######## design 1 ########
### The metal 3 layer, design 1

Cells faint in the background.
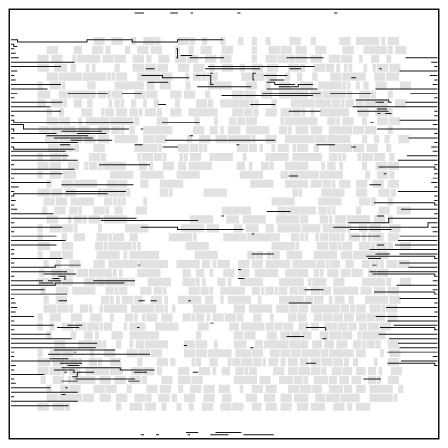

===== src/rtl/mem_commit_stage.sv =====
// Dual-slot MEM->commit stage: registers the slot pair and drives two register-file write ports.
// It also provides forwarding lookups. Optional retire counter: define RETIRE_CNT_EN.
// cmt_require slot i occupies [i*SLOT_W +: SLOT_W] as {result, write_reg_need, write_reg_addr}.
module mem_commit_stage #(
  parameter int unsigned DATA_W     = 32,
  parameter int unsigned RADDR_W    = 5,
  parameter int unsigned NUM_LOOKUP = 4,
  parameter int unsigned CNT_W      = 32
) (
  input  logic                           clk,
  input  logic                           rst_n,
  input  logic [1:0]                     in_valid,
  input  logic [2*(DATA_W+1+RADDR_W)-1:0] cmt_require,
  input  logic                           stall,
  input  logic                           flush,
  output logic [1:0]                     reg_we,
  output logic [2*RADDR_W-1:0]           reg_waddr,
  output logic [2*DATA_W-1:0]            reg_wdata,
  input  logic [NUM_LOOKUP*RADDR_W-1:0]  lk_addr,
  output logic [NUM_LOOKUP-1:0]          lk_hit,
  output logic [NUM_LOOKUP*DATA_W-1:0]   lk_data
`ifdef RETIRE_CNT_EN
  ,
  output logic [CNT_W-1:0]               retire_count
`endif
);

  localparam int unsigned SLOT_W = DATA_W + 1 + RADDR_W;

  if (CNT_W == 0) begin : g_cnt_w_check
    $error("CNT_W must be nonzero");
  end

  logic [1:0]         v_q, v_d;
  logic [1:0]         need_q, need_d;
  logic [RADDR_W-1:0] addr_q [2];
  logic [RADDR_W-1:0] addr_d [2];
  logic [DATA_W-1:0]  data_q [2];
  logic [DATA_W-1:0]  data_d [2];
  logic [1:0]         we_raw;

  // A stalled or flushed cycle inserts a bubble. The held payload is kept, so the
  // write ports and forwarding lookups see stable addr/data values.
  always_comb begin
    v_d = in_valid;
    for (int unsigned i = 0; i < 2; i++) begin
      addr_d[i] = cmt_require[i*SLOT_W +: RADDR_W];
      need_d[i] = cmt_require[i*SLOT_W + RADDR_W];
      data_d[i] = cmt_require[i*SLOT_W + RADDR_W + 1 +: DATA_W];
    end
    if (flush || stall) begin
      v_d    = '0;
      need_d = need_q;
      addr_d = addr_q;
      data_d = data_q;
    end
  end

  always_ff @(posedge clk) begin
    if (!rst_n) begin
      v_q    <= '0;
      need_q <= '0;
      for (int unsigned i = 0; i < 2; i++) begin
        addr_q[i] <= '0;
        data_q[i] <= '0;
      end
    end else begin
      v_q    <= v_d;
      need_q <= need_d;
      for (int unsigned i = 0; i < 2; i++) begin
        addr_q[i] <= addr_d[i];
        data_q[i] <= data_d[i];
      end
    end
  end

  // On a same-destination collision, the younger slot (1) wins.
  always_comb begin
    for (int unsigned i = 0; i < 2; i++) begin
      we_raw[i] = v_q[i] & need_q[i] & (addr_q[i] != '0);
    end
    reg_we[1] = we_raw[1];
    reg_we[0] = we_raw[0] & ~(we_raw[1] & (addr_q[1] == addr_q[0]));
    reg_waddr = {addr_q[1], addr_q[0]};
    reg_wdata = {data_q[1], data_q[0]};
  end

  always_comb begin
    lk_hit  = '0;
    lk_data = '0;
    for (int unsigned k = 0; k < NUM_LOOKUP; k++) begin
      if (reg_we[1] && (addr_q[1] == lk_addr[k*RADDR_W +: RADDR_W])) begin
        lk_hit[k]                  = 1'b1;
        lk_data[k*DATA_W +: DATA_W] = data_q[1];
      end else if (reg_we[0] && (addr_q[0] == lk_addr[k*RADDR_W +: RADDR_W])) begin
        lk_hit[k]                  = 1'b1;
        lk_data[k*DATA_W +: DATA_W] = data_q[0];
      end
    end
  end

`ifdef RETIRE_CNT_EN
  logic [CNT_W-1:0] cnt_q, cnt_d;

  // Counts every valid slot that retires, including slots that do not write a register.
  always_comb begin
    cnt_d = cnt_q + CNT_W'(v_q[0]) + CNT_W'(v_q[1]);
  end

  always_ff @(posedge clk) begin
    if (!rst_n) begin
      cnt_q <= '0;
    end else begin
      cnt_q <= cnt_d;
    end
  end

  assign retire_count = cnt_q;
`endif

endmodule


===== config.mk =====
export PLATFORM = sky130hd
export DESIGN_NAME = mem_commit_stage
export DESIGN_NICKNAME = d
export VERILOG_FILES = /design/src/rtl/mem_commit_stage.sv
export SDC_FILE = /design/constraint.sdc
export NUM_CORES = 1
export LEC_CHECK = 0
export CORE_MARGIN = 8
export CORE_UTILIZATION = 38
export CTS_BUF_LIST = sky130_fd_sc_hd__clkbuf_4 sky130_fd_sc_hd__clkbuf_8 sky130_fd_sc_hd__clkbuf_16
export DETAILED_ROUTE_END_ITERATION = 8
export PLACE_DENSITY_LB_ADDON = 0.12
export SYNTH_ARGS = -nofsm -noshare
export SYNTH_HDL_FRONTEND = slang
export SYNTH_SLANG_ARGS = --single-unit

===== constraint.sdc =====
create_clock -name clk -period 3.3 [get_ports clk]
set_input_delay 0.66 -clock clk [delete_from_list [all_inputs] [get_ports clk]]
set_output_delay 0.66 -clock clk [all_outputs]
set_load 0.02 [all_outputs]

######## design 2 ########
$ cat src/rtl/sync_fifo.sv
// sync_fifo: single-clock FIFO for WIDTH-bit words with a registered read port.
//
// Ports:
//   clk_i    - clock; all state changes on the rising edge
//   rstn_i   - synchronous reset, active-high despite the name
//   wr_i     - write strobe; a word is accepted when the FIFO is not full
//   rd_i     - read strobe; a word is accepted when the FIFO is not empty
//   din_i    - write data, captured on the accepting edge
//   dout_o   - read data, updated on the accepting edge and held otherwise
//   empty_o  - FIFO holds no words (registered)
//   full_o   - FIFO holds DEPTH words (registered)
//
// The storage array has no reset, and its read port is registered, so it
// maps onto block RAM. The flags are registered from the next-state count.
// As a result, they never depend combinationally on the strobes.
module sync_fifo #(
  parameter int WIDTH = 16,
  parameter int DEPTH = 4
) (
  input  logic             clk_i,
  input  logic             rstn_i,
  input  logic             wr_i,
  input  logic             rd_i,
  input  logic [WIDTH-1:0] din_i,
  output logic [WIDTH-1:0] dout_o,
  output logic             empty_o,
  output logic             full_o
);

  localparam int PTR_W = (DEPTH > 1) ? $clog2(DEPTH) : 1;
  // One extra bit so that a count of DEPTH can be represented.
  localparam int CNT_W = PTR_W + 1;

  logic [WIDTH-1:0] mem [DEPTH];

  logic [PTR_W-1:0] wr_ptr_reg, wr_ptr_next;
  logic [PTR_W-1:0] rd_ptr_reg, rd_ptr_next;
  logic [CNT_W-1:0] count_reg, count_next;
  logic [WIDTH-1:0] dout_reg;
  logic             empty_reg;
  logic             full_reg;

  logic             wr_en;
  logic             rd_en;

  // Acceptance uses only the registered flags. Because of this, a write to
  // a full FIFO is dropped even when a read is accepted in the same cycle.
  assign wr_en = wr_i & ~full_reg;
  assign rd_en = rd_i & ~empty_reg;

  always_comb begin
    wr_ptr_next = wr_ptr_reg;
    rd_ptr_next = rd_ptr_reg;
    count_next  = count_reg;
    // DEPTH is a power of two, so pointer overflow is the wrap to 0.
    if (wr_en) begin
      wr_ptr_next = wr_ptr_reg + 1'b1;
    end
    if (rd_en) begin
      rd_ptr_next = rd_ptr_reg + 1'b1;
    end
    case ({wr_en, rd_en})
      2'b10:   count_next = count_reg + 1'b1;
      2'b01:   count_next = count_reg - 1'b1;
      default: count_next = count_reg;
    endcase
  end

  // Control state.
  always_ff @(posedge clk_i) begin
    if (rstn_i) begin
      wr_ptr_reg <= '0;
      rd_ptr_reg <= '0;
      count_reg  <= '0;
      empty_reg  <= 1'b1;
      full_reg   <= 1'b0;
    end else begin
      wr_ptr_reg <= wr_ptr_next;
      rd_ptr_reg <= rd_ptr_next;
      count_reg  <= count_next;
      empty_reg  <= (count_next == '0);
      full_reg   <= (count_next == CNT_W'(DEPTH));
    end
  end

  // Storage write port. There is no reset, because the contents are
  // meaningless after reset anyway.
  always_ff @(posedge clk_i) begin
    if (wr_en && !rstn_i) begin
      mem[wr_ptr_reg] <= din_i;
    end
  end

  // Registered read port. It is only updated by an accepted read, so a word
  // written into an empty FIFO is never bypassed to the output.
  always_ff @(posedge clk_i) begin
    if (rstn_i) begin
      dout_reg <= '0;
    end else if (rd_en) begin
      dout_reg <= mem[rd_ptr_reg];
    end
  end

  assign dout_o  = dout_reg;
  assign empty_o = empty_reg;
  assign full_o  = full_reg;

endmodule

$ cat config.mk
export PLATFORM = sky130hd
export DESIGN_NAME = sync_fifo
export DESIGN_NICKNAME = d
export VERILOG_FILES = /design/src/rtl/sync_fifo.sv
export SDC_FILE = /design/constraint.sdc
export NUM_CORES = 1
export LEC_CHECK = 0
export CAP_MARGIN = 10
export CORE_MARGIN = 5
export CORE_UTILIZATION = 40
export CTS_CLUSTER_DIAMETER = 100
export DETAILED_ROUTE_END_ITERATION = 10
export PLACE_DENSITY = 0.65
export REMOVE_ABC_BUFFERS = 1
export SLEW_MARGIN = 30
export SYNTH_ARGS = -nofsm -noshare
export SYNTH_HDL_FRONTEND = slang
export SYNTH_SLANG_ARGS = --single-unit
$ cat constraint.sdc
create_clock -name clk_i -period 3.6 [get_ports clk_i]
set_input_delay 1.08 -clock clk_i [delete_from_list [all_inputs] [get_ports clk_i]]
set_output_delay 1.08 -clock clk_i [all_outputs]
set_load 0.02 [all_outputs]
######## design 3 ########
## src/rtl/rom_arbiter.sv

```systemverilog
// Round-robin arbiter sharing one synchronous ROM between NREQ requesters.
// Each access: grant, wait ROM_LAT edges, capture data, pulse rvalid to the winner.
module rom_arbiter #(
    parameter int unsigned NREQ    = 2,
    parameter int unsigned ADDR_W  = 5,
    parameter int unsigned DATA_W  = 32,
    parameter int unsigned ROM_LAT = 1
) (
    input  logic                     clk,
    input  logic                     rst_n,
    input  logic [NREQ-1:0]          req,
    input  logic [NREQ*ADDR_W-1:0]   addr,
    output logic [NREQ-1:0]          gnt,
    output logic [DATA_W-1:0]        rdata,
    output logic [NREQ-1:0]          rvalid,
    output logic [ADDR_W-1:0]        rom_addr,
    input  logic [DATA_W-1:0]        rom_data,
    output logic                     busy
);

    localparam int unsigned PTR_W = (NREQ > 1) ? $clog2(NREQ) : 1;
    localparam int unsigned CNT_W = $clog2(ROM_LAT + 1);

    typedef enum logic {
        IDLE,
        WAIT
    } state_e;

    state_e              state_q, state_d;
    logic [PTR_W-1:0]    ptr_q, ptr_d;
    logic [PTR_W-1:0]    win_q, win_d;
    logic [CNT_W-1:0]    cnt_q, cnt_d;
    logic [ADDR_W-1:0]   rom_addr_q, rom_addr_d;
    logic [DATA_W-1:0]   rdata_q, rdata_d;
    logic [NREQ-1:0]     gnt_q, gnt_d;
    logic [NREQ-1:0]     rvalid_q, rvalid_d;
    logic                busy_q, busy_d;
    logic [PTR_W-1:0]    sel_idx;
    logic [ADDR_W-1:0]   sel_addr;

    // Modulo-NREQ addition for pointer rotation (NREQ need not be a power of two).
    function automatic logic [PTR_W-1:0] wrap_add(input logic [PTR_W-1:0] a,
                                                  input int unsigned b);
        int unsigned s;
        s = 32'(a) + b;
        if (s >= NREQ) begin
            s = s - NREQ;
        end
        return PTR_W'(s);
    endfunction

    // First requester at or after the pointer; the descending scan lets the nearest win.
    always_comb begin
        sel_idx = ptr_q;
        for (int k = NREQ - 1; k >= 0; k--) begin
            if (req[wrap_add(ptr_q, 32'(k))]) begin
                sel_idx = wrap_add(ptr_q, 32'(k));
            end
        end
    end

    always_comb begin
        sel_addr = '0;
        for (int i = 0; i < NREQ; i++) begin
            if (sel_idx == PTR_W'(i)) begin
                sel_addr = addr[i*ADDR_W +: ADDR_W];
            end
        end
    end

    always_ff @(posedge clk or negedge rst_n) begin
        if (!rst_n) begin
            state_q    <= IDLE;
            ptr_q      <= '0;
            win_q      <= '0;
            cnt_q      <= '0;
            rom_addr_q <= '0;
            rdata_q    <= '0;
            gnt_q      <= '0;
            rvalid_q   <= '0;
            busy_q     <= 1'b0;
        end else begin
            state_q    <= state_d;
            ptr_q      <= ptr_d;
            win_q      <= win_d;
            cnt_q      <= cnt_d;
            rom_addr_q <= rom_addr_d;
            rdata_q    <= rdata_d;
            gnt_q      <= gnt_d;
            rvalid_q   <= rvalid_d;
            busy_q     <= busy_d;
        end
    end

    always_comb begin
        state_d    = state_q;
        ptr_d      = ptr_q;
        win_d      = win_q;
        cnt_d      = cnt_q;
        rom_addr_d = rom_addr_q;
        rdata_d    = rdata_q;
        gnt_d      = '0;
        rvalid_d   = '0;
        case (state_q)
            IDLE: begin
                if (|req) begin
                    win_d      = sel_idx;
                    rom_addr_d = sel_addr;
                    gnt_d      = NREQ'(1) << sel_idx;
                    cnt_d      = CNT_W'(ROM_LAT);
                    state_d    = WAIT;
                end
            end
            WAIT: begin
                // rom_addr is frozen here; data lands once the counter has run down.
                if (cnt_q != '0) begin
                    cnt_d = cnt_q - CNT_W'(1);
                end else begin
                    rdata_d  = rom_data;
                    rvalid_d = NREQ'(1) << win_q;
                    ptr_d    = wrap_add(win_q, 32'd1);
                    state_d  = IDLE;
                end
            end
            default: state_d = IDLE;
        endcase
        busy_d = (state_d == WAIT);
    end

    assign gnt      = gnt_q;
    assign rvalid   = rvalid_q;
    assign rdata    = rdata_q;
    assign rom_addr = rom_addr_q;
    assign busy     = busy_q;

endmodule

```

## config.mk

```make
export PLATFORM = sky130hd
export DESIGN_NAME = rom_arbiter
export DESIGN_NICKNAME = d
export VERILOG_FILES = /design/src/rtl/rom_arbiter.sv
export SDC_FILE = /design/constraint.sdc
export NUM_CORES = 1
export LEC_CHECK = 0
export CAP_MARGIN = 20
export CORE_MARGIN = 4
export CORE_UTILIZATION = 30
export CTS_BUF_LIST = sky130_fd_sc_hd__clkbuf_4
export DETAILED_ROUTE_END_ITERATION = 16
export GPL_TIMING_DRIVEN = 0
export PLACE_DENSITY = 0.65
export SLEW_MARGIN = 20
export SYNTH_ARGS = -nofsm -noshare
export SYNTH_HDL_FRONTEND = slang
export SYNTH_SLANG_ARGS = --single-unit
```

## constraint.sdc

```tcl
create_clock -name clk -period 2.59 [get_ports clk]
set_input_delay 0.518 -clock clk [delete_from_list [all_inputs] [get_ports clk]]
set_output_delay 0.518 -clock clk [all_outputs]
set_load 0.01 [all_outputs]
```

### Clock nets, design 2

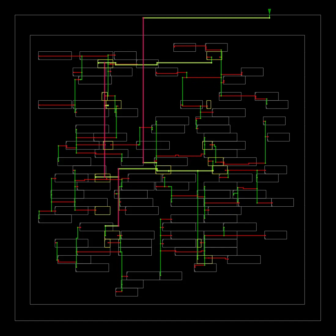
TritonCTS Buffers: 9
Clock group: 0.599 mW
clock latency (worst-skew pair): 0.35 ns
sequential cell count: 89
Worst Clk Skew: 0.0118 ns

==> flow_summary.toml, design 2 <==
# implementation run metrics
[power_and_ir_drop]
p_int_mw = 1.69
top_power_group = "sequential cells"

[critical_path]
r2r_end = "empty_o$_SDFF_PP1_"
cp-end-kind = "register"
path_buffers = 2

[synth]
edf_count = 64
top_cells_by_count = "edfxtp_1 (64), nand2_1 (36), dfxtp_1 (25)"
yosysTopAreaCell = "edfxtp_1"

[cells_and_area]
final_area_mm2 = 0.00407
comb_area_um2 = 878
fin_util_pct = 49.5

[outcome]
status = "finished, final reports clean"

[sta]
rsz0062_at_grt = "false"

[clock_network]
clk_pin_slew_ns = 0.09

[global_route]
grt_use_met2_pct = 20.3
grt-busiest-layer = "met2"

[detailed_routing]
wl_met3_um = 243

[hold_path]
hp-class = "reg -> reg"
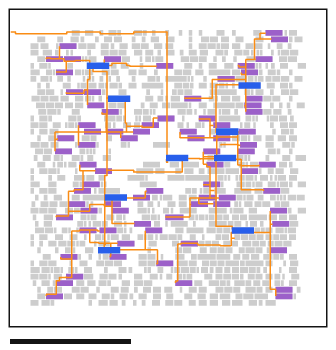
*Clock distribution, design 1*
The bar under the picture is 50 um long.
Key: purple = flip-flops [count 78]; orange = clock wires [length 1100 um]; blue = clock drivers [count 9]
There are 10 routed clock nets. Position of the flops: spread over the die.

About 'The metal 3 layer' of design 1:
The longest straight run is 37.9 um. 217 nets have wire on it. The layer holds 9.8% of the routed length. The layer carries 2420 um of wire. The wires run mostly horizontal.

==> flow_summary.toml, design 1 <==
# implementation run metrics
[synth]
flop_cell = "dfxtp_1"
yosysUniqueCellTypes = 25
ys_sh_adder_pct = 0

[sta]
tightestPinTransition_ns = 1.19
slew_viol_final = 0
fmax_mhz = 307

[power_and_ir_drop]
power_clock_mw = 0.965
p_switching_mw = 0.703
p_per_area_mw_per_mm2 = 296

[cells_and_area]
nNonClkBuffers = 366
register_area_mm2 = 0.00156
final_area_mm2 = 0.00862

[outcome]
status = "finished, final reports clean"

[detailed_routing]
drt_iter0_markers = 506

[hold_path]
holdPathStages = 2

[global_route]
antenna_found_initial = 0

[floorplanning]
fp-utilization_pct = 38.2
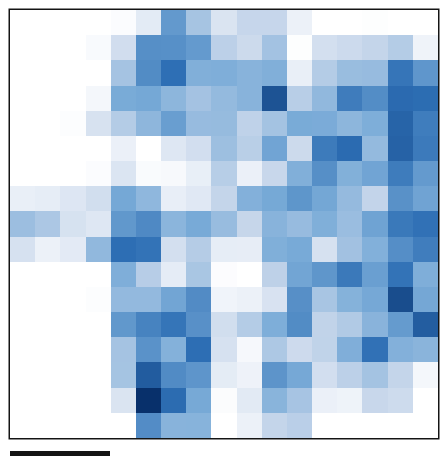
*Signal metal coverage by tile, design 3*
The bar under the picture is 20 um long. The die is cut into 17 by 17 equal tiles; white is low, dark blue is high, scaled to the fullest tile. Values are wire area over tile area, all layers added.
25% of the tiles are nearly empty. The emptiest ninth of the die: north-west. 25% of the tiles are over half the peak. The mean over all tiles is 0.092.

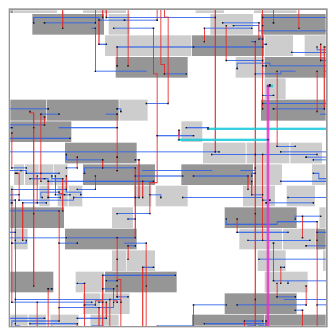
*Zoomed window, design 3*
Window x 23 to 63, y 23 to 63 um. Cells in gray, sequential cells in the stronger gray; small squares are vias.
Key: cyan = metal 3; magenta = metal 4; blue = metal 1; red = metal 2
Sequential cells in the window: 20. Most frequent: dfrtp_1 (20), clkdlybuf4s50_1 (10), clkbuf_4 (4). Netlist names of flops here include rdata (11), rom_addr (2), rvalid (2). 58 logic cells have their middle in the window.

==> flow_summary.toml, design 3 <==
# implementation run metrics
[floorplanning]
fp-row-count = 28
dieWidth_um = 85.8

[cells_and_area]
syn_to_final_growth_pct = 57.9

[synth]
synth-seq-area-share_pct = 62.0
ys_sh_xor_pct = 0
yosysUniqueCellTypes = 17
yosysWarningCount = 0
flop_cell = "dfrtp_1"

[critical_path]
cpMaxStageDelayCell = "clkdlybuf4s50_1"
rr_worst_depth = 4
cp.depth = 1
crit_start = "busy$_DFF_PN0_"
regToRegSetupSlack_ns = 1.20
path_class = "reg -> out"

[outcome]
status = "finished, final reports clean"

[global_route]
grt_pass1_vias = 1285
grtUsageTotal_pct = 12.1

[sta]
report.final.setup_viol = 0

[power_and_ir_drop]
fin_total_pwr_mw = 3.54
seq_power_share_pct = 35.2
ir_drop_mv = 0.446
switching_share_pct = 29.9

[detailed_routing]
wl_met3_um = 293
drt-total-wl_um = 4250

[placed_design]
pre_cts_slack_ns = 0.727
io_buffer_count = 87

[clock_network]
clk_latency_ns = 0.35
cts.htree.levels = 2

[flow_run]
warnings = 26

######## design 4 ########
===== src/rtl/hazard_stall_controller.sv =====
// Pipeline stall/flush controller: load-use, taken branch, multi-cycle EX and memory wait.
// Optional stall-cycle performance counter enabled by HAZARD_PERF_CNT_EN.
module hazard_stall_controller #(
  parameter int REG_ADDR_W   = 5,
  parameter int MULTI_CYCLES = 4,
  parameter int STALL_CNT_W  = 32
) (
  input  logic                   clk,
  input  logic                   reset,
  input  logic                   ext_stall,
  input  logic [REG_ADDR_W-1:0]  id_rs1,
  input  logic [REG_ADDR_W-1:0]  id_rs2,
  input  logic                   id_uses_rs1,
  input  logic                   id_uses_rs2,
  input  logic [REG_ADDR_W-1:0]  ex_rd,
  input  logic                   ex_mem_read,
  input  logic                   ex_branch_taken,
  input  logic                   ex_multi_start,
  output logic                   stall_pc,
  output logic                   stall_if_id,
  output logic                   stall_id_ex,
  output logic                   stall_ex_mem,
  output logic                   flush_if_id,
  output logic                   flush_id_ex,
  output logic                   flush_ex_mem,
  output logic                   multi_busy,
  output logic                   multi_done,
  output logic [STALL_CNT_W-1:0] stall_cycles
);

  typedef enum logic {IDLE, MULTI} state_e;

  localparam bit         MULTI_EN = (MULTI_CYCLES > 1);
  localparam logic [7:0] CNT_LOAD = 8'(MULTI_CYCLES - 2);

  state_e     state_q, state_d;
  logic [7:0] cnt_q, cnt_d;
  logic       lu, ms;

  assign lu = ex_mem_read && (ex_rd != '0) &&
              ((id_uses_rs1 && (id_rs1 == ex_rd)) || (id_uses_rs2 && (id_rs2 == ex_rd)));

  assign ms = ((state_q == IDLE) && ex_multi_start && MULTI_EN) ||
              ((state_q == MULTI) && (cnt_q != 8'd0));

  always_ff @(posedge clk) begin
    state_q <= state_d;
    cnt_q   <= cnt_d;
  end

  always_comb begin
    state_d = state_q;
    cnt_d   = cnt_q;
    if (reset) begin
      state_d = IDLE;
      cnt_d   = 8'd0;
    end else if (!ext_stall) begin
      case (state_q)
        IDLE: if (ex_multi_start && MULTI_EN) begin
          state_d = MULTI;
          cnt_d   = CNT_LOAD;
        end
        MULTI: if (cnt_q != 8'd0) cnt_d = cnt_q - 8'd1;
               else               state_d = IDLE;
        default: state_d = IDLE;
      endcase
    end
  end

  // Priority: reset > ext_stall > multi > branch > load-use.
  always_comb begin
    stall_pc     = 1'b0;
    stall_if_id  = 1'b0;
    stall_id_ex  = 1'b0;
    stall_ex_mem = 1'b0;
    flush_if_id  = 1'b0;
    flush_id_ex  = 1'b0;
    flush_ex_mem = 1'b0;
    if (reset) begin
      stall_pc = 1'b0;
    end else if (ext_stall) begin
      stall_pc     = 1'b1;
      stall_if_id  = 1'b1;
      stall_id_ex  = 1'b1;
      stall_ex_mem = 1'b1;
    end else if (ms) begin
      stall_pc     = 1'b1;
      stall_if_id  = 1'b1;
      stall_id_ex  = 1'b1;
      flush_ex_mem = 1'b1;
    end else if (ex_branch_taken) begin
      flush_if_id = 1'b1;
      flush_id_ex = 1'b1;
    end else if (lu) begin
      stall_pc    = 1'b1;
      stall_if_id = 1'b1;
      flush_id_ex = 1'b1;
    end
  end

  assign multi_busy = (state_q == MULTI) && !reset;
  assign multi_done = !reset && !ext_stall &&
                      (((state_q == MULTI) && (cnt_q == 8'd0)) ||
                       ((state_q == IDLE) && ex_multi_start && !MULTI_EN));

`ifdef HAZARD_PERF_CNT_EN
  logic [STALL_CNT_W-1:0] stall_cycles_q, stall_cycles_d;

  always_comb begin
    stall_cycles_d = stall_cycles_q;
    if (reset)                             stall_cycles_d = '0;
    else if (stall_pc && !(&stall_cycles_q)) stall_cycles_d = stall_cycles_q + 1'b1;
  end

  always_ff @(posedge clk) stall_cycles_q <= stall_cycles_d;

  assign stall_cycles = stall_cycles_q;
`else
  assign stall_cycles = '0;
`endif

endmodule


===== config.mk =====
export PLATFORM = sky130hd
export DESIGN_NAME = hazard_stall_controller
export DESIGN_NICKNAME = d
export VERILOG_FILES = /design/src/rtl/hazard_stall_controller.sv
export SDC_FILE = /design/constraint.sdc
export NUM_CORES = 1
export LEC_CHECK = 0
export CORE_MARGIN = 4
export CORE_UTILIZATION = 35
export CTS_CLUSTER_SIZE = 40
export DETAILED_ROUTE_END_ITERATION = 7
export PLACE_DENSITY = 0.79
export SETUP_SLACK_MARGIN = 0.2
export SLEW_MARGIN = 20
export SYNTH_ARGS = -nofsm -noshare
export SYNTH_HDL_FRONTEND = slang
export SYNTH_SLANG_ARGS = --single-unit

===== constraint.sdc =====
create_clock -name clk -period 2.35 [get_ports clk]
set_input_delay 0.5875 -clock clk [delete_from_list [all_inputs] [get_ports clk]]
set_output_delay 0.5875 -clock clk [all_outputs]
set_load 0.02 [all_outputs]

######## design 5 ########
<file path="src/rtl/sar_scan_controller_if.sv">
// Bundle of channel-request, SAR core and result-handshake signals for
// sar_scan_controller. The master modport is the controller's view.
interface sar_scan_if #(
    parameter int NCH = 4
);
    localparam int CHW = (NCH > 1) ? $clog2(NCH) : 1;

    logic [NCH-1:0] req;
    logic [CHW-1:0] mux_sel;
    logic           sample_en;
    logic           sar_rst;
    logic [11:0]    sar_bits;
    logic           sar_done;
    logic [11:0]    res_data;
    logic [CHW-1:0] res_ch;
    logic           res_err;
    logic           res_valid;
    logic           res_ready;
    logic           busy;

    modport master (
        input  req, sar_bits, sar_done, res_ready,
        output mux_sel, sample_en, sar_rst, res_data, res_ch, res_err,
               res_valid, busy
    );

    modport slave (
        output req, sar_bits, sar_done, res_ready,
        input  mux_sel, sample_en, sar_rst, res_data, res_ch, res_err,
               res_valid, busy
    );
endinterface

</file>
<file path="src/rtl/sar_scan_controller.sv">
// Round-robin multi-channel scheduler for the 12-bit SAR core: collects
// channel requests, then runs mux settle, sample/hold, conversion with
// timeout, and delivers each tagged result on a valid/ready handshake.
module sar_scan_controller #(
    parameter int NCH           = 4,
    parameter int SETTLE_CYCLES = 2,
    parameter int SAMPLE_CYCLES = 4,
    parameter int TIMEOUT       = 20
) (
    input  logic      clk,
    input  logic      rst_n,
    sar_scan_if.master bus
);
    localparam int CHW = (NCH > 1) ? $clog2(NCH) : 1;

    typedef enum logic [2:0] {
        S_IDLE,
        S_SETTLE,
        S_SAMPLE,
        S_CONVERT,
        S_OUTPUT
    } state_t;

    state_t         state, state_d;
    logic [7:0]     cnt, cnt_d;
    logic [NCH-1:0] pending, pending_d, clr;
    logic [CHW-1:0] last_grant, last_grant_d;
    logic [CHW-1:0] mux_sel, mux_sel_d;
    logic           sample_en, sample_en_d;
    logic           sar_rst, sar_rst_d;
    logic [11:0]    res_data, res_data_d;
    logic [CHW-1:0] res_ch, res_ch_d;
    logic           res_err, res_err_d;
    logic           res_valid, res_valid_d;
    logic           busy, busy_d;

    logic           found;
    logic [CHW-1:0] winner;
    logic [CHW:0]   sum;

    // Round-robin search starting one past the last granted channel.
    always_comb begin
        found  = 1'b0;
        winner = '0;
        sum    = '0;
        for (int unsigned i = 1; i <= NCH; i++) begin
            sum = {1'b0, last_grant} + (CHW+1)'(i);
            if (sum >= (CHW+1)'(NCH)) sum = sum - (CHW+1)'(NCH);
            if (!found && pending[sum[CHW-1:0]]) begin
                found  = 1'b1;
                winner = sum[CHW-1:0];
            end
        end
    end

    // Next-state and next-output logic; every output is registered below.
    always_comb begin
        state_d      = state;
        cnt_d        = cnt;
        clr          = '0;
        last_grant_d = last_grant;
        mux_sel_d    = mux_sel;
        sample_en_d  = 1'b0;
        sar_rst_d    = 1'b1;
        res_data_d   = res_data;
        res_ch_d     = res_ch;
        res_err_d    = res_err;
        res_valid_d  = 1'b0;

        case (state)
            S_IDLE: begin
                if (found) begin
                    clr[winner]  = 1'b1;
                    last_grant_d = winner;
                    mux_sel_d    = winner;
                    cnt_d        = 8'(SETTLE_CYCLES - 1);
                    state_d      = S_SETTLE;
                end
            end
            S_SETTLE: begin
                if (cnt == '0) begin
                    state_d     = S_SAMPLE;
                    cnt_d       = 8'(SAMPLE_CYCLES - 1);
                    sample_en_d = 1'b1;
                end else begin
                    cnt_d = cnt - 8'd1;
                end
            end
            S_SAMPLE: begin
                if (cnt == '0) begin
                    state_d   = S_CONVERT;
                    cnt_d     = 8'(TIMEOUT - 1);
                    sar_rst_d = 1'b0;
                end else begin
                    cnt_d       = cnt - 8'd1;
                    sample_en_d = 1'b1;
                end
            end
            S_CONVERT: begin
                if (bus.sar_done) begin
                    res_data_d  = bus.sar_bits;
                    res_ch_d    = mux_sel;
                    res_err_d   = 1'b0;
                    res_valid_d = 1'b1;
                    state_d     = S_OUTPUT;
                end else if (cnt == '0) begin
                    res_data_d  = '0;
                    res_ch_d    = mux_sel;
                    res_err_d   = 1'b1;
                    res_valid_d = 1'b1;
                    state_d     = S_OUTPUT;
                end else begin
                    cnt_d     = cnt - 8'd1;
                    sar_rst_d = 1'b0;
                end
            end
            S_OUTPUT: begin
                if (bus.res_ready) begin
                    state_d = S_IDLE;
                end else begin
                    res_valid_d = 1'b1;
                end
            end
            default: state_d = S_IDLE;
        endcase

        // A request arriving on the grant cycle re-arms the channel.
        pending_d = (pending & ~clr) | bus.req;
        busy_d    = (state_d != S_IDLE);
    end

    // State and registered outputs with synchronous active-low reset.
    always_ff @(posedge clk) begin
        if (!rst_n) begin
            state      <= S_IDLE;
            cnt        <= '0;
            pending    <= '0;
            last_grant <= CHW'(NCH - 1);
            mux_sel    <= '0;
            sample_en  <= 1'b0;
            sar_rst    <= 1'b1;
            res_data   <= '0;
            res_ch     <= '0;
            res_err    <= 1'b0;
            res_valid  <= 1'b0;
            busy       <= 1'b0;
        end else begin
            state      <= state_d;
            cnt        <= cnt_d;
            pending    <= pending_d;
            last_grant <= last_grant_d;
            mux_sel    <= mux_sel_d;
            sample_en  <= sample_en_d;
            sar_rst    <= sar_rst_d;
            res_data   <= res_data_d;
            res_ch     <= res_ch_d;
            res_err    <= res_err_d;
            res_valid  <= res_valid_d;
            busy       <= busy_d;
        end
    end

    assign bus.mux_sel   = mux_sel;
    assign bus.sample_en = sample_en;
    assign bus.sar_rst   = sar_rst;
    assign bus.res_data  = res_data;
    assign bus.res_ch    = res_ch;
    assign bus.res_err   = res_err;
    assign bus.res_valid = res_valid;
    assign bus.busy      = busy;
endmodule

</file>
<file path="src/flat_wrapper.sv">
// flat-port wrapper written by rule: the top's interface ports become plain ports
module sar_scan_controller_flat 
#(
    parameter int NCH           = 4,
    parameter int SETTLE_CYCLES = 2,
    parameter int SAMPLE_CYCLES = 4,
    parameter int TIMEOUT       = 20
)
  (clk, rst_n, bus_req, bus_sar_bits, bus_sar_done, bus_res_ready, bus_mux_sel, bus_sample_en, bus_sar_rst, bus_res_data, bus_res_ch, bus_res_err, bus_res_valid, bus_busy);
  sar_scan_if #(.NCH(NCH)) bus_i ();
  input  logic clk;
  input  logic rst_n;
  input wire logic [$bits(bus_i.req)-1:0] bus_req;
  input wire logic [$bits(bus_i.sar_bits)-1:0] bus_sar_bits;
  input wire logic [$bits(bus_i.sar_done)-1:0] bus_sar_done;
  input wire logic [$bits(bus_i.res_ready)-1:0] bus_res_ready;
  output wire logic [$bits(bus_i.mux_sel)-1:0] bus_mux_sel;
  output wire logic [$bits(bus_i.sample_en)-1:0] bus_sample_en;
  output wire logic [$bits(bus_i.sar_rst)-1:0] bus_sar_rst;
  output wire logic [$bits(bus_i.res_data)-1:0] bus_res_data;
  output wire logic [$bits(bus_i.res_ch)-1:0] bus_res_ch;
  output wire logic [$bits(bus_i.res_err)-1:0] bus_res_err;
  output wire logic [$bits(bus_i.res_valid)-1:0] bus_res_valid;
  output wire logic [$bits(bus_i.busy)-1:0] bus_busy;
  assign bus_i.req = bus_req;
  assign bus_i.sar_bits = bus_sar_bits;
  assign bus_i.sar_done = bus_sar_done;
  assign bus_i.res_ready = bus_res_ready;
  assign bus_mux_sel = bus_i.mux_sel;
  assign bus_sample_en = bus_i.sample_en;
  assign bus_sar_rst = bus_i.sar_rst;
  assign bus_res_data = bus_i.res_data;
  assign bus_res_ch = bus_i.res_ch;
  assign bus_res_err = bus_i.res_err;
  assign bus_res_valid = bus_i.res_valid;
  assign bus_busy = bus_i.busy;
  sar_scan_controller #(.NCH(NCH), .SETTLE_CYCLES(SETTLE_CYCLES), .SAMPLE_CYCLES(SAMPLE_CYCLES), .TIMEOUT(TIMEOUT)) u_core (.clk(clk), .rst_n(rst_n), .bus(bus_i));
endmodule
</file>
<file path="config.mk">
export PLATFORM = sky130hd
export DESIGN_NAME = sar_scan_controller_flat
export DESIGN_NICKNAME = d
export VERILOG_FILES = /design/src/rtl/sar_scan_controller_if.sv /design/src/rtl/sar_scan_controller.sv /design/src/flat_wrapper.sv
export SDC_FILE = /design/constraint.sdc
export NUM_CORES = 1
export LEC_CHECK = 0
export CAP_MARGIN = 10
export CORE_UTILIZATION = 53
export CTS_CLUSTER_SIZE = 8
export DETAILED_ROUTE_END_ITERATION = 7
export PLACE_DENSITY = 0.84
export SLEW_MARGIN = 10
export SYNTH_ARGS = -nofsm -noshare
export SYNTH_HDL_FRONTEND = slang
export SYNTH_SLANG_ARGS = --single-unit
</file>
<file path="constraint.sdc">
create_clock -name clk -period 3.8 [get_ports clk]
set_input_delay 0.76 -clock clk [delete_from_list [all_inputs] [get_ports clk]]
set_output_delay 0.76 -clock clk [all_outputs]
set_load 0.05 [all_outputs]
</file>
######## design 6 ########
$ cat src/rtl/depth_ctrl_pkg.sv
// Shared types for the depth-control issue stage.
// Command layout and issue FSM encoding.
package depth_ctrl_pkg;

  localparam int CTRL_W = 7;
  localparam int RPT_W  = 4;

  typedef struct packed {
    logic [CTRL_W-1:0] word;
    logic [RPT_W-1:0]  rpt;
  } ctrl_cmd_t;

  typedef enum logic {
    IDLE  = 1'b0,
    ISSUE = 1'b1
  } issue_state_t;

endpackage

$ cat src/rtl/depth_ctrl_fifo.sv
// Command FIFO for the depth-control issue stage.
// Pointers carry one extra wrap bit for full/empty.
module depth_ctrl_fifo
  import depth_ctrl_pkg::*;
#(
  parameter int DEPTH = 4
) (
  input  logic      clk,
  input  logic      rst_n,
  input  logic      flush,
  input  logic      push,
  input  logic      pop,
  input  ctrl_cmd_t din,
  output ctrl_cmd_t dout,
  output logic      full,
  output logic      empty
);

  localparam int AW = $clog2(DEPTH);

  ctrl_cmd_t     mem [DEPTH];
  logic [AW:0]   wr_ptr;
  logic [AW:0]   rd_ptr;
  logic          do_push;
  logic          do_pop;

  assign full  = (wr_ptr[AW] != rd_ptr[AW]) &&
                 (wr_ptr[AW-1:0] == rd_ptr[AW-1:0]);
  assign empty = (wr_ptr == rd_ptr);
  assign dout  = mem[rd_ptr[AW-1:0]];

  assign do_push = push && !full && !flush;
  assign do_pop  = pop && !empty && !flush;

  // Pointer update; flush drops every queued entry.
  always_ff @(posedge clk or negedge rst_n) begin
    if (!rst_n) begin
      wr_ptr <= '0;
      rd_ptr <= '0;
    end else if (flush) begin
      wr_ptr <= '0;
      rd_ptr <= '0;
    end else begin
      if (do_push) wr_ptr <= wr_ptr + (AW+1)'(1);
      if (do_pop)  rd_ptr <= rd_ptr + (AW+1)'(1);
    end
  end

  // Storage write; contents need no reset.
  always_ff @(posedge clk) begin
    if (do_push) mem[wr_ptr[AW-1:0]] <= din;
  end

endmodule

$ cat src/rtl/depth_ctrl_issue.sv
// Issue stage: repeats each queued word rpt+1 times
// toward the depth-control decoder.
module depth_ctrl_issue
  import depth_ctrl_pkg::*;
#(
  parameter int DEPTH = 4,
  parameter int RPT_W = 4,
  parameter int CNT_W = 16
) (
  input  logic              clk,
  input  logic              rst_n,
  input  logic              flush,
  input  logic              in_valid,
  output logic              in_ready,
  input  logic [CTRL_W-1:0] in_word,
  input  logic [RPT_W-1:0]  in_rpt,
  output logic              out_valid,
  input  logic              out_ready,
  output logic [CTRL_W-1:0] out_word,
  output logic              out_last,
  output logic [CNT_W-1:0]  issue_cnt,
  output logic              busy
);

  issue_state_t      state_q;
  issue_state_t      state_d;
  ctrl_cmd_t         push_cmd;
  ctrl_cmd_t         head;
  logic              full;
  logic              empty;
  logic              hs;
  logic              rem_zero;
  logic              pop;
  logic [RPT_W-1:0]  rem_q;
  logic [CTRL_W-1:0] word_q;
  logic              last_q;
  logic [CNT_W-1:0]  cnt_q;

  assign push_cmd.word = in_word;
  assign push_cmd.rpt  = in_rpt;

  assign in_ready  = !full;
  assign hs        = out_valid && out_ready;
  assign rem_zero  = (rem_q == '0);
  assign pop       = !flush && !empty &&
                     (state_q == IDLE || (hs && rem_zero));

  assign out_word  = word_q;
  assign out_last  = last_q;
  assign issue_cnt = cnt_q;
  assign busy      = !empty || out_valid;

  depth_ctrl_fifo #(
    .DEPTH (DEPTH)
  ) u_fifo (
    .clk   (clk),
    .rst_n (rst_n),
    .flush (flush),
    .push  (in_valid && in_ready),
    .pop   (pop),
    .din   (push_cmd),
    .dout  (head),
    .full  (full),
    .empty (empty)
  );

  // FSM state register.
  always_ff @(posedge clk or negedge rst_n) begin
    if (!rst_n) state_q <= IDLE;
    else        state_q <= state_d;
  end

  // Next state: leave ISSUE only when the last beat drains an empty FIFO.
  always_comb begin
    state_d = state_q;
    unique case (state_q)
      IDLE:    if (!empty) state_d = ISSUE;
      ISSUE:   if (hs && rem_zero && empty) state_d = IDLE;
      default: state_d = IDLE;
    endcase
    if (flush) state_d = IDLE;
  end

  // FSM outputs.
  always_comb begin
    out_valid = (state_q == ISSUE);
  end

  // Output register, repeat counter and beat counter.
  always_ff @(posedge clk or negedge rst_n) begin
    if (!rst_n) begin
      word_q <= '0;
      rem_q  <= '0;
      last_q <= 1'b0;
      cnt_q  <= '0;
    end else begin
      if (hs && !flush) cnt_q <= cnt_q + CNT_W'(1);
      if (flush) begin
        last_q <= 1'b0;
      end else if (pop) begin
        word_q <= head.word;
        rem_q  <= head.rpt;
        last_q <= (head.rpt == '0);
      end else if (hs) begin
        if (!rem_zero) begin
          rem_q  <= rem_q - RPT_W'(1);
          last_q <= (rem_q == RPT_W'(1));
        end else begin
          last_q <= 1'b0;
        end
      end
    end
  end

endmodule

$ cat config.mk
export PLATFORM = sky130hd
export DESIGN_NAME = depth_ctrl_issue
export DESIGN_NICKNAME = d
export VERILOG_FILES = /design/src/rtl/depth_ctrl_pkg.sv /design/src/rtl/depth_ctrl_fifo.sv /design/src/rtl/depth_ctrl_issue.sv
export SDC_FILE = /design/constraint.sdc
export NUM_CORES = 1
export LEC_CHECK = 0
export CELL_PAD_IN_SITES_DETAIL_PLACEMENT = 0
export CELL_PAD_IN_SITES_GLOBAL_PLACEMENT = 1
export CORE_MARGIN = 4
export CORE_UTILIZATION = 26
export DETAILED_ROUTE_END_ITERATION = 6
export PLACE_DENSITY_LB_ADDON = 0.1
export SKIP_CTS_REPAIR_TIMING = 1
export SLEW_MARGIN = 40
export SYNTH_ARGS = -nofsm -noshare
export SYNTH_HDL_FRONTEND = slang
export SYNTH_SLANG_ARGS = --single-unit
$ cat constraint.sdc
create_clock -name clk -period 5.8 [get_ports clk]
set_input_delay 1.16 -clock clk [delete_from_list [all_inputs] [get_ports clk]]
set_output_delay 1.16 -clock clk [all_outputs]
set_load 0.01 [all_outputs]
### Zoomed window, design 4

Window x 10 to 50, y 10 to 50 um. Cells in gray, sequential cells in the stronger gray; small squares are vias.
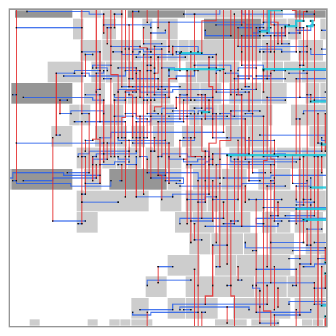
Key: blue = metal 1; cyan = metal 3; red = metal 2
Netlist names of flops here include cnt_q (3), state_q (1). Sequential cells in the window: 4. 105 logic cells have their middle in the window. Most frequent: buf_4 (22), buf_6 (8), nor2_1 (7).

==> flow_summary.toml, design 4 <==
# implementation run metrics
[cells_and_area]
register_area_um2 = 183
comb_area_um2 = 785
syn_to_final_growth_pct = 63.1

[detailed_routing]
wire_per_inst_um = 14.6
ant_nets = 0

[synth]
ys_sh_adder_pct = 2.64
yosysTopAreaCell = "buf_4"
yosys.stat.chipArea_um2 = 950
area_leaders = "buf_4 (26%), dfxtp_1 (19%), xor2_1 (7.4%)"
flop_cell = "dfxtp_1"
synth-seq-area-share_pct = 19.0
synth-async-reset-ratio_pct = 0

[outcome]
status = "finished, violations left"
violations = "negative setup slack"

[sta]
timing.final.ws_setup_ns = -0.146
report.final.setup_viol = 5

[global_route]
grt_use_met2_pct = 32.4
grt_pass1_wl_um = 4490

[hold_path]
holdPathStages = 2
min-delay-start = "cnt_q[7]$_SDFFE_PP0P_"

[floorplanning]
dieWidth_um = 60.1

[power_and_ir_drop]
p_comb_mw = 0.351
power_clock_mw = 0.126

[critical_path]
crit_family = "buffers and inverters"
cp-end-kind = "output pin"
r2r-start = "cnt_q[1]$_SDFFE_PP0P_"

[clock_network]
clk_latency_ns = 0.27
clk_pin_slew_ns = 0.07
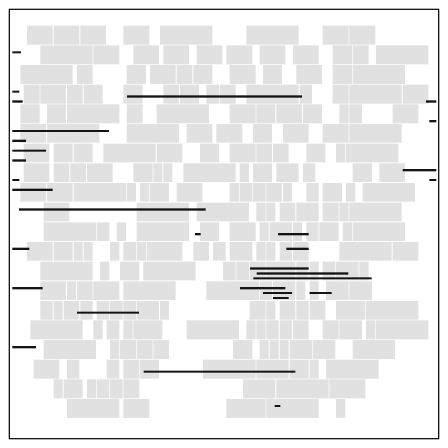
*The metal 3 layer, design 5*
Cells faint in the background.
The wires run mostly horizontal. 27 nets have wire on it. The layer carries 181 um of wire. The layer holds 4.8% of the routed length.
Routed WL: 3800 um
overall via count from detail_route: 1556

==> flow_summary.toml, design 5 <==
# implementation run metrics
[detailed_routing]
wl_met3_um = 181
met2WireLength_um = 1840
viasPerCell = 5.50

[outcome]
status = "finished, final reports clean"

[floorplanning]
fp.dieArea_mm2 = 0.00351
n_tap_cell = 44

[placed_design]
dp_hpwl_um = 2830
gp_congestion = 0.874

[synth]
ys_sh_adder_pct = 1.44
most_common_cell = "dfxtp_1"
synth_nets = 219
ys_ff = 38
synth_cells = 197
yosys.stat.chipArea_mm2 = 0.00174

[flow_run]
cap_violations = 0

[clock_network]
clk_latency_ns = 0.35
cts_buffers = 5

[cells_and_area]
buffer_area_share_pct = 18.3
largest_reg_flops = 12
top_register = "u_core.bus.res_data"
syn_to_final_growth_pct = 28.2

[sta]
tightestPinTransition_ns = 0.585
fmax_mhz = 433

[critical_path]
worstPathMaxFanout = 3
endpoint = "bus_mux_sel[0]"
cp.arrival_ns = 1.55
required_ns = 3.04

[global_route]
grt_max_degree = 31

[power_and_ir_drop]
seq-power_mw = 0.601
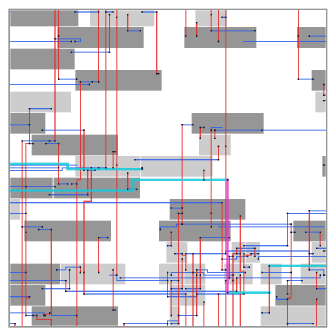
*Zoomed window, design 6*
Window x 41 to 81, y 41 to 81 um. Cells in gray, sequential cells in the stronger gray; small squares are vias.
Key: blue = metal 1; magenta = metal 4; red = metal 2; cyan = metal 3
34 logic cells have their middle in the window. Sequential cells in the window: 14. Netlist names of flops here include u_fifo.mem (9), out_word (2), u_fifo.rd_ptr (2). Most frequent: edfxtp_1 (9), dfrtp_1 (4).

==> flow_summary.toml, design 6 <==
# implementation run metrics
[global_route]
grt_use_met2_pct = 15.3
grt_use_met3_pct = 4.19
grt_pass1_wl_um = 11100
antenna_found_initial = 0
gr-total-overflow = 0
grt_pass1_vias = 2028
grtUsageTotal_pct = 10.0

[sta]
setup_tns_ns = 0
fmax_mhz = 295
post-route-min-period_ns = 3.39
slew_headroom_pct = 51.7

[synth]
avgSynthCellArea_um2 = 15.5
synth-async-reset-ratio_pct = 44.3
yosysUniqueCellTypes = 50
yosys.stat.chipArea_mm2 = 0.00342
mux_share_pct = 10.5
most_common_cell = "edfxtp_1"

[clock_network]
ctsLongestPathBuffers = 2
cts_tree = "done"

[critical_path]
crit_family = "flip-flops"

[power_and_ir_drop]
seq_power_share_pct = 44.3
p_comb_mw = 0.419
p_comb_share_pct = 24.3

[cells_and_area]
layout.cells.non_filler = 443

[outcome]
status = "finished, final reports clean"

## Gallery

Clock nets.
image #1
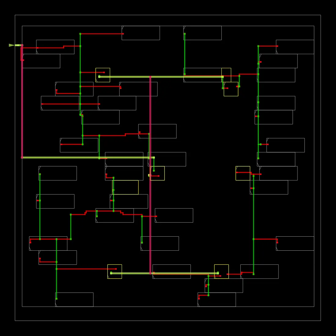
image #2
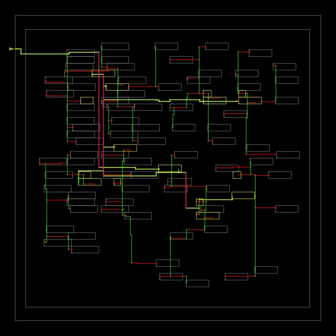
image #3
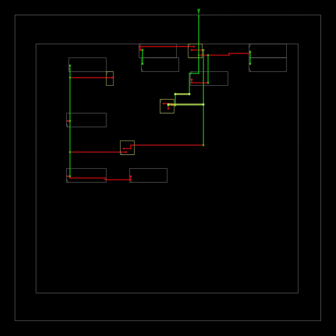
The one with the fewest sequential cells is image #3.
The one with the most sequential cells is image #2.
Image #1 comes from design 5.
Image #2 comes from design 6.
Image #3 comes from design 4.


######## design 7 ########
### Clock nets, design 7

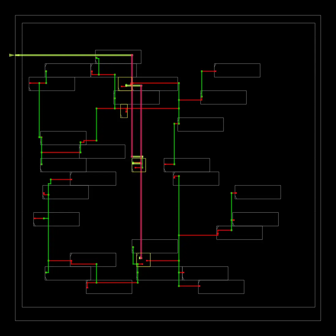

## src/rtl/fifo_wr_ctrl.sv

```systemverilog
// Write-side controller for an async FIFO: owns the write pointer, syncs the read pointer, raises full/almost-full/level/overflow.
// Latency: the address and flags update on the accepting edge; a read-pointer change reaches the flags after SYNC_STAGES+1 edges.
// Backpressure: while w_full_out is high, requests are refused and the pointer holds; each refused request gives a one-cycle w_overflow_out.
module fifo_wr_ctrl #(
    parameter int ADDR_WIDTH   = 4,
    parameter int SYNC_STAGES  = 2,
    parameter int AFULL_MARGIN = 2
) (
    input  logic                  w_clk_in,
    input  logic                  w_rst_n_in,
    input  logic                  w_request_in,
    input  logic [ADDR_WIDTH:0]   r_gray_ptr_in,
    output logic [ADDR_WIDTH-1:0] w_addr_out,
    output logic [ADDR_WIDTH:0]   w_gray_ptr_out,
    output logic                  w_full_out,
    output logic                  w_almost_full_out,
    output logic [ADDR_WIDTH:0]   w_level_out,
    output logic                  w_overflow_out
);

    localparam int PW    = ADDR_WIDTH + 1;
    localparam int DEPTH = 1 << ADDR_WIDTH;
    localparam logic [PW-1:0] AFULL_THR = PW'(DEPTH - AFULL_MARGIN);
    // The read pointer one full lap behind differs in exactly the two Gray MSBs.
    localparam logic [PW-1:0] FULL_MASK = PW'(3 << (ADDR_WIDTH - 1));

    function automatic logic [PW-1:0] gray2bin(input logic [PW-1:0] g);
        logic [PW-1:0] b;
        b = g;
        for (int i = PW - 2; i >= 0; i--) begin
            b[i] = b[i+1] ^ g[i];
        end
        return b;
    endfunction

    logic [PW-1:0] wbin_q, wbin_d;
    logic [PW-1:0] wgray_q, wgray_d;
    logic [PW-1:0] sync_q [SYNC_STAGES];
    logic [PW-1:0] rq_sync;
    logic [PW-1:0] rbin_sync;
    logic [PW-1:0] level_q, level_d;
    logic          full_q, full_d;
    logic          afull_q, afull_d;
    logic          ovf_q, ovf_d;
    logic          accept;

    // Plain flop chain: nothing may be inserted between stages.
    always_ff @(posedge w_clk_in or negedge w_rst_n_in) begin
        if (!w_rst_n_in) begin
            for (int i = 0; i < SYNC_STAGES; i++) begin
                sync_q[i] <= '0;
            end
        end else begin
            sync_q[0] <= r_gray_ptr_in;
            for (int i = 1; i < SYNC_STAGES; i++) begin
                sync_q[i] <= sync_q[i-1];
            end
        end
    end

    assign rq_sync   = sync_q[SYNC_STAGES-1];
    assign rbin_sync = gray2bin(rq_sync);

    assign accept  = w_request_in & ~full_q;
    assign wbin_d  = wbin_q + PW'(accept);
    assign wgray_d = wbin_d ^ (wbin_d >> 1);
    assign level_d = wbin_d - rbin_sync;
    assign full_d  = (wgray_d == (rq_sync ^ FULL_MASK));
    assign afull_d = (level_d >= AFULL_THR);
    assign ovf_d   = w_request_in & full_q;

    always_ff @(posedge w_clk_in or negedge w_rst_n_in) begin
        if (!w_rst_n_in) begin
            wbin_q  <= '0;
            wgray_q <= '0;
            level_q <= '0;
            full_q  <= 1'b0;
            afull_q <= 1'b0;
            ovf_q   <= 1'b0;
        end else begin
            wbin_q  <= wbin_d;
            wgray_q <= wgray_d;
            level_q <= level_d;
            full_q  <= full_d;
            afull_q <= afull_d;
            ovf_q   <= ovf_d;
        end
    end

    assign w_addr_out        = wbin_q[ADDR_WIDTH-1:0];
    assign w_gray_ptr_out    = wgray_q;
    assign w_full_out        = full_q;
    assign w_almost_full_out = afull_q;
    assign w_level_out       = level_q;
    assign w_overflow_out    = ovf_q;

endmodule
```

## config.mk

```make
export PLATFORM = sky130hd
export DESIGN_NAME = fifo_wr_ctrl
export DESIGN_NICKNAME = d
export VERILOG_FILES = /design/src/rtl/fifo_wr_ctrl.sv
export SDC_FILE = /design/constraint.sdc
export NUM_CORES = 1
export LEC_CHECK = 0
export CAP_MARGIN = 20
export CORE_UTILIZATION = 35
export CTS_CLUSTER_DIAMETER = 50
export DETAILED_ROUTE_END_ITERATION = 10
export PLACE_DENSITY = 0.58
export SLEW_MARGIN = 10
export SYNTH_ARGS = -nofsm -noshare
export SYNTH_HDL_FRONTEND = slang
export SYNTH_SLANG_ARGS = --single-unit
```

## constraint.sdc

```tcl
create_clock -name w_clk_in -period 3.35 [get_ports w_clk_in]
set_input_delay 0.67 -clock w_clk_in [delete_from_list [all_inputs] [get_ports w_clk_in]]
set_output_delay 0.67 -clock w_clk_in [all_outputs]
set_load 0.03 [all_outputs]
```

######## design 8 ########
[src/rtl/sar_pkg.sv]
// Shared types and limits for the SAR conversion controller.
// Optional continuous-conversion mode is selected with SAR_CONT_EN.
package sar_pkg;

   typedef enum logic [1:0] {
      SAR_IDLE,
      SAR_SAMPLE,
      SAR_CONVERT
   } sar_state_e;

   localparam int unsigned SAR_WIDTH_MIN  = 2;
   localparam int unsigned SAR_WIDTH_MAX  = 16;
   localparam int unsigned SAR_SAMPLE_MIN = 1;
   localparam int unsigned SAR_SAMPLE_MAX = 15;

   // First trial code of a conversion: only the MSB of a width-bit code set.
   function automatic logic [SAR_WIDTH_MAX-1:0] sar_msb_code(input int unsigned width);
      logic [SAR_WIDTH_MAX-1:0] code;
      code = '0;
      code[width-1] = 1'b1;
      return code;
   endfunction

endpackage

[src/rtl/sar_ctrl_param_if.sv]
// Handshake and analog-side signals of the SAR controller (cont exists only with SAR_CONT_EN).
interface sar_ctrl_param_if #(
   parameter int unsigned WIDTH = 12
);
   logic             start;
   logic             d;
   logic             sample;
   logic [WIDTH-1:0] dac_code;
   logic             busy;
   logic [WIDTH-1:0] result;
   logic             result_valid;
`ifdef SAR_CONT_EN
   logic             cont;

   modport master (
      input  start, d, cont,
      output sample, dac_code, busy, result, result_valid
   );
   modport slave (
      output start, d, cont,
      input  sample, dac_code, busy, result, result_valid
   );
`else
   modport master (
      input  start, d,
      output sample, dac_code, busy, result, result_valid
   );
   modport slave (
      output start, d,
      input  sample, dac_code, busy, result, result_valid
   );
`endif
endinterface

[src/rtl/sar_ctrl_param.sv]
// Successive-approximation controller: sample phase, then one comparator bit per clock.
// SAR_CONT_EN adds a cont input that chains conversions without returning to idle.
module sar_ctrl_param
   import sar_pkg::*;
#(
   parameter int unsigned WIDTH         = 12,
   parameter int unsigned SAMPLE_CYCLES = 2
) (
   input logic              clk,
   input logic              reset,
   sar_ctrl_param_if.master bus
);

   localparam int unsigned KW = $clog2(WIDTH);

   typedef logic [WIDTH-1:0] code_t;

   if (WIDTH < SAR_WIDTH_MIN || WIDTH > SAR_WIDTH_MAX) begin : g_bad_width
      $error("sar_ctrl_param: WIDTH out of range");
   end
   if (SAMPLE_CYCLES < SAR_SAMPLE_MIN || SAMPLE_CYCLES > SAR_SAMPLE_MAX) begin : g_bad_sample
      $error("sar_ctrl_param: SAMPLE_CYCLES out of range");
   end

   sar_state_e    r_state, w_state;
   logic [3:0]    r_cnt, w_cnt;
   logic [KW-1:0] r_k, w_k;
   code_t         r_code, w_code;
   code_t         r_result, w_result;
   code_t         w_trial, w_msb;
   logic          r_sample, w_sample;
   logic          r_busy, w_busy;
   logic          r_valid, w_valid;
   logic          w_cont;

   assign w_msb = code_t'(sar_msb_code(WIDTH));

`ifdef SAR_CONT_EN
   assign w_cont = bus.cont;
`else
   assign w_cont = 1'b0;
`endif

   always_comb begin
      w_state  = r_state;
      w_cnt    = r_cnt;
      w_k      = r_k;
      w_code   = r_code;
      w_result = r_result;
      w_sample = r_sample;
      w_busy   = r_busy;
      w_valid  = 1'b0;

      // Resolve the bit under trial and raise the next one down.
      w_trial      = r_code;
      w_trial[r_k] = bus.d;
      if (r_k != '0) begin
         w_trial[r_k - 1'b1] = 1'b1;
      end

      unique case (r_state)
         SAR_IDLE: begin
            if (bus.start) begin
               w_state  = SAR_SAMPLE;
               w_sample = 1'b1;
               w_busy   = 1'b1;
               w_cnt    = 4'(SAMPLE_CYCLES - 1);
            end
         end
         SAR_SAMPLE: begin
            if (r_cnt == 4'd0) begin
               w_state  = SAR_CONVERT;
               w_sample = 1'b0;
               w_code   = w_msb;
               w_k      = KW'(WIDTH - 1);
            end else begin
               w_cnt = r_cnt - 4'd1;
            end
         end
         SAR_CONVERT: begin
            w_code = w_trial;
            if (r_k != '0) begin
               w_k = r_k - 1'b1;
            end else begin
               w_result = w_trial;
               w_valid  = 1'b1;
               w_code   = '0;
               if (w_cont) begin
                  w_state  = SAR_SAMPLE;
                  w_sample = 1'b1;
                  w_cnt    = 4'(SAMPLE_CYCLES - 1);
               end else begin
                  w_state = SAR_IDLE;
                  w_busy  = 1'b0;
               end
            end
         end
         default: begin
            w_state = SAR_IDLE;
         end
      endcase
   end

   always_ff @(posedge clk) begin
      if (reset) begin
         r_state  <= SAR_IDLE;
         r_cnt    <= '0;
         r_k      <= '0;
         r_code   <= '0;
         r_result <= '0;
         r_sample <= 1'b0;
         r_busy   <= 1'b0;
         r_valid  <= 1'b0;
      end else begin
         r_state  <= w_state;
         r_cnt    <= w_cnt;
         r_k      <= w_k;
         r_code   <= w_code;
         r_result <= w_result;
         r_sample <= w_sample;
         r_busy   <= w_busy;
         r_valid  <= w_valid;
      end
   end

   assign bus.sample       = r_sample;
   assign bus.dac_code     = r_code;
   assign bus.busy         = r_busy;
   assign bus.result       = r_result;
   assign bus.result_valid = r_valid;

endmodule

[src/flat_wrapper.sv]
// flat-port wrapper written by rule: the top's interface ports become plain ports
module sar_ctrl_param_flat import sar_pkg::*;
#(
   parameter int unsigned WIDTH         = 12,
   parameter int unsigned SAMPLE_CYCLES = 2
)
  (clk, reset, bus_start, bus_d, bus_sample, bus_dac_code, bus_busy, bus_result, bus_result_valid);
  sar_ctrl_param_if #(.WIDTH(WIDTH)) bus_i ();
  input logic clk;
  input logic reset;
  input wire logic [$bits(bus_i.start)-1:0] bus_start;
  input wire logic [$bits(bus_i.d)-1:0] bus_d;
  output wire logic [$bits(bus_i.sample)-1:0] bus_sample;
  output wire logic [$bits(bus_i.dac_code)-1:0] bus_dac_code;
  output wire logic [$bits(bus_i.busy)-1:0] bus_busy;
  output wire logic [$bits(bus_i.result)-1:0] bus_result;
  output wire logic [$bits(bus_i.result_valid)-1:0] bus_result_valid;
  assign bus_i.start = bus_start;
  assign bus_i.d = bus_d;
  assign bus_sample = bus_i.sample;
  assign bus_dac_code = bus_i.dac_code;
  assign bus_busy = bus_i.busy;
  assign bus_result = bus_i.result;
  assign bus_result_valid = bus_i.result_valid;
  sar_ctrl_param #(.WIDTH(WIDTH), .SAMPLE_CYCLES(SAMPLE_CYCLES)) u_core (.clk(clk), .reset(reset), .bus(bus_i));
endmodule
[config.mk]
export PLATFORM = sky130hd
export DESIGN_NAME = sar_ctrl_param_flat
export DESIGN_NICKNAME = d
export VERILOG_FILES = /design/src/rtl/sar_pkg.sv /design/src/rtl/sar_ctrl_param_if.sv /design/src/rtl/sar_ctrl_param.sv /design/src/flat_wrapper.sv
export SDC_FILE = /design/constraint.sdc
export NUM_CORES = 1
export LEC_CHECK = 0
export ABC_CLOCK_PERIOD_IN_PS = 3700
export CAP_MARGIN = 10
export CORE_MARGIN = 5
export CORE_UTILIZATION = 57
export DETAILED_ROUTE_END_ITERATION = 12
export PLACE_DENSITY = 0.87
export SKIP_LAST_GASP = 1
export SYNTH_ARGS = -nofsm -noshare
export SYNTH_HDL_FRONTEND = slang
export SYNTH_SLANG_ARGS = --single-unit
[constraint.sdc]
create_clock -name clk -period 3.7 [get_ports clk]
set_clock_uncertainty 0.2 [all_clocks]
set_input_delay 0.555 -clock clk [delete_from_list [all_inputs] [get_ports clk]]
set_output_delay 0.555 -clock clk [all_outputs]
set_load 0.005 [all_outputs]
######## design 9 ########
--- src/rtl/regfile_pkg.sv ---
`default_nettype none
// ============================================================================
// Module      : regfile_pkg
// Description : Shared default constants and the word type for the register file.
// Revision    : 1.0 - initial release
// ============================================================================
package regfile_pkg;

    localparam int REGFILE_WIDTH = 10;
    localparam int REGFILE_DEPTH = 8;

    typedef logic [REGFILE_WIDTH-1:0] regfile_word_t;

endpackage
`default_nettype wire

--- src/rtl/regfile_2r1w_decoder_onehot.sv ---
`default_nettype none
// ============================================================================
// Module      : decoder_onehot
// Description : Enable-gated binary to one-hot decoder (write-enable generator).
// Revision    : 1.0 - initial release
// ============================================================================
module decoder_onehot #(
    parameter  int N  = 8,
    localparam int SW = (N > 1) ? $clog2(N) : 1
) (
    input  logic          i_en,
    input  logic [SW-1:0] i_sel,
    output logic [N-1:0]  o_onehot
);

    always_comb begin
        o_onehot = '0;
        if (i_en) begin
            o_onehot[i_sel] = 1'b1;
        end
    end

endmodule
`default_nettype wire

--- src/rtl/regfile_2r1w.sv ---
`default_nettype none
// ============================================================================
// Module      : regfile_2r1w
// Description : 1-write / 2-registered-read register file with read valid
//               strobes. Define REGFILE_BYPASS_EN for write-first forwarding;
//               otherwise reads return the pre-write contents.
// Revision    : 1.0 - initial release
// ============================================================================
module regfile_2r1w
    import regfile_pkg::*;
#(
    parameter  int WIDTH    = REGFILE_WIDTH,
    parameter  int DEPTH    = REGFILE_DEPTH,
    parameter  int ZERO_REG = 0,
    localparam int AW       = $clog2(DEPTH)
) (
    input  logic             CLKb,
    input  logic             RST,
    input  logic [WIDTH-1:0] D,
    input  logic             ENW,
    input  logic [AW-1:0]    WRA,
    input  logic             ENR0,
    input  logic [AW-1:0]    RDA0,
    input  logic             ENR1,
    input  logic [AW-1:0]    RDA1,
    output logic [WIDTH-1:0] Q0,
    output logic [WIDTH-1:0] Q1,
    output logic             V0,
    output logic             V1
);

    localparam int c_nports = 2;

    logic [DEPTH-1:0] w_wen;
    logic [WIDTH-1:0] r_mem [DEPTH];

    logic             w_enr [c_nports];
    logic [AW-1:0]    w_rda [c_nports];
    logic [WIDTH-1:0] w_rd  [c_nports];
    logic [WIDTH-1:0] r_q   [c_nports];
    logic             r_v   [c_nports];

    decoder_onehot #(
        .N (DEPTH)
    ) u_wdec (
        .i_en     (ENW),
        .i_sel    (WRA),
        .o_onehot (w_wen)
    );

    genvar gi;
    generate
        for (gi = 0; gi < DEPTH; gi++) begin : g_reg
            // A hardwired zero register is held at zero and never written.
            localparam bit c_hardwire = (ZERO_REG != 0) && (gi == 0);

            always_ff @(posedge CLKb) begin
                if (RST) begin
                    r_mem[gi] <= '0;
                end else if (w_wen[gi] && !c_hardwire) begin
                    r_mem[gi] <= D;
                end
            end
        end
    endgenerate

    assign w_enr[0] = ENR0;
    assign w_rda[0] = RDA0;
    assign w_enr[1] = ENR1;
    assign w_rda[1] = RDA1;

    generate
        for (gi = 0; gi < c_nports; gi++) begin : g_port
            always_comb begin
                w_rd[gi] = r_mem[w_rda[gi]];
`ifdef REGFILE_BYPASS_EN
                if (ENW && (WRA == w_rda[gi])) begin
                    w_rd[gi] = D;
                end
`endif
                // Applied last so forwarding can never leak into register 0.
                if ((ZERO_REG != 0) && (w_rda[gi] == '0)) begin
                    w_rd[gi] = '0;
                end
            end

            always_ff @(posedge CLKb) begin
                if (RST) begin
                    r_q[gi] <= '0;
                    r_v[gi] <= 1'b0;
                end else begin
                    r_v[gi] <= w_enr[gi];
                    if (w_enr[gi]) begin
                        r_q[gi] <= w_rd[gi];
                    end
                end
            end
        end
    endgenerate

    assign Q0 = r_q[0];
    assign Q1 = r_q[1];
    assign V0 = r_v[0];
    assign V1 = r_v[1];

endmodule
`default_nettype wire

--- config.mk ---
export PLATFORM = sky130hd
export DESIGN_NAME = regfile_2r1w
export DESIGN_NICKNAME = d
export VERILOG_FILES = /design/src/rtl/regfile_pkg.sv /design/src/rtl/regfile_2r1w_decoder_onehot.sv /design/src/rtl/regfile_2r1w.sv
export SDC_FILE = /design/constraint.sdc
export NUM_CORES = 1
export LEC_CHECK = 0
export CORE_ASPECT_RATIO = 1.75
export CORE_MARGIN = 10
export CORE_UTILIZATION = 62
export CTS_CLUSTER_SIZE = 24
export DETAILED_ROUTE_END_ITERATION = 8
export PLACE_DENSITY = 0.89
export SKIP_LAST_GASP = 1
export SLEW_MARGIN = 30
export SYNTH_ARGS = -nofsm -noshare
export SYNTH_HDL_FRONTEND = slang
export SYNTH_SLANG_ARGS = --single-unit
--- constraint.sdc ---
create_clock -name CLKb -period 5.11 [get_ports CLKb]
set_clock_uncertainty 0.2 [all_clocks]
set_input_delay 0.7665 -clock CLKb [delete_from_list [all_inputs] [get_ports CLKb]]
set_output_delay 0.7665 -clock CLKb [all_outputs]
set_load 0.01 [all_outputs]
######## design 10 ########
### config.mk
export PLATFORM = sky130hd
export DESIGN_NAME = seg7_scan32
export DESIGN_NICKNAME = d
export VERILOG_FILES = /design/src/rtl/seg7_scan32.sv
export SDC_FILE = /design/constraint.sdc
export NUM_CORES = 1
export LEC_CHECK = 0
export CAP_MARGIN = 30
export CORE_MARGIN = 5
export CORE_UTILIZATION = 59
export DETAILED_ROUTE_END_ITERATION = 10
export GPL_TIMING_DRIVEN = 0
export MAX_ROUTING_LAYER = met4
export PLACE_DENSITY = 0.85
export RECOVER_POWER = 25
export SLEW_MARGIN = 30
export SYNTH_ARGS = -nofsm -noshare
export SYNTH_HDL_FRONTEND = slang
export SYNTH_SLANG_ARGS = --single-unit
### constraint.sdc
create_clock -name clk -period 4.2 [get_ports clk]
set_input_delay 0.42 -clock clk [delete_from_list [all_inputs] [get_ports clk]]
set_output_delay 0.42 -clock clk [all_outputs]
set_load 0.005 [all_outputs]
### src/rtl/seg7_scan32.sv
// seg7_scan32 - multiplexed 8-digit hexadecimal 7-segment display driver.
//
// Shows a 32-bit value as eight hex digits on one shared segment bus,
// strobing one anode per digit slot. A snapshot taken on `load` is held in
// a shadow register. It moves to the display register only at a frame
// boundary, so a single frame never mixes two values. Each slot opens with
// a guard interval that keeps all anodes off, which suppresses ghosting
// while the segment bus changes.
//
// Ports:
//   clk         system clock, rising edge
//   rst         asynchronous reset, active low
//   value[31:0] value to display; nibble i -> digit i, digit 0 rightmost
//   load        sample `value` into the shadow register on this edge
//   blank_lz    enable leading-zero blanking
//   dp_in[7:0]  decimal point request per digit, active high
//   seg[6:0]    {g,f,e,d,c,b,a}, polarity set by ACTIVE_LOW_SEG
//   dp          decimal point pin, same polarity as seg
//   an[7:0]     one-hot digit enable, polarity set by ACTIVE_LOW_AN
//   frame_done  one-cycle pulse after the last slot of each frame
module seg7_scan32 #(
  parameter int REFRESH_DIV    = 50000,  // cycles per digit slot, >= 2
  parameter int GUARD          = 16,     // anode-off cycles per slot, < REFRESH_DIV
  parameter bit ACTIVE_LOW_SEG = 1'b1,
  parameter bit ACTIVE_LOW_AN  = 1'b1
) (
  input  logic        clk,
  input  logic        rst,
  input  logic [31:0] value,
  input  logic        load,
  input  logic        blank_lz,
  input  logic [7:0]  dp_in,
  output logic [6:0]  seg,
  output logic        dp,
  output logic [7:0]  an,
  output logic        frame_done
);

  localparam int             PW       = $clog2(REFRESH_DIV);
  localparam logic [PW-1:0]  PCNT_MAX = PW'(REFRESH_DIV - 1);
  localparam logic [6:0]     SEG_OFF  = ACTIVE_LOW_SEG ? 7'h7F : 7'h00;
  localparam logic           DP_OFF   = ACTIVE_LOW_SEG;
  localparam logic [7:0]     AN_OFF   = ACTIVE_LOW_AN ? 8'hFF : 8'h00;

  // Active-high {g,f,e,d,c,b,a} pattern for one hex nibble.
  function automatic logic [6:0] hex_decode(input logic [3:0] nib);
    case (nib)
      4'h0: hex_decode = 7'h3F;
      4'h1: hex_decode = 7'h06;
      4'h2: hex_decode = 7'h5B;
      4'h3: hex_decode = 7'h4F;
      4'h4: hex_decode = 7'h66;
      4'h5: hex_decode = 7'h6D;
      4'h6: hex_decode = 7'h7D;
      4'h7: hex_decode = 7'h07;
      4'h8: hex_decode = 7'h7F;
      4'h9: hex_decode = 7'h6F;
      4'hA: hex_decode = 7'h77;
      4'hB: hex_decode = 7'h7C;
      4'hC: hex_decode = 7'h39;
      4'hD: hex_decode = 7'h5E;
      4'hE: hex_decode = 7'h79;
      default: hex_decode = 7'h71;
    endcase
  endfunction

  logic [PW-1:0] pcnt_q, pcnt_d;
  logic [2:0]    didx_q, didx_d;
  logic [31:0]   shd_q, shd_d;
  logic [31:0]   disp_q, disp_d;
  logic          frame_done_q, frame_done_d;
  logic [6:0]    seg_q, seg_d;
  logic          dp_q, dp_d;
  logic [7:0]    an_q, an_d;

  logic          tick, wrap, blank, in_guard;
  logic [3:0]    nib;
  logic [31:0]   upper;
  logic [6:0]    seg_hi;
  logic          dp_hi;
  logic [7:0]    an_hi;

  always_comb begin
    // NOTE: every signal gets a default first so no path leaves it
    // unassigned; a missing default here would infer a latch.
    pcnt_d       = pcnt_q + 1'b1;
    didx_d       = didx_q;
    shd_d        = shd_q;
    disp_d       = disp_q;

    tick         = (pcnt_q == PCNT_MAX);
    wrap         = tick && (didx_q == 3'd7);

    if (tick) begin
      pcnt_d = '0;
      didx_d = didx_q + 3'd1;  // 7 -> 0 wraps naturally
    end

    if (load) shd_d = value;
    // A load coinciding with the frame boundary bypasses the shadow, so the
    // newest value is never lost behind a stale snapshot.
    if (wrap) disp_d = load ? value : shd_q;

    frame_done_d = wrap;

    // Display path reads the current state; the output register adds the
    // single cycle of pin latency.
    nib      = disp_q[{didx_q, 2'b00} +: 4];
    upper    = disp_q >> {didx_q, 2'b00};
    blank    = blank_lz && (didx_q != 3'd0) && (upper == 32'd0);
    in_guard = (32'(pcnt_q) < GUARD);

    seg_hi   = blank ? 7'h00 : hex_decode(nib);
    dp_hi    = !blank && dp_in[didx_q];
    an_hi    = in_guard ? 8'h00 : (8'd1 << didx_q);

    seg_d    = ACTIVE_LOW_SEG ? ~seg_hi : seg_hi;
    dp_d     = ACTIVE_LOW_SEG ? ~dp_hi  : dp_hi;
    an_d     = ACTIVE_LOW_AN  ? ~an_hi  : an_hi;
  end

  // NOTE: sequential state uses non-blocking assignments so every flop
  // samples the pre-edge values regardless of statement order.
  always_ff @(posedge clk or negedge rst) begin
    if (!rst) begin
      pcnt_q       <= '0;
      didx_q       <= '0;
      shd_q        <= '0;
      disp_q       <= '0;
      frame_done_q <= 1'b0;
      seg_q        <= SEG_OFF;
      dp_q         <= DP_OFF;
      an_q         <= AN_OFF;
    end else begin
      pcnt_q       <= pcnt_d;
      didx_q       <= didx_d;
      shd_q        <= shd_d;
      disp_q       <= disp_d;
      frame_done_q <= frame_done_d;
      seg_q        <= seg_d;
      dp_q         <= dp_d;
      an_q         <= an_d;
    end
  end

  assign seg        = seg_q;
  assign dp         = dp_q;
  assign an         = an_q;
  assign frame_done = frame_done_q;

endmodule

### Clock distribution, design 9

The bar under the picture is 20 um long.
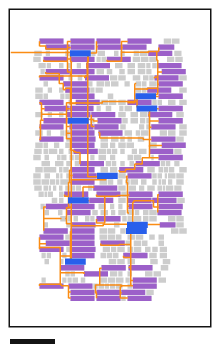
Key: blue = clock drivers [count 9]; purple = flip-flops [count 102]; orange = clock wires [length 1010 um]
There are 10 routed clock nets.
clock latency (worst-skew pair): 0.34 ns
Clk pwr share: 33.7%
Clock group: 0.629 mW

==> flow_summary.toml, design 9 <==
# implementation run metrics
[detailed_routing]
top_layer = "met4"

[cells_and_area]
layout_top_cells = "edfxtp_1 (100), mux2i_1 (80), and2_1 (75)"
seq_cells = 102
drive_gt1_share_pct = 9.81
nNonClkBuffers = 52

[floorplanning]
n_tap_cell = 90
io_pins = 46

[global_route]
antenna_found_initial = 0
grt_pass1_wl_um = 18700

[synth]
yosys.stat.chipArea_mm2 = 0.00512

[hold_path]
min_to = "r_q[1][7]$_SDFFCE_PN0P_"

[outcome]
status = "finished, final reports clean"

[critical_path]
worstPathMaxFanout = 10
crit_start = "RDA0[0]"

[power_and_ir_drop]
power_leakage_nw = 2.33

[sta]
finalCritPeriodShare_pct = 52.0
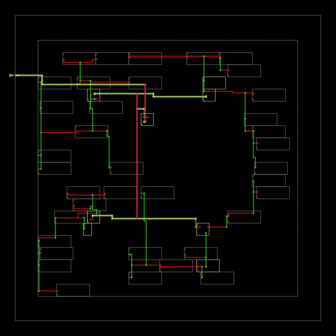
*Clock nets, design 8*
clock latency (worst-skew pair): 0.34 ns
Clock group: 0.240 mW

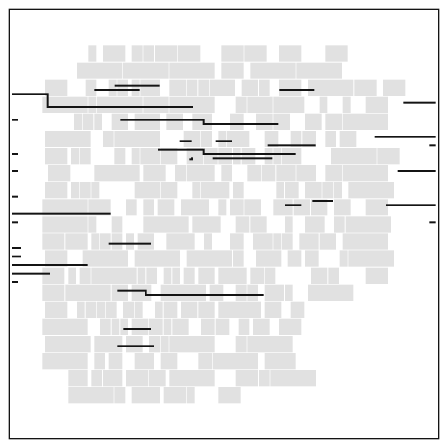
*The metal 3 layer, design 8*
Cells faint in the background.
30 nets have wire on it. The layer holds 5.2% of the routed length. The layer carries 232 um of wire.
M3 GR Usage: 6.40%
overall via count from detail_route: 1721
Routed WL: 4470 um

==> flow_summary.toml, design 8 <==
# implementation run metrics
[placed_design]
gp_congestion = 0.849
numPlacedInstances = 286
post_dp_cell_area_mm2 = 0.00221

[global_route]
grt_pass1_wl_um = 7570
antenna_found_initial = 0
grtUsageTotal_pct = 21.4

[floorplanning]
coreArea_mm2 = 0.00331

[synth]
area_leaders = "dfxtp_1 (38%), ha_1 (5.2%), a21oi_1 (4.9%)"
ys_sh_simple_pct = 27.3
synth_nets = 236
synth_area_mm2 = 0.00193
most_common_cell = "dfxtp_1"

[cells_and_area]
comb_share_pct = 47.7
nClkBuffers = 7
comb_cells = 167
largest_class = "logic gates"
comb_area_mm2 = 0.00109
drive_gt1_share_pct = 8.06

[outcome]
status = "finished, final reports clean"

[power_and_ir_drop]
p_comb_share_pct = 30.5

[detailed_routing]
ant_nets = 0

[critical_path]
path_buffers = 1
r2r-start = "u_core.r_k[0]$_SDFFE_PP0P_"

[sta]
fmax_mhz = 439
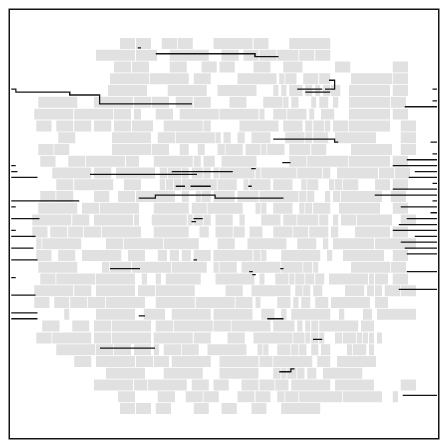
*The metal 3 layer, design 10*
Cells faint in the background.
54 nets have wire on it. The layer holds 4.8% of the routed length. The layer carries 431 um of wire.

==> flow_summary.toml, design 10 <==
# implementation run metrics
[synth]
area_leaders = "dfrtp_1 (45%), mux2_2 (16%), dfstp_2 (9.0%)"
yosysWarningCount = 0

[outcome]
violations = "max-capacitance violations, max-slew violations"
status = "finished, violations left"

[global_route]
grt-busiest-layer = "met2"

[clock_network]
cts_root_buffer = "clkbuf_8"
cts_setup_buffers = 0
postCtsHoldBufs = 1

[critical_path]
cp.arrival_ns = 3.30
worstPathMaxFanout = 10

[cells_and_area]
n_antenna_cell = 0
comb_area_mm2 = 0.00201
buffer_area_share_pct = 12.9
comb_cells = 227
clock_area_share_pct = 3.23
layout.cells.non_filler = 529

[sta]
slew_viol_final = 34
finalCritPeriodShare_pct = 71.4

[flow_run]
cap_violations = 1

[placed_design]
pre_cts_slack_ns = 1.16

[power_and_ir_drop]
p_comb_share_pct = 10.7
pwr-share-clk_pct = 31.5
seq_power_share_pct = 57.8

[detailed_routing]
met2WireLength_um = 4360
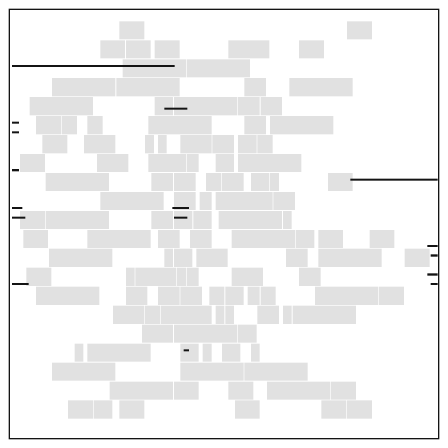
*The metal 3 layer, design 7*
Cells faint in the background.
The longest straight run is 23.0 um. The layer carries 52.7 um of wire. The layer holds 2.8% of the routed length. The wires run mostly horizontal. 13 nets have wire on it.
Routed WL: 1920 um
overall via count from detail_route: 739
M3 GR Usage: 1.89%

## Picture notes: 'Clock nets' of design 7
Worst Clk Skew: 0.00315 ns
TritonCTS Buffers: 3

==> flow_summary.toml, design 7 <==
# implementation run metrics
[floorplanning]
fp.dieArea_mm2 = 0.00377

[clock_network]
clk_latency_ns = 0.32
cts.htree.levels = 1
cts_tree = "done"

[power_and_ir_drop]
p_per_area_mw_per_mm2 = 1140
power_leakage_nw = 0.692

[cells_and_area]
seq_share_pct = 43.2
clock_area_share_pct = 1.68
nNonClkBuffers = 28
layout_top_cells = "dfrtp_1 (27), clkdlybuf4s50_1 (24), xnor2_1 (12)"

[critical_path]
crit_path_cell_trace = "clkdlybuf4s50_1 -> nor2b_1 -> ha_1 -> xnor2_1 -> inv_1 -> ha_1 -> nor2b_1 -> o21ai_0 -> nor3b_1 -> o311ai_1"
cp-end-kind = "register"
worstPathMaxFanout = 6

[synth]
area_leaders = "dfrtp_1 (55%), xnor2_1 (8.5%), ha_1 (6.1%)"
mux_share_pct = 0
top_area_share_pct = 54.7
yosysUniqueCellTypes = 31

[sta]
post-route-min-period_ns = 2.80
report.final.setup_viol = 0
hold_slack_ns = 0.369

[global_route]
grt_pass1_vias = 739
met1_usage_pct = 14.8

[flow_run]
cap_violations = 0

[hold_path]
min_to = "rq_sync[0]$_DFF_PN0_"
min-delay-start = "sync_q[5]$_DFF_PN0_"

[outcome]
status = "finished, final reports clean"

[detailed_routing]
drt_iter0_markers = 8
ant_nets = 0
met2WireLength_um = 979

[placed_design]
gp_congestion = 0.801

==> layout pictures side by side <==
Signal metal coverage by tile.
Plate I
The bar under the picture is 20 um long. The die is cut into 12 by 12 equal tiles; white is low, dark blue is high, scaled to the fullest tile. Values are wire area over tile area, all layers added.
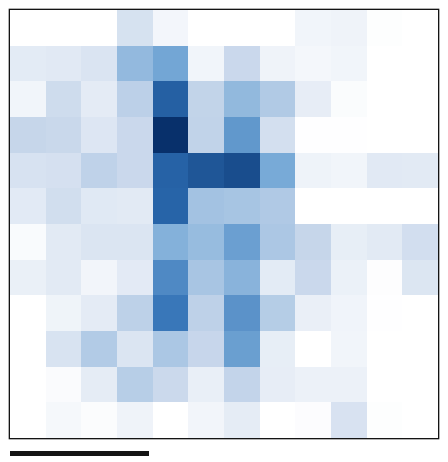
Plate II
The bar under the picture is 20 um long. The die is cut into 14 by 14 equal tiles; white is low, dark blue is high, scaled to the fullest tile. Values are wire area over tile area, all layers added.
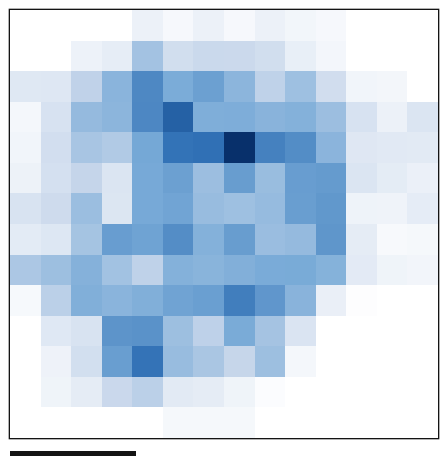
Plate III
The bar under the picture is 20 um long. The die is cut into 20 by 20 equal tiles; white is low, dark blue is high, scaled to the fullest tile. Values are wire area over tile area, all layers added.
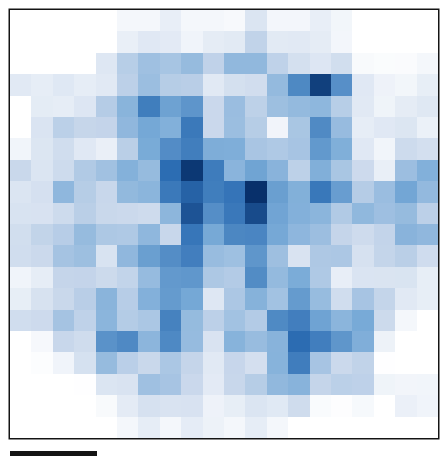
Plate IV
The bar under the picture is 20 um long. The die is cut into 18 by 28 equal tiles; white is low, dark blue is high, scaled to the fullest tile. Values are wire area over tile area, all layers added.
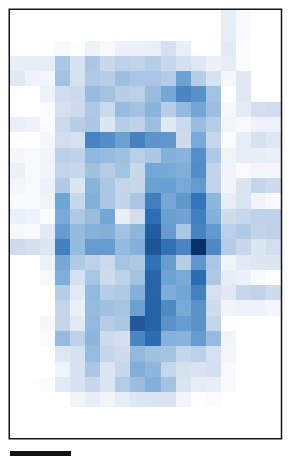
- design 10 = Plate III
- design 7 = Plate I
- design 9 = Plate IV
- design 8 = Plate II
The one with the largest die is Plate IV.
The one with the smallest die is Plate I.



==> layout pictures side by side <==
Clock nets.
(a)
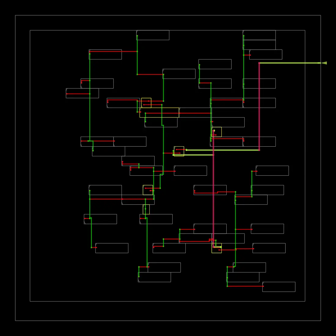
(b)
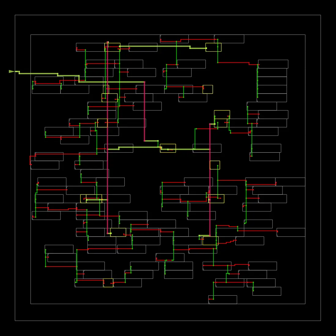
(c)
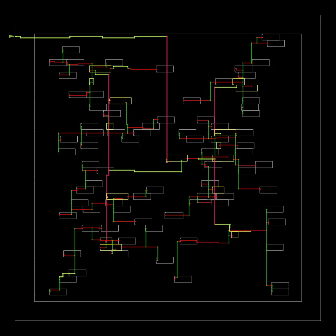
(c) -> design 1
(a) -> design 3
(b) -> design 10


==> gallery <==
The metal 3 layer.
Cells faint in the background.
picture 1
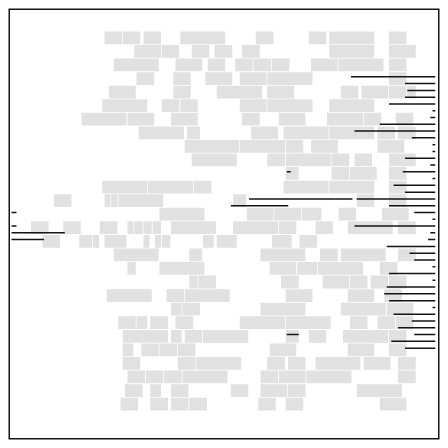
picture 2
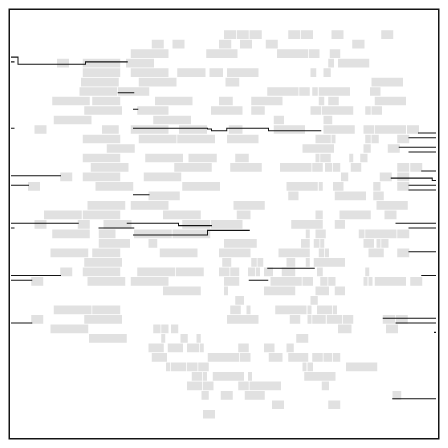
picture 3
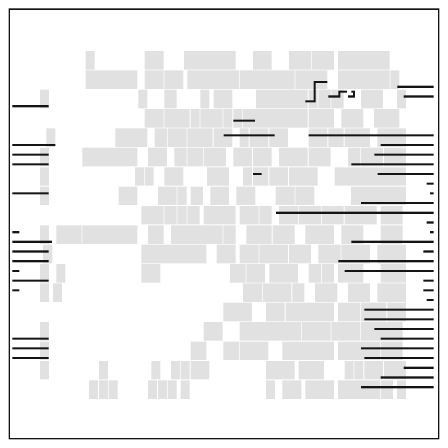
picture 4
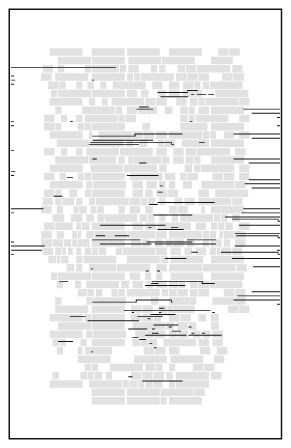
picture 5
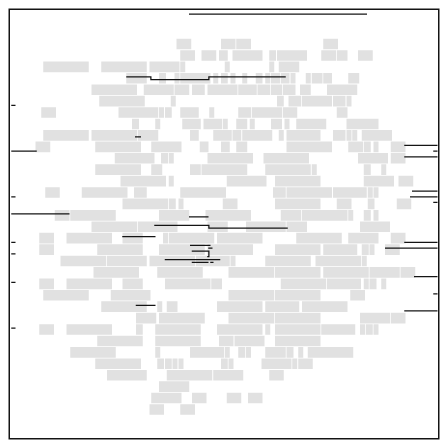
design 3: picture 1
design 4: picture 3
design 9: picture 4
design 2: picture 5
design 6: picture 2

No activity file was given, so power comes from the tool's default toggle rates.
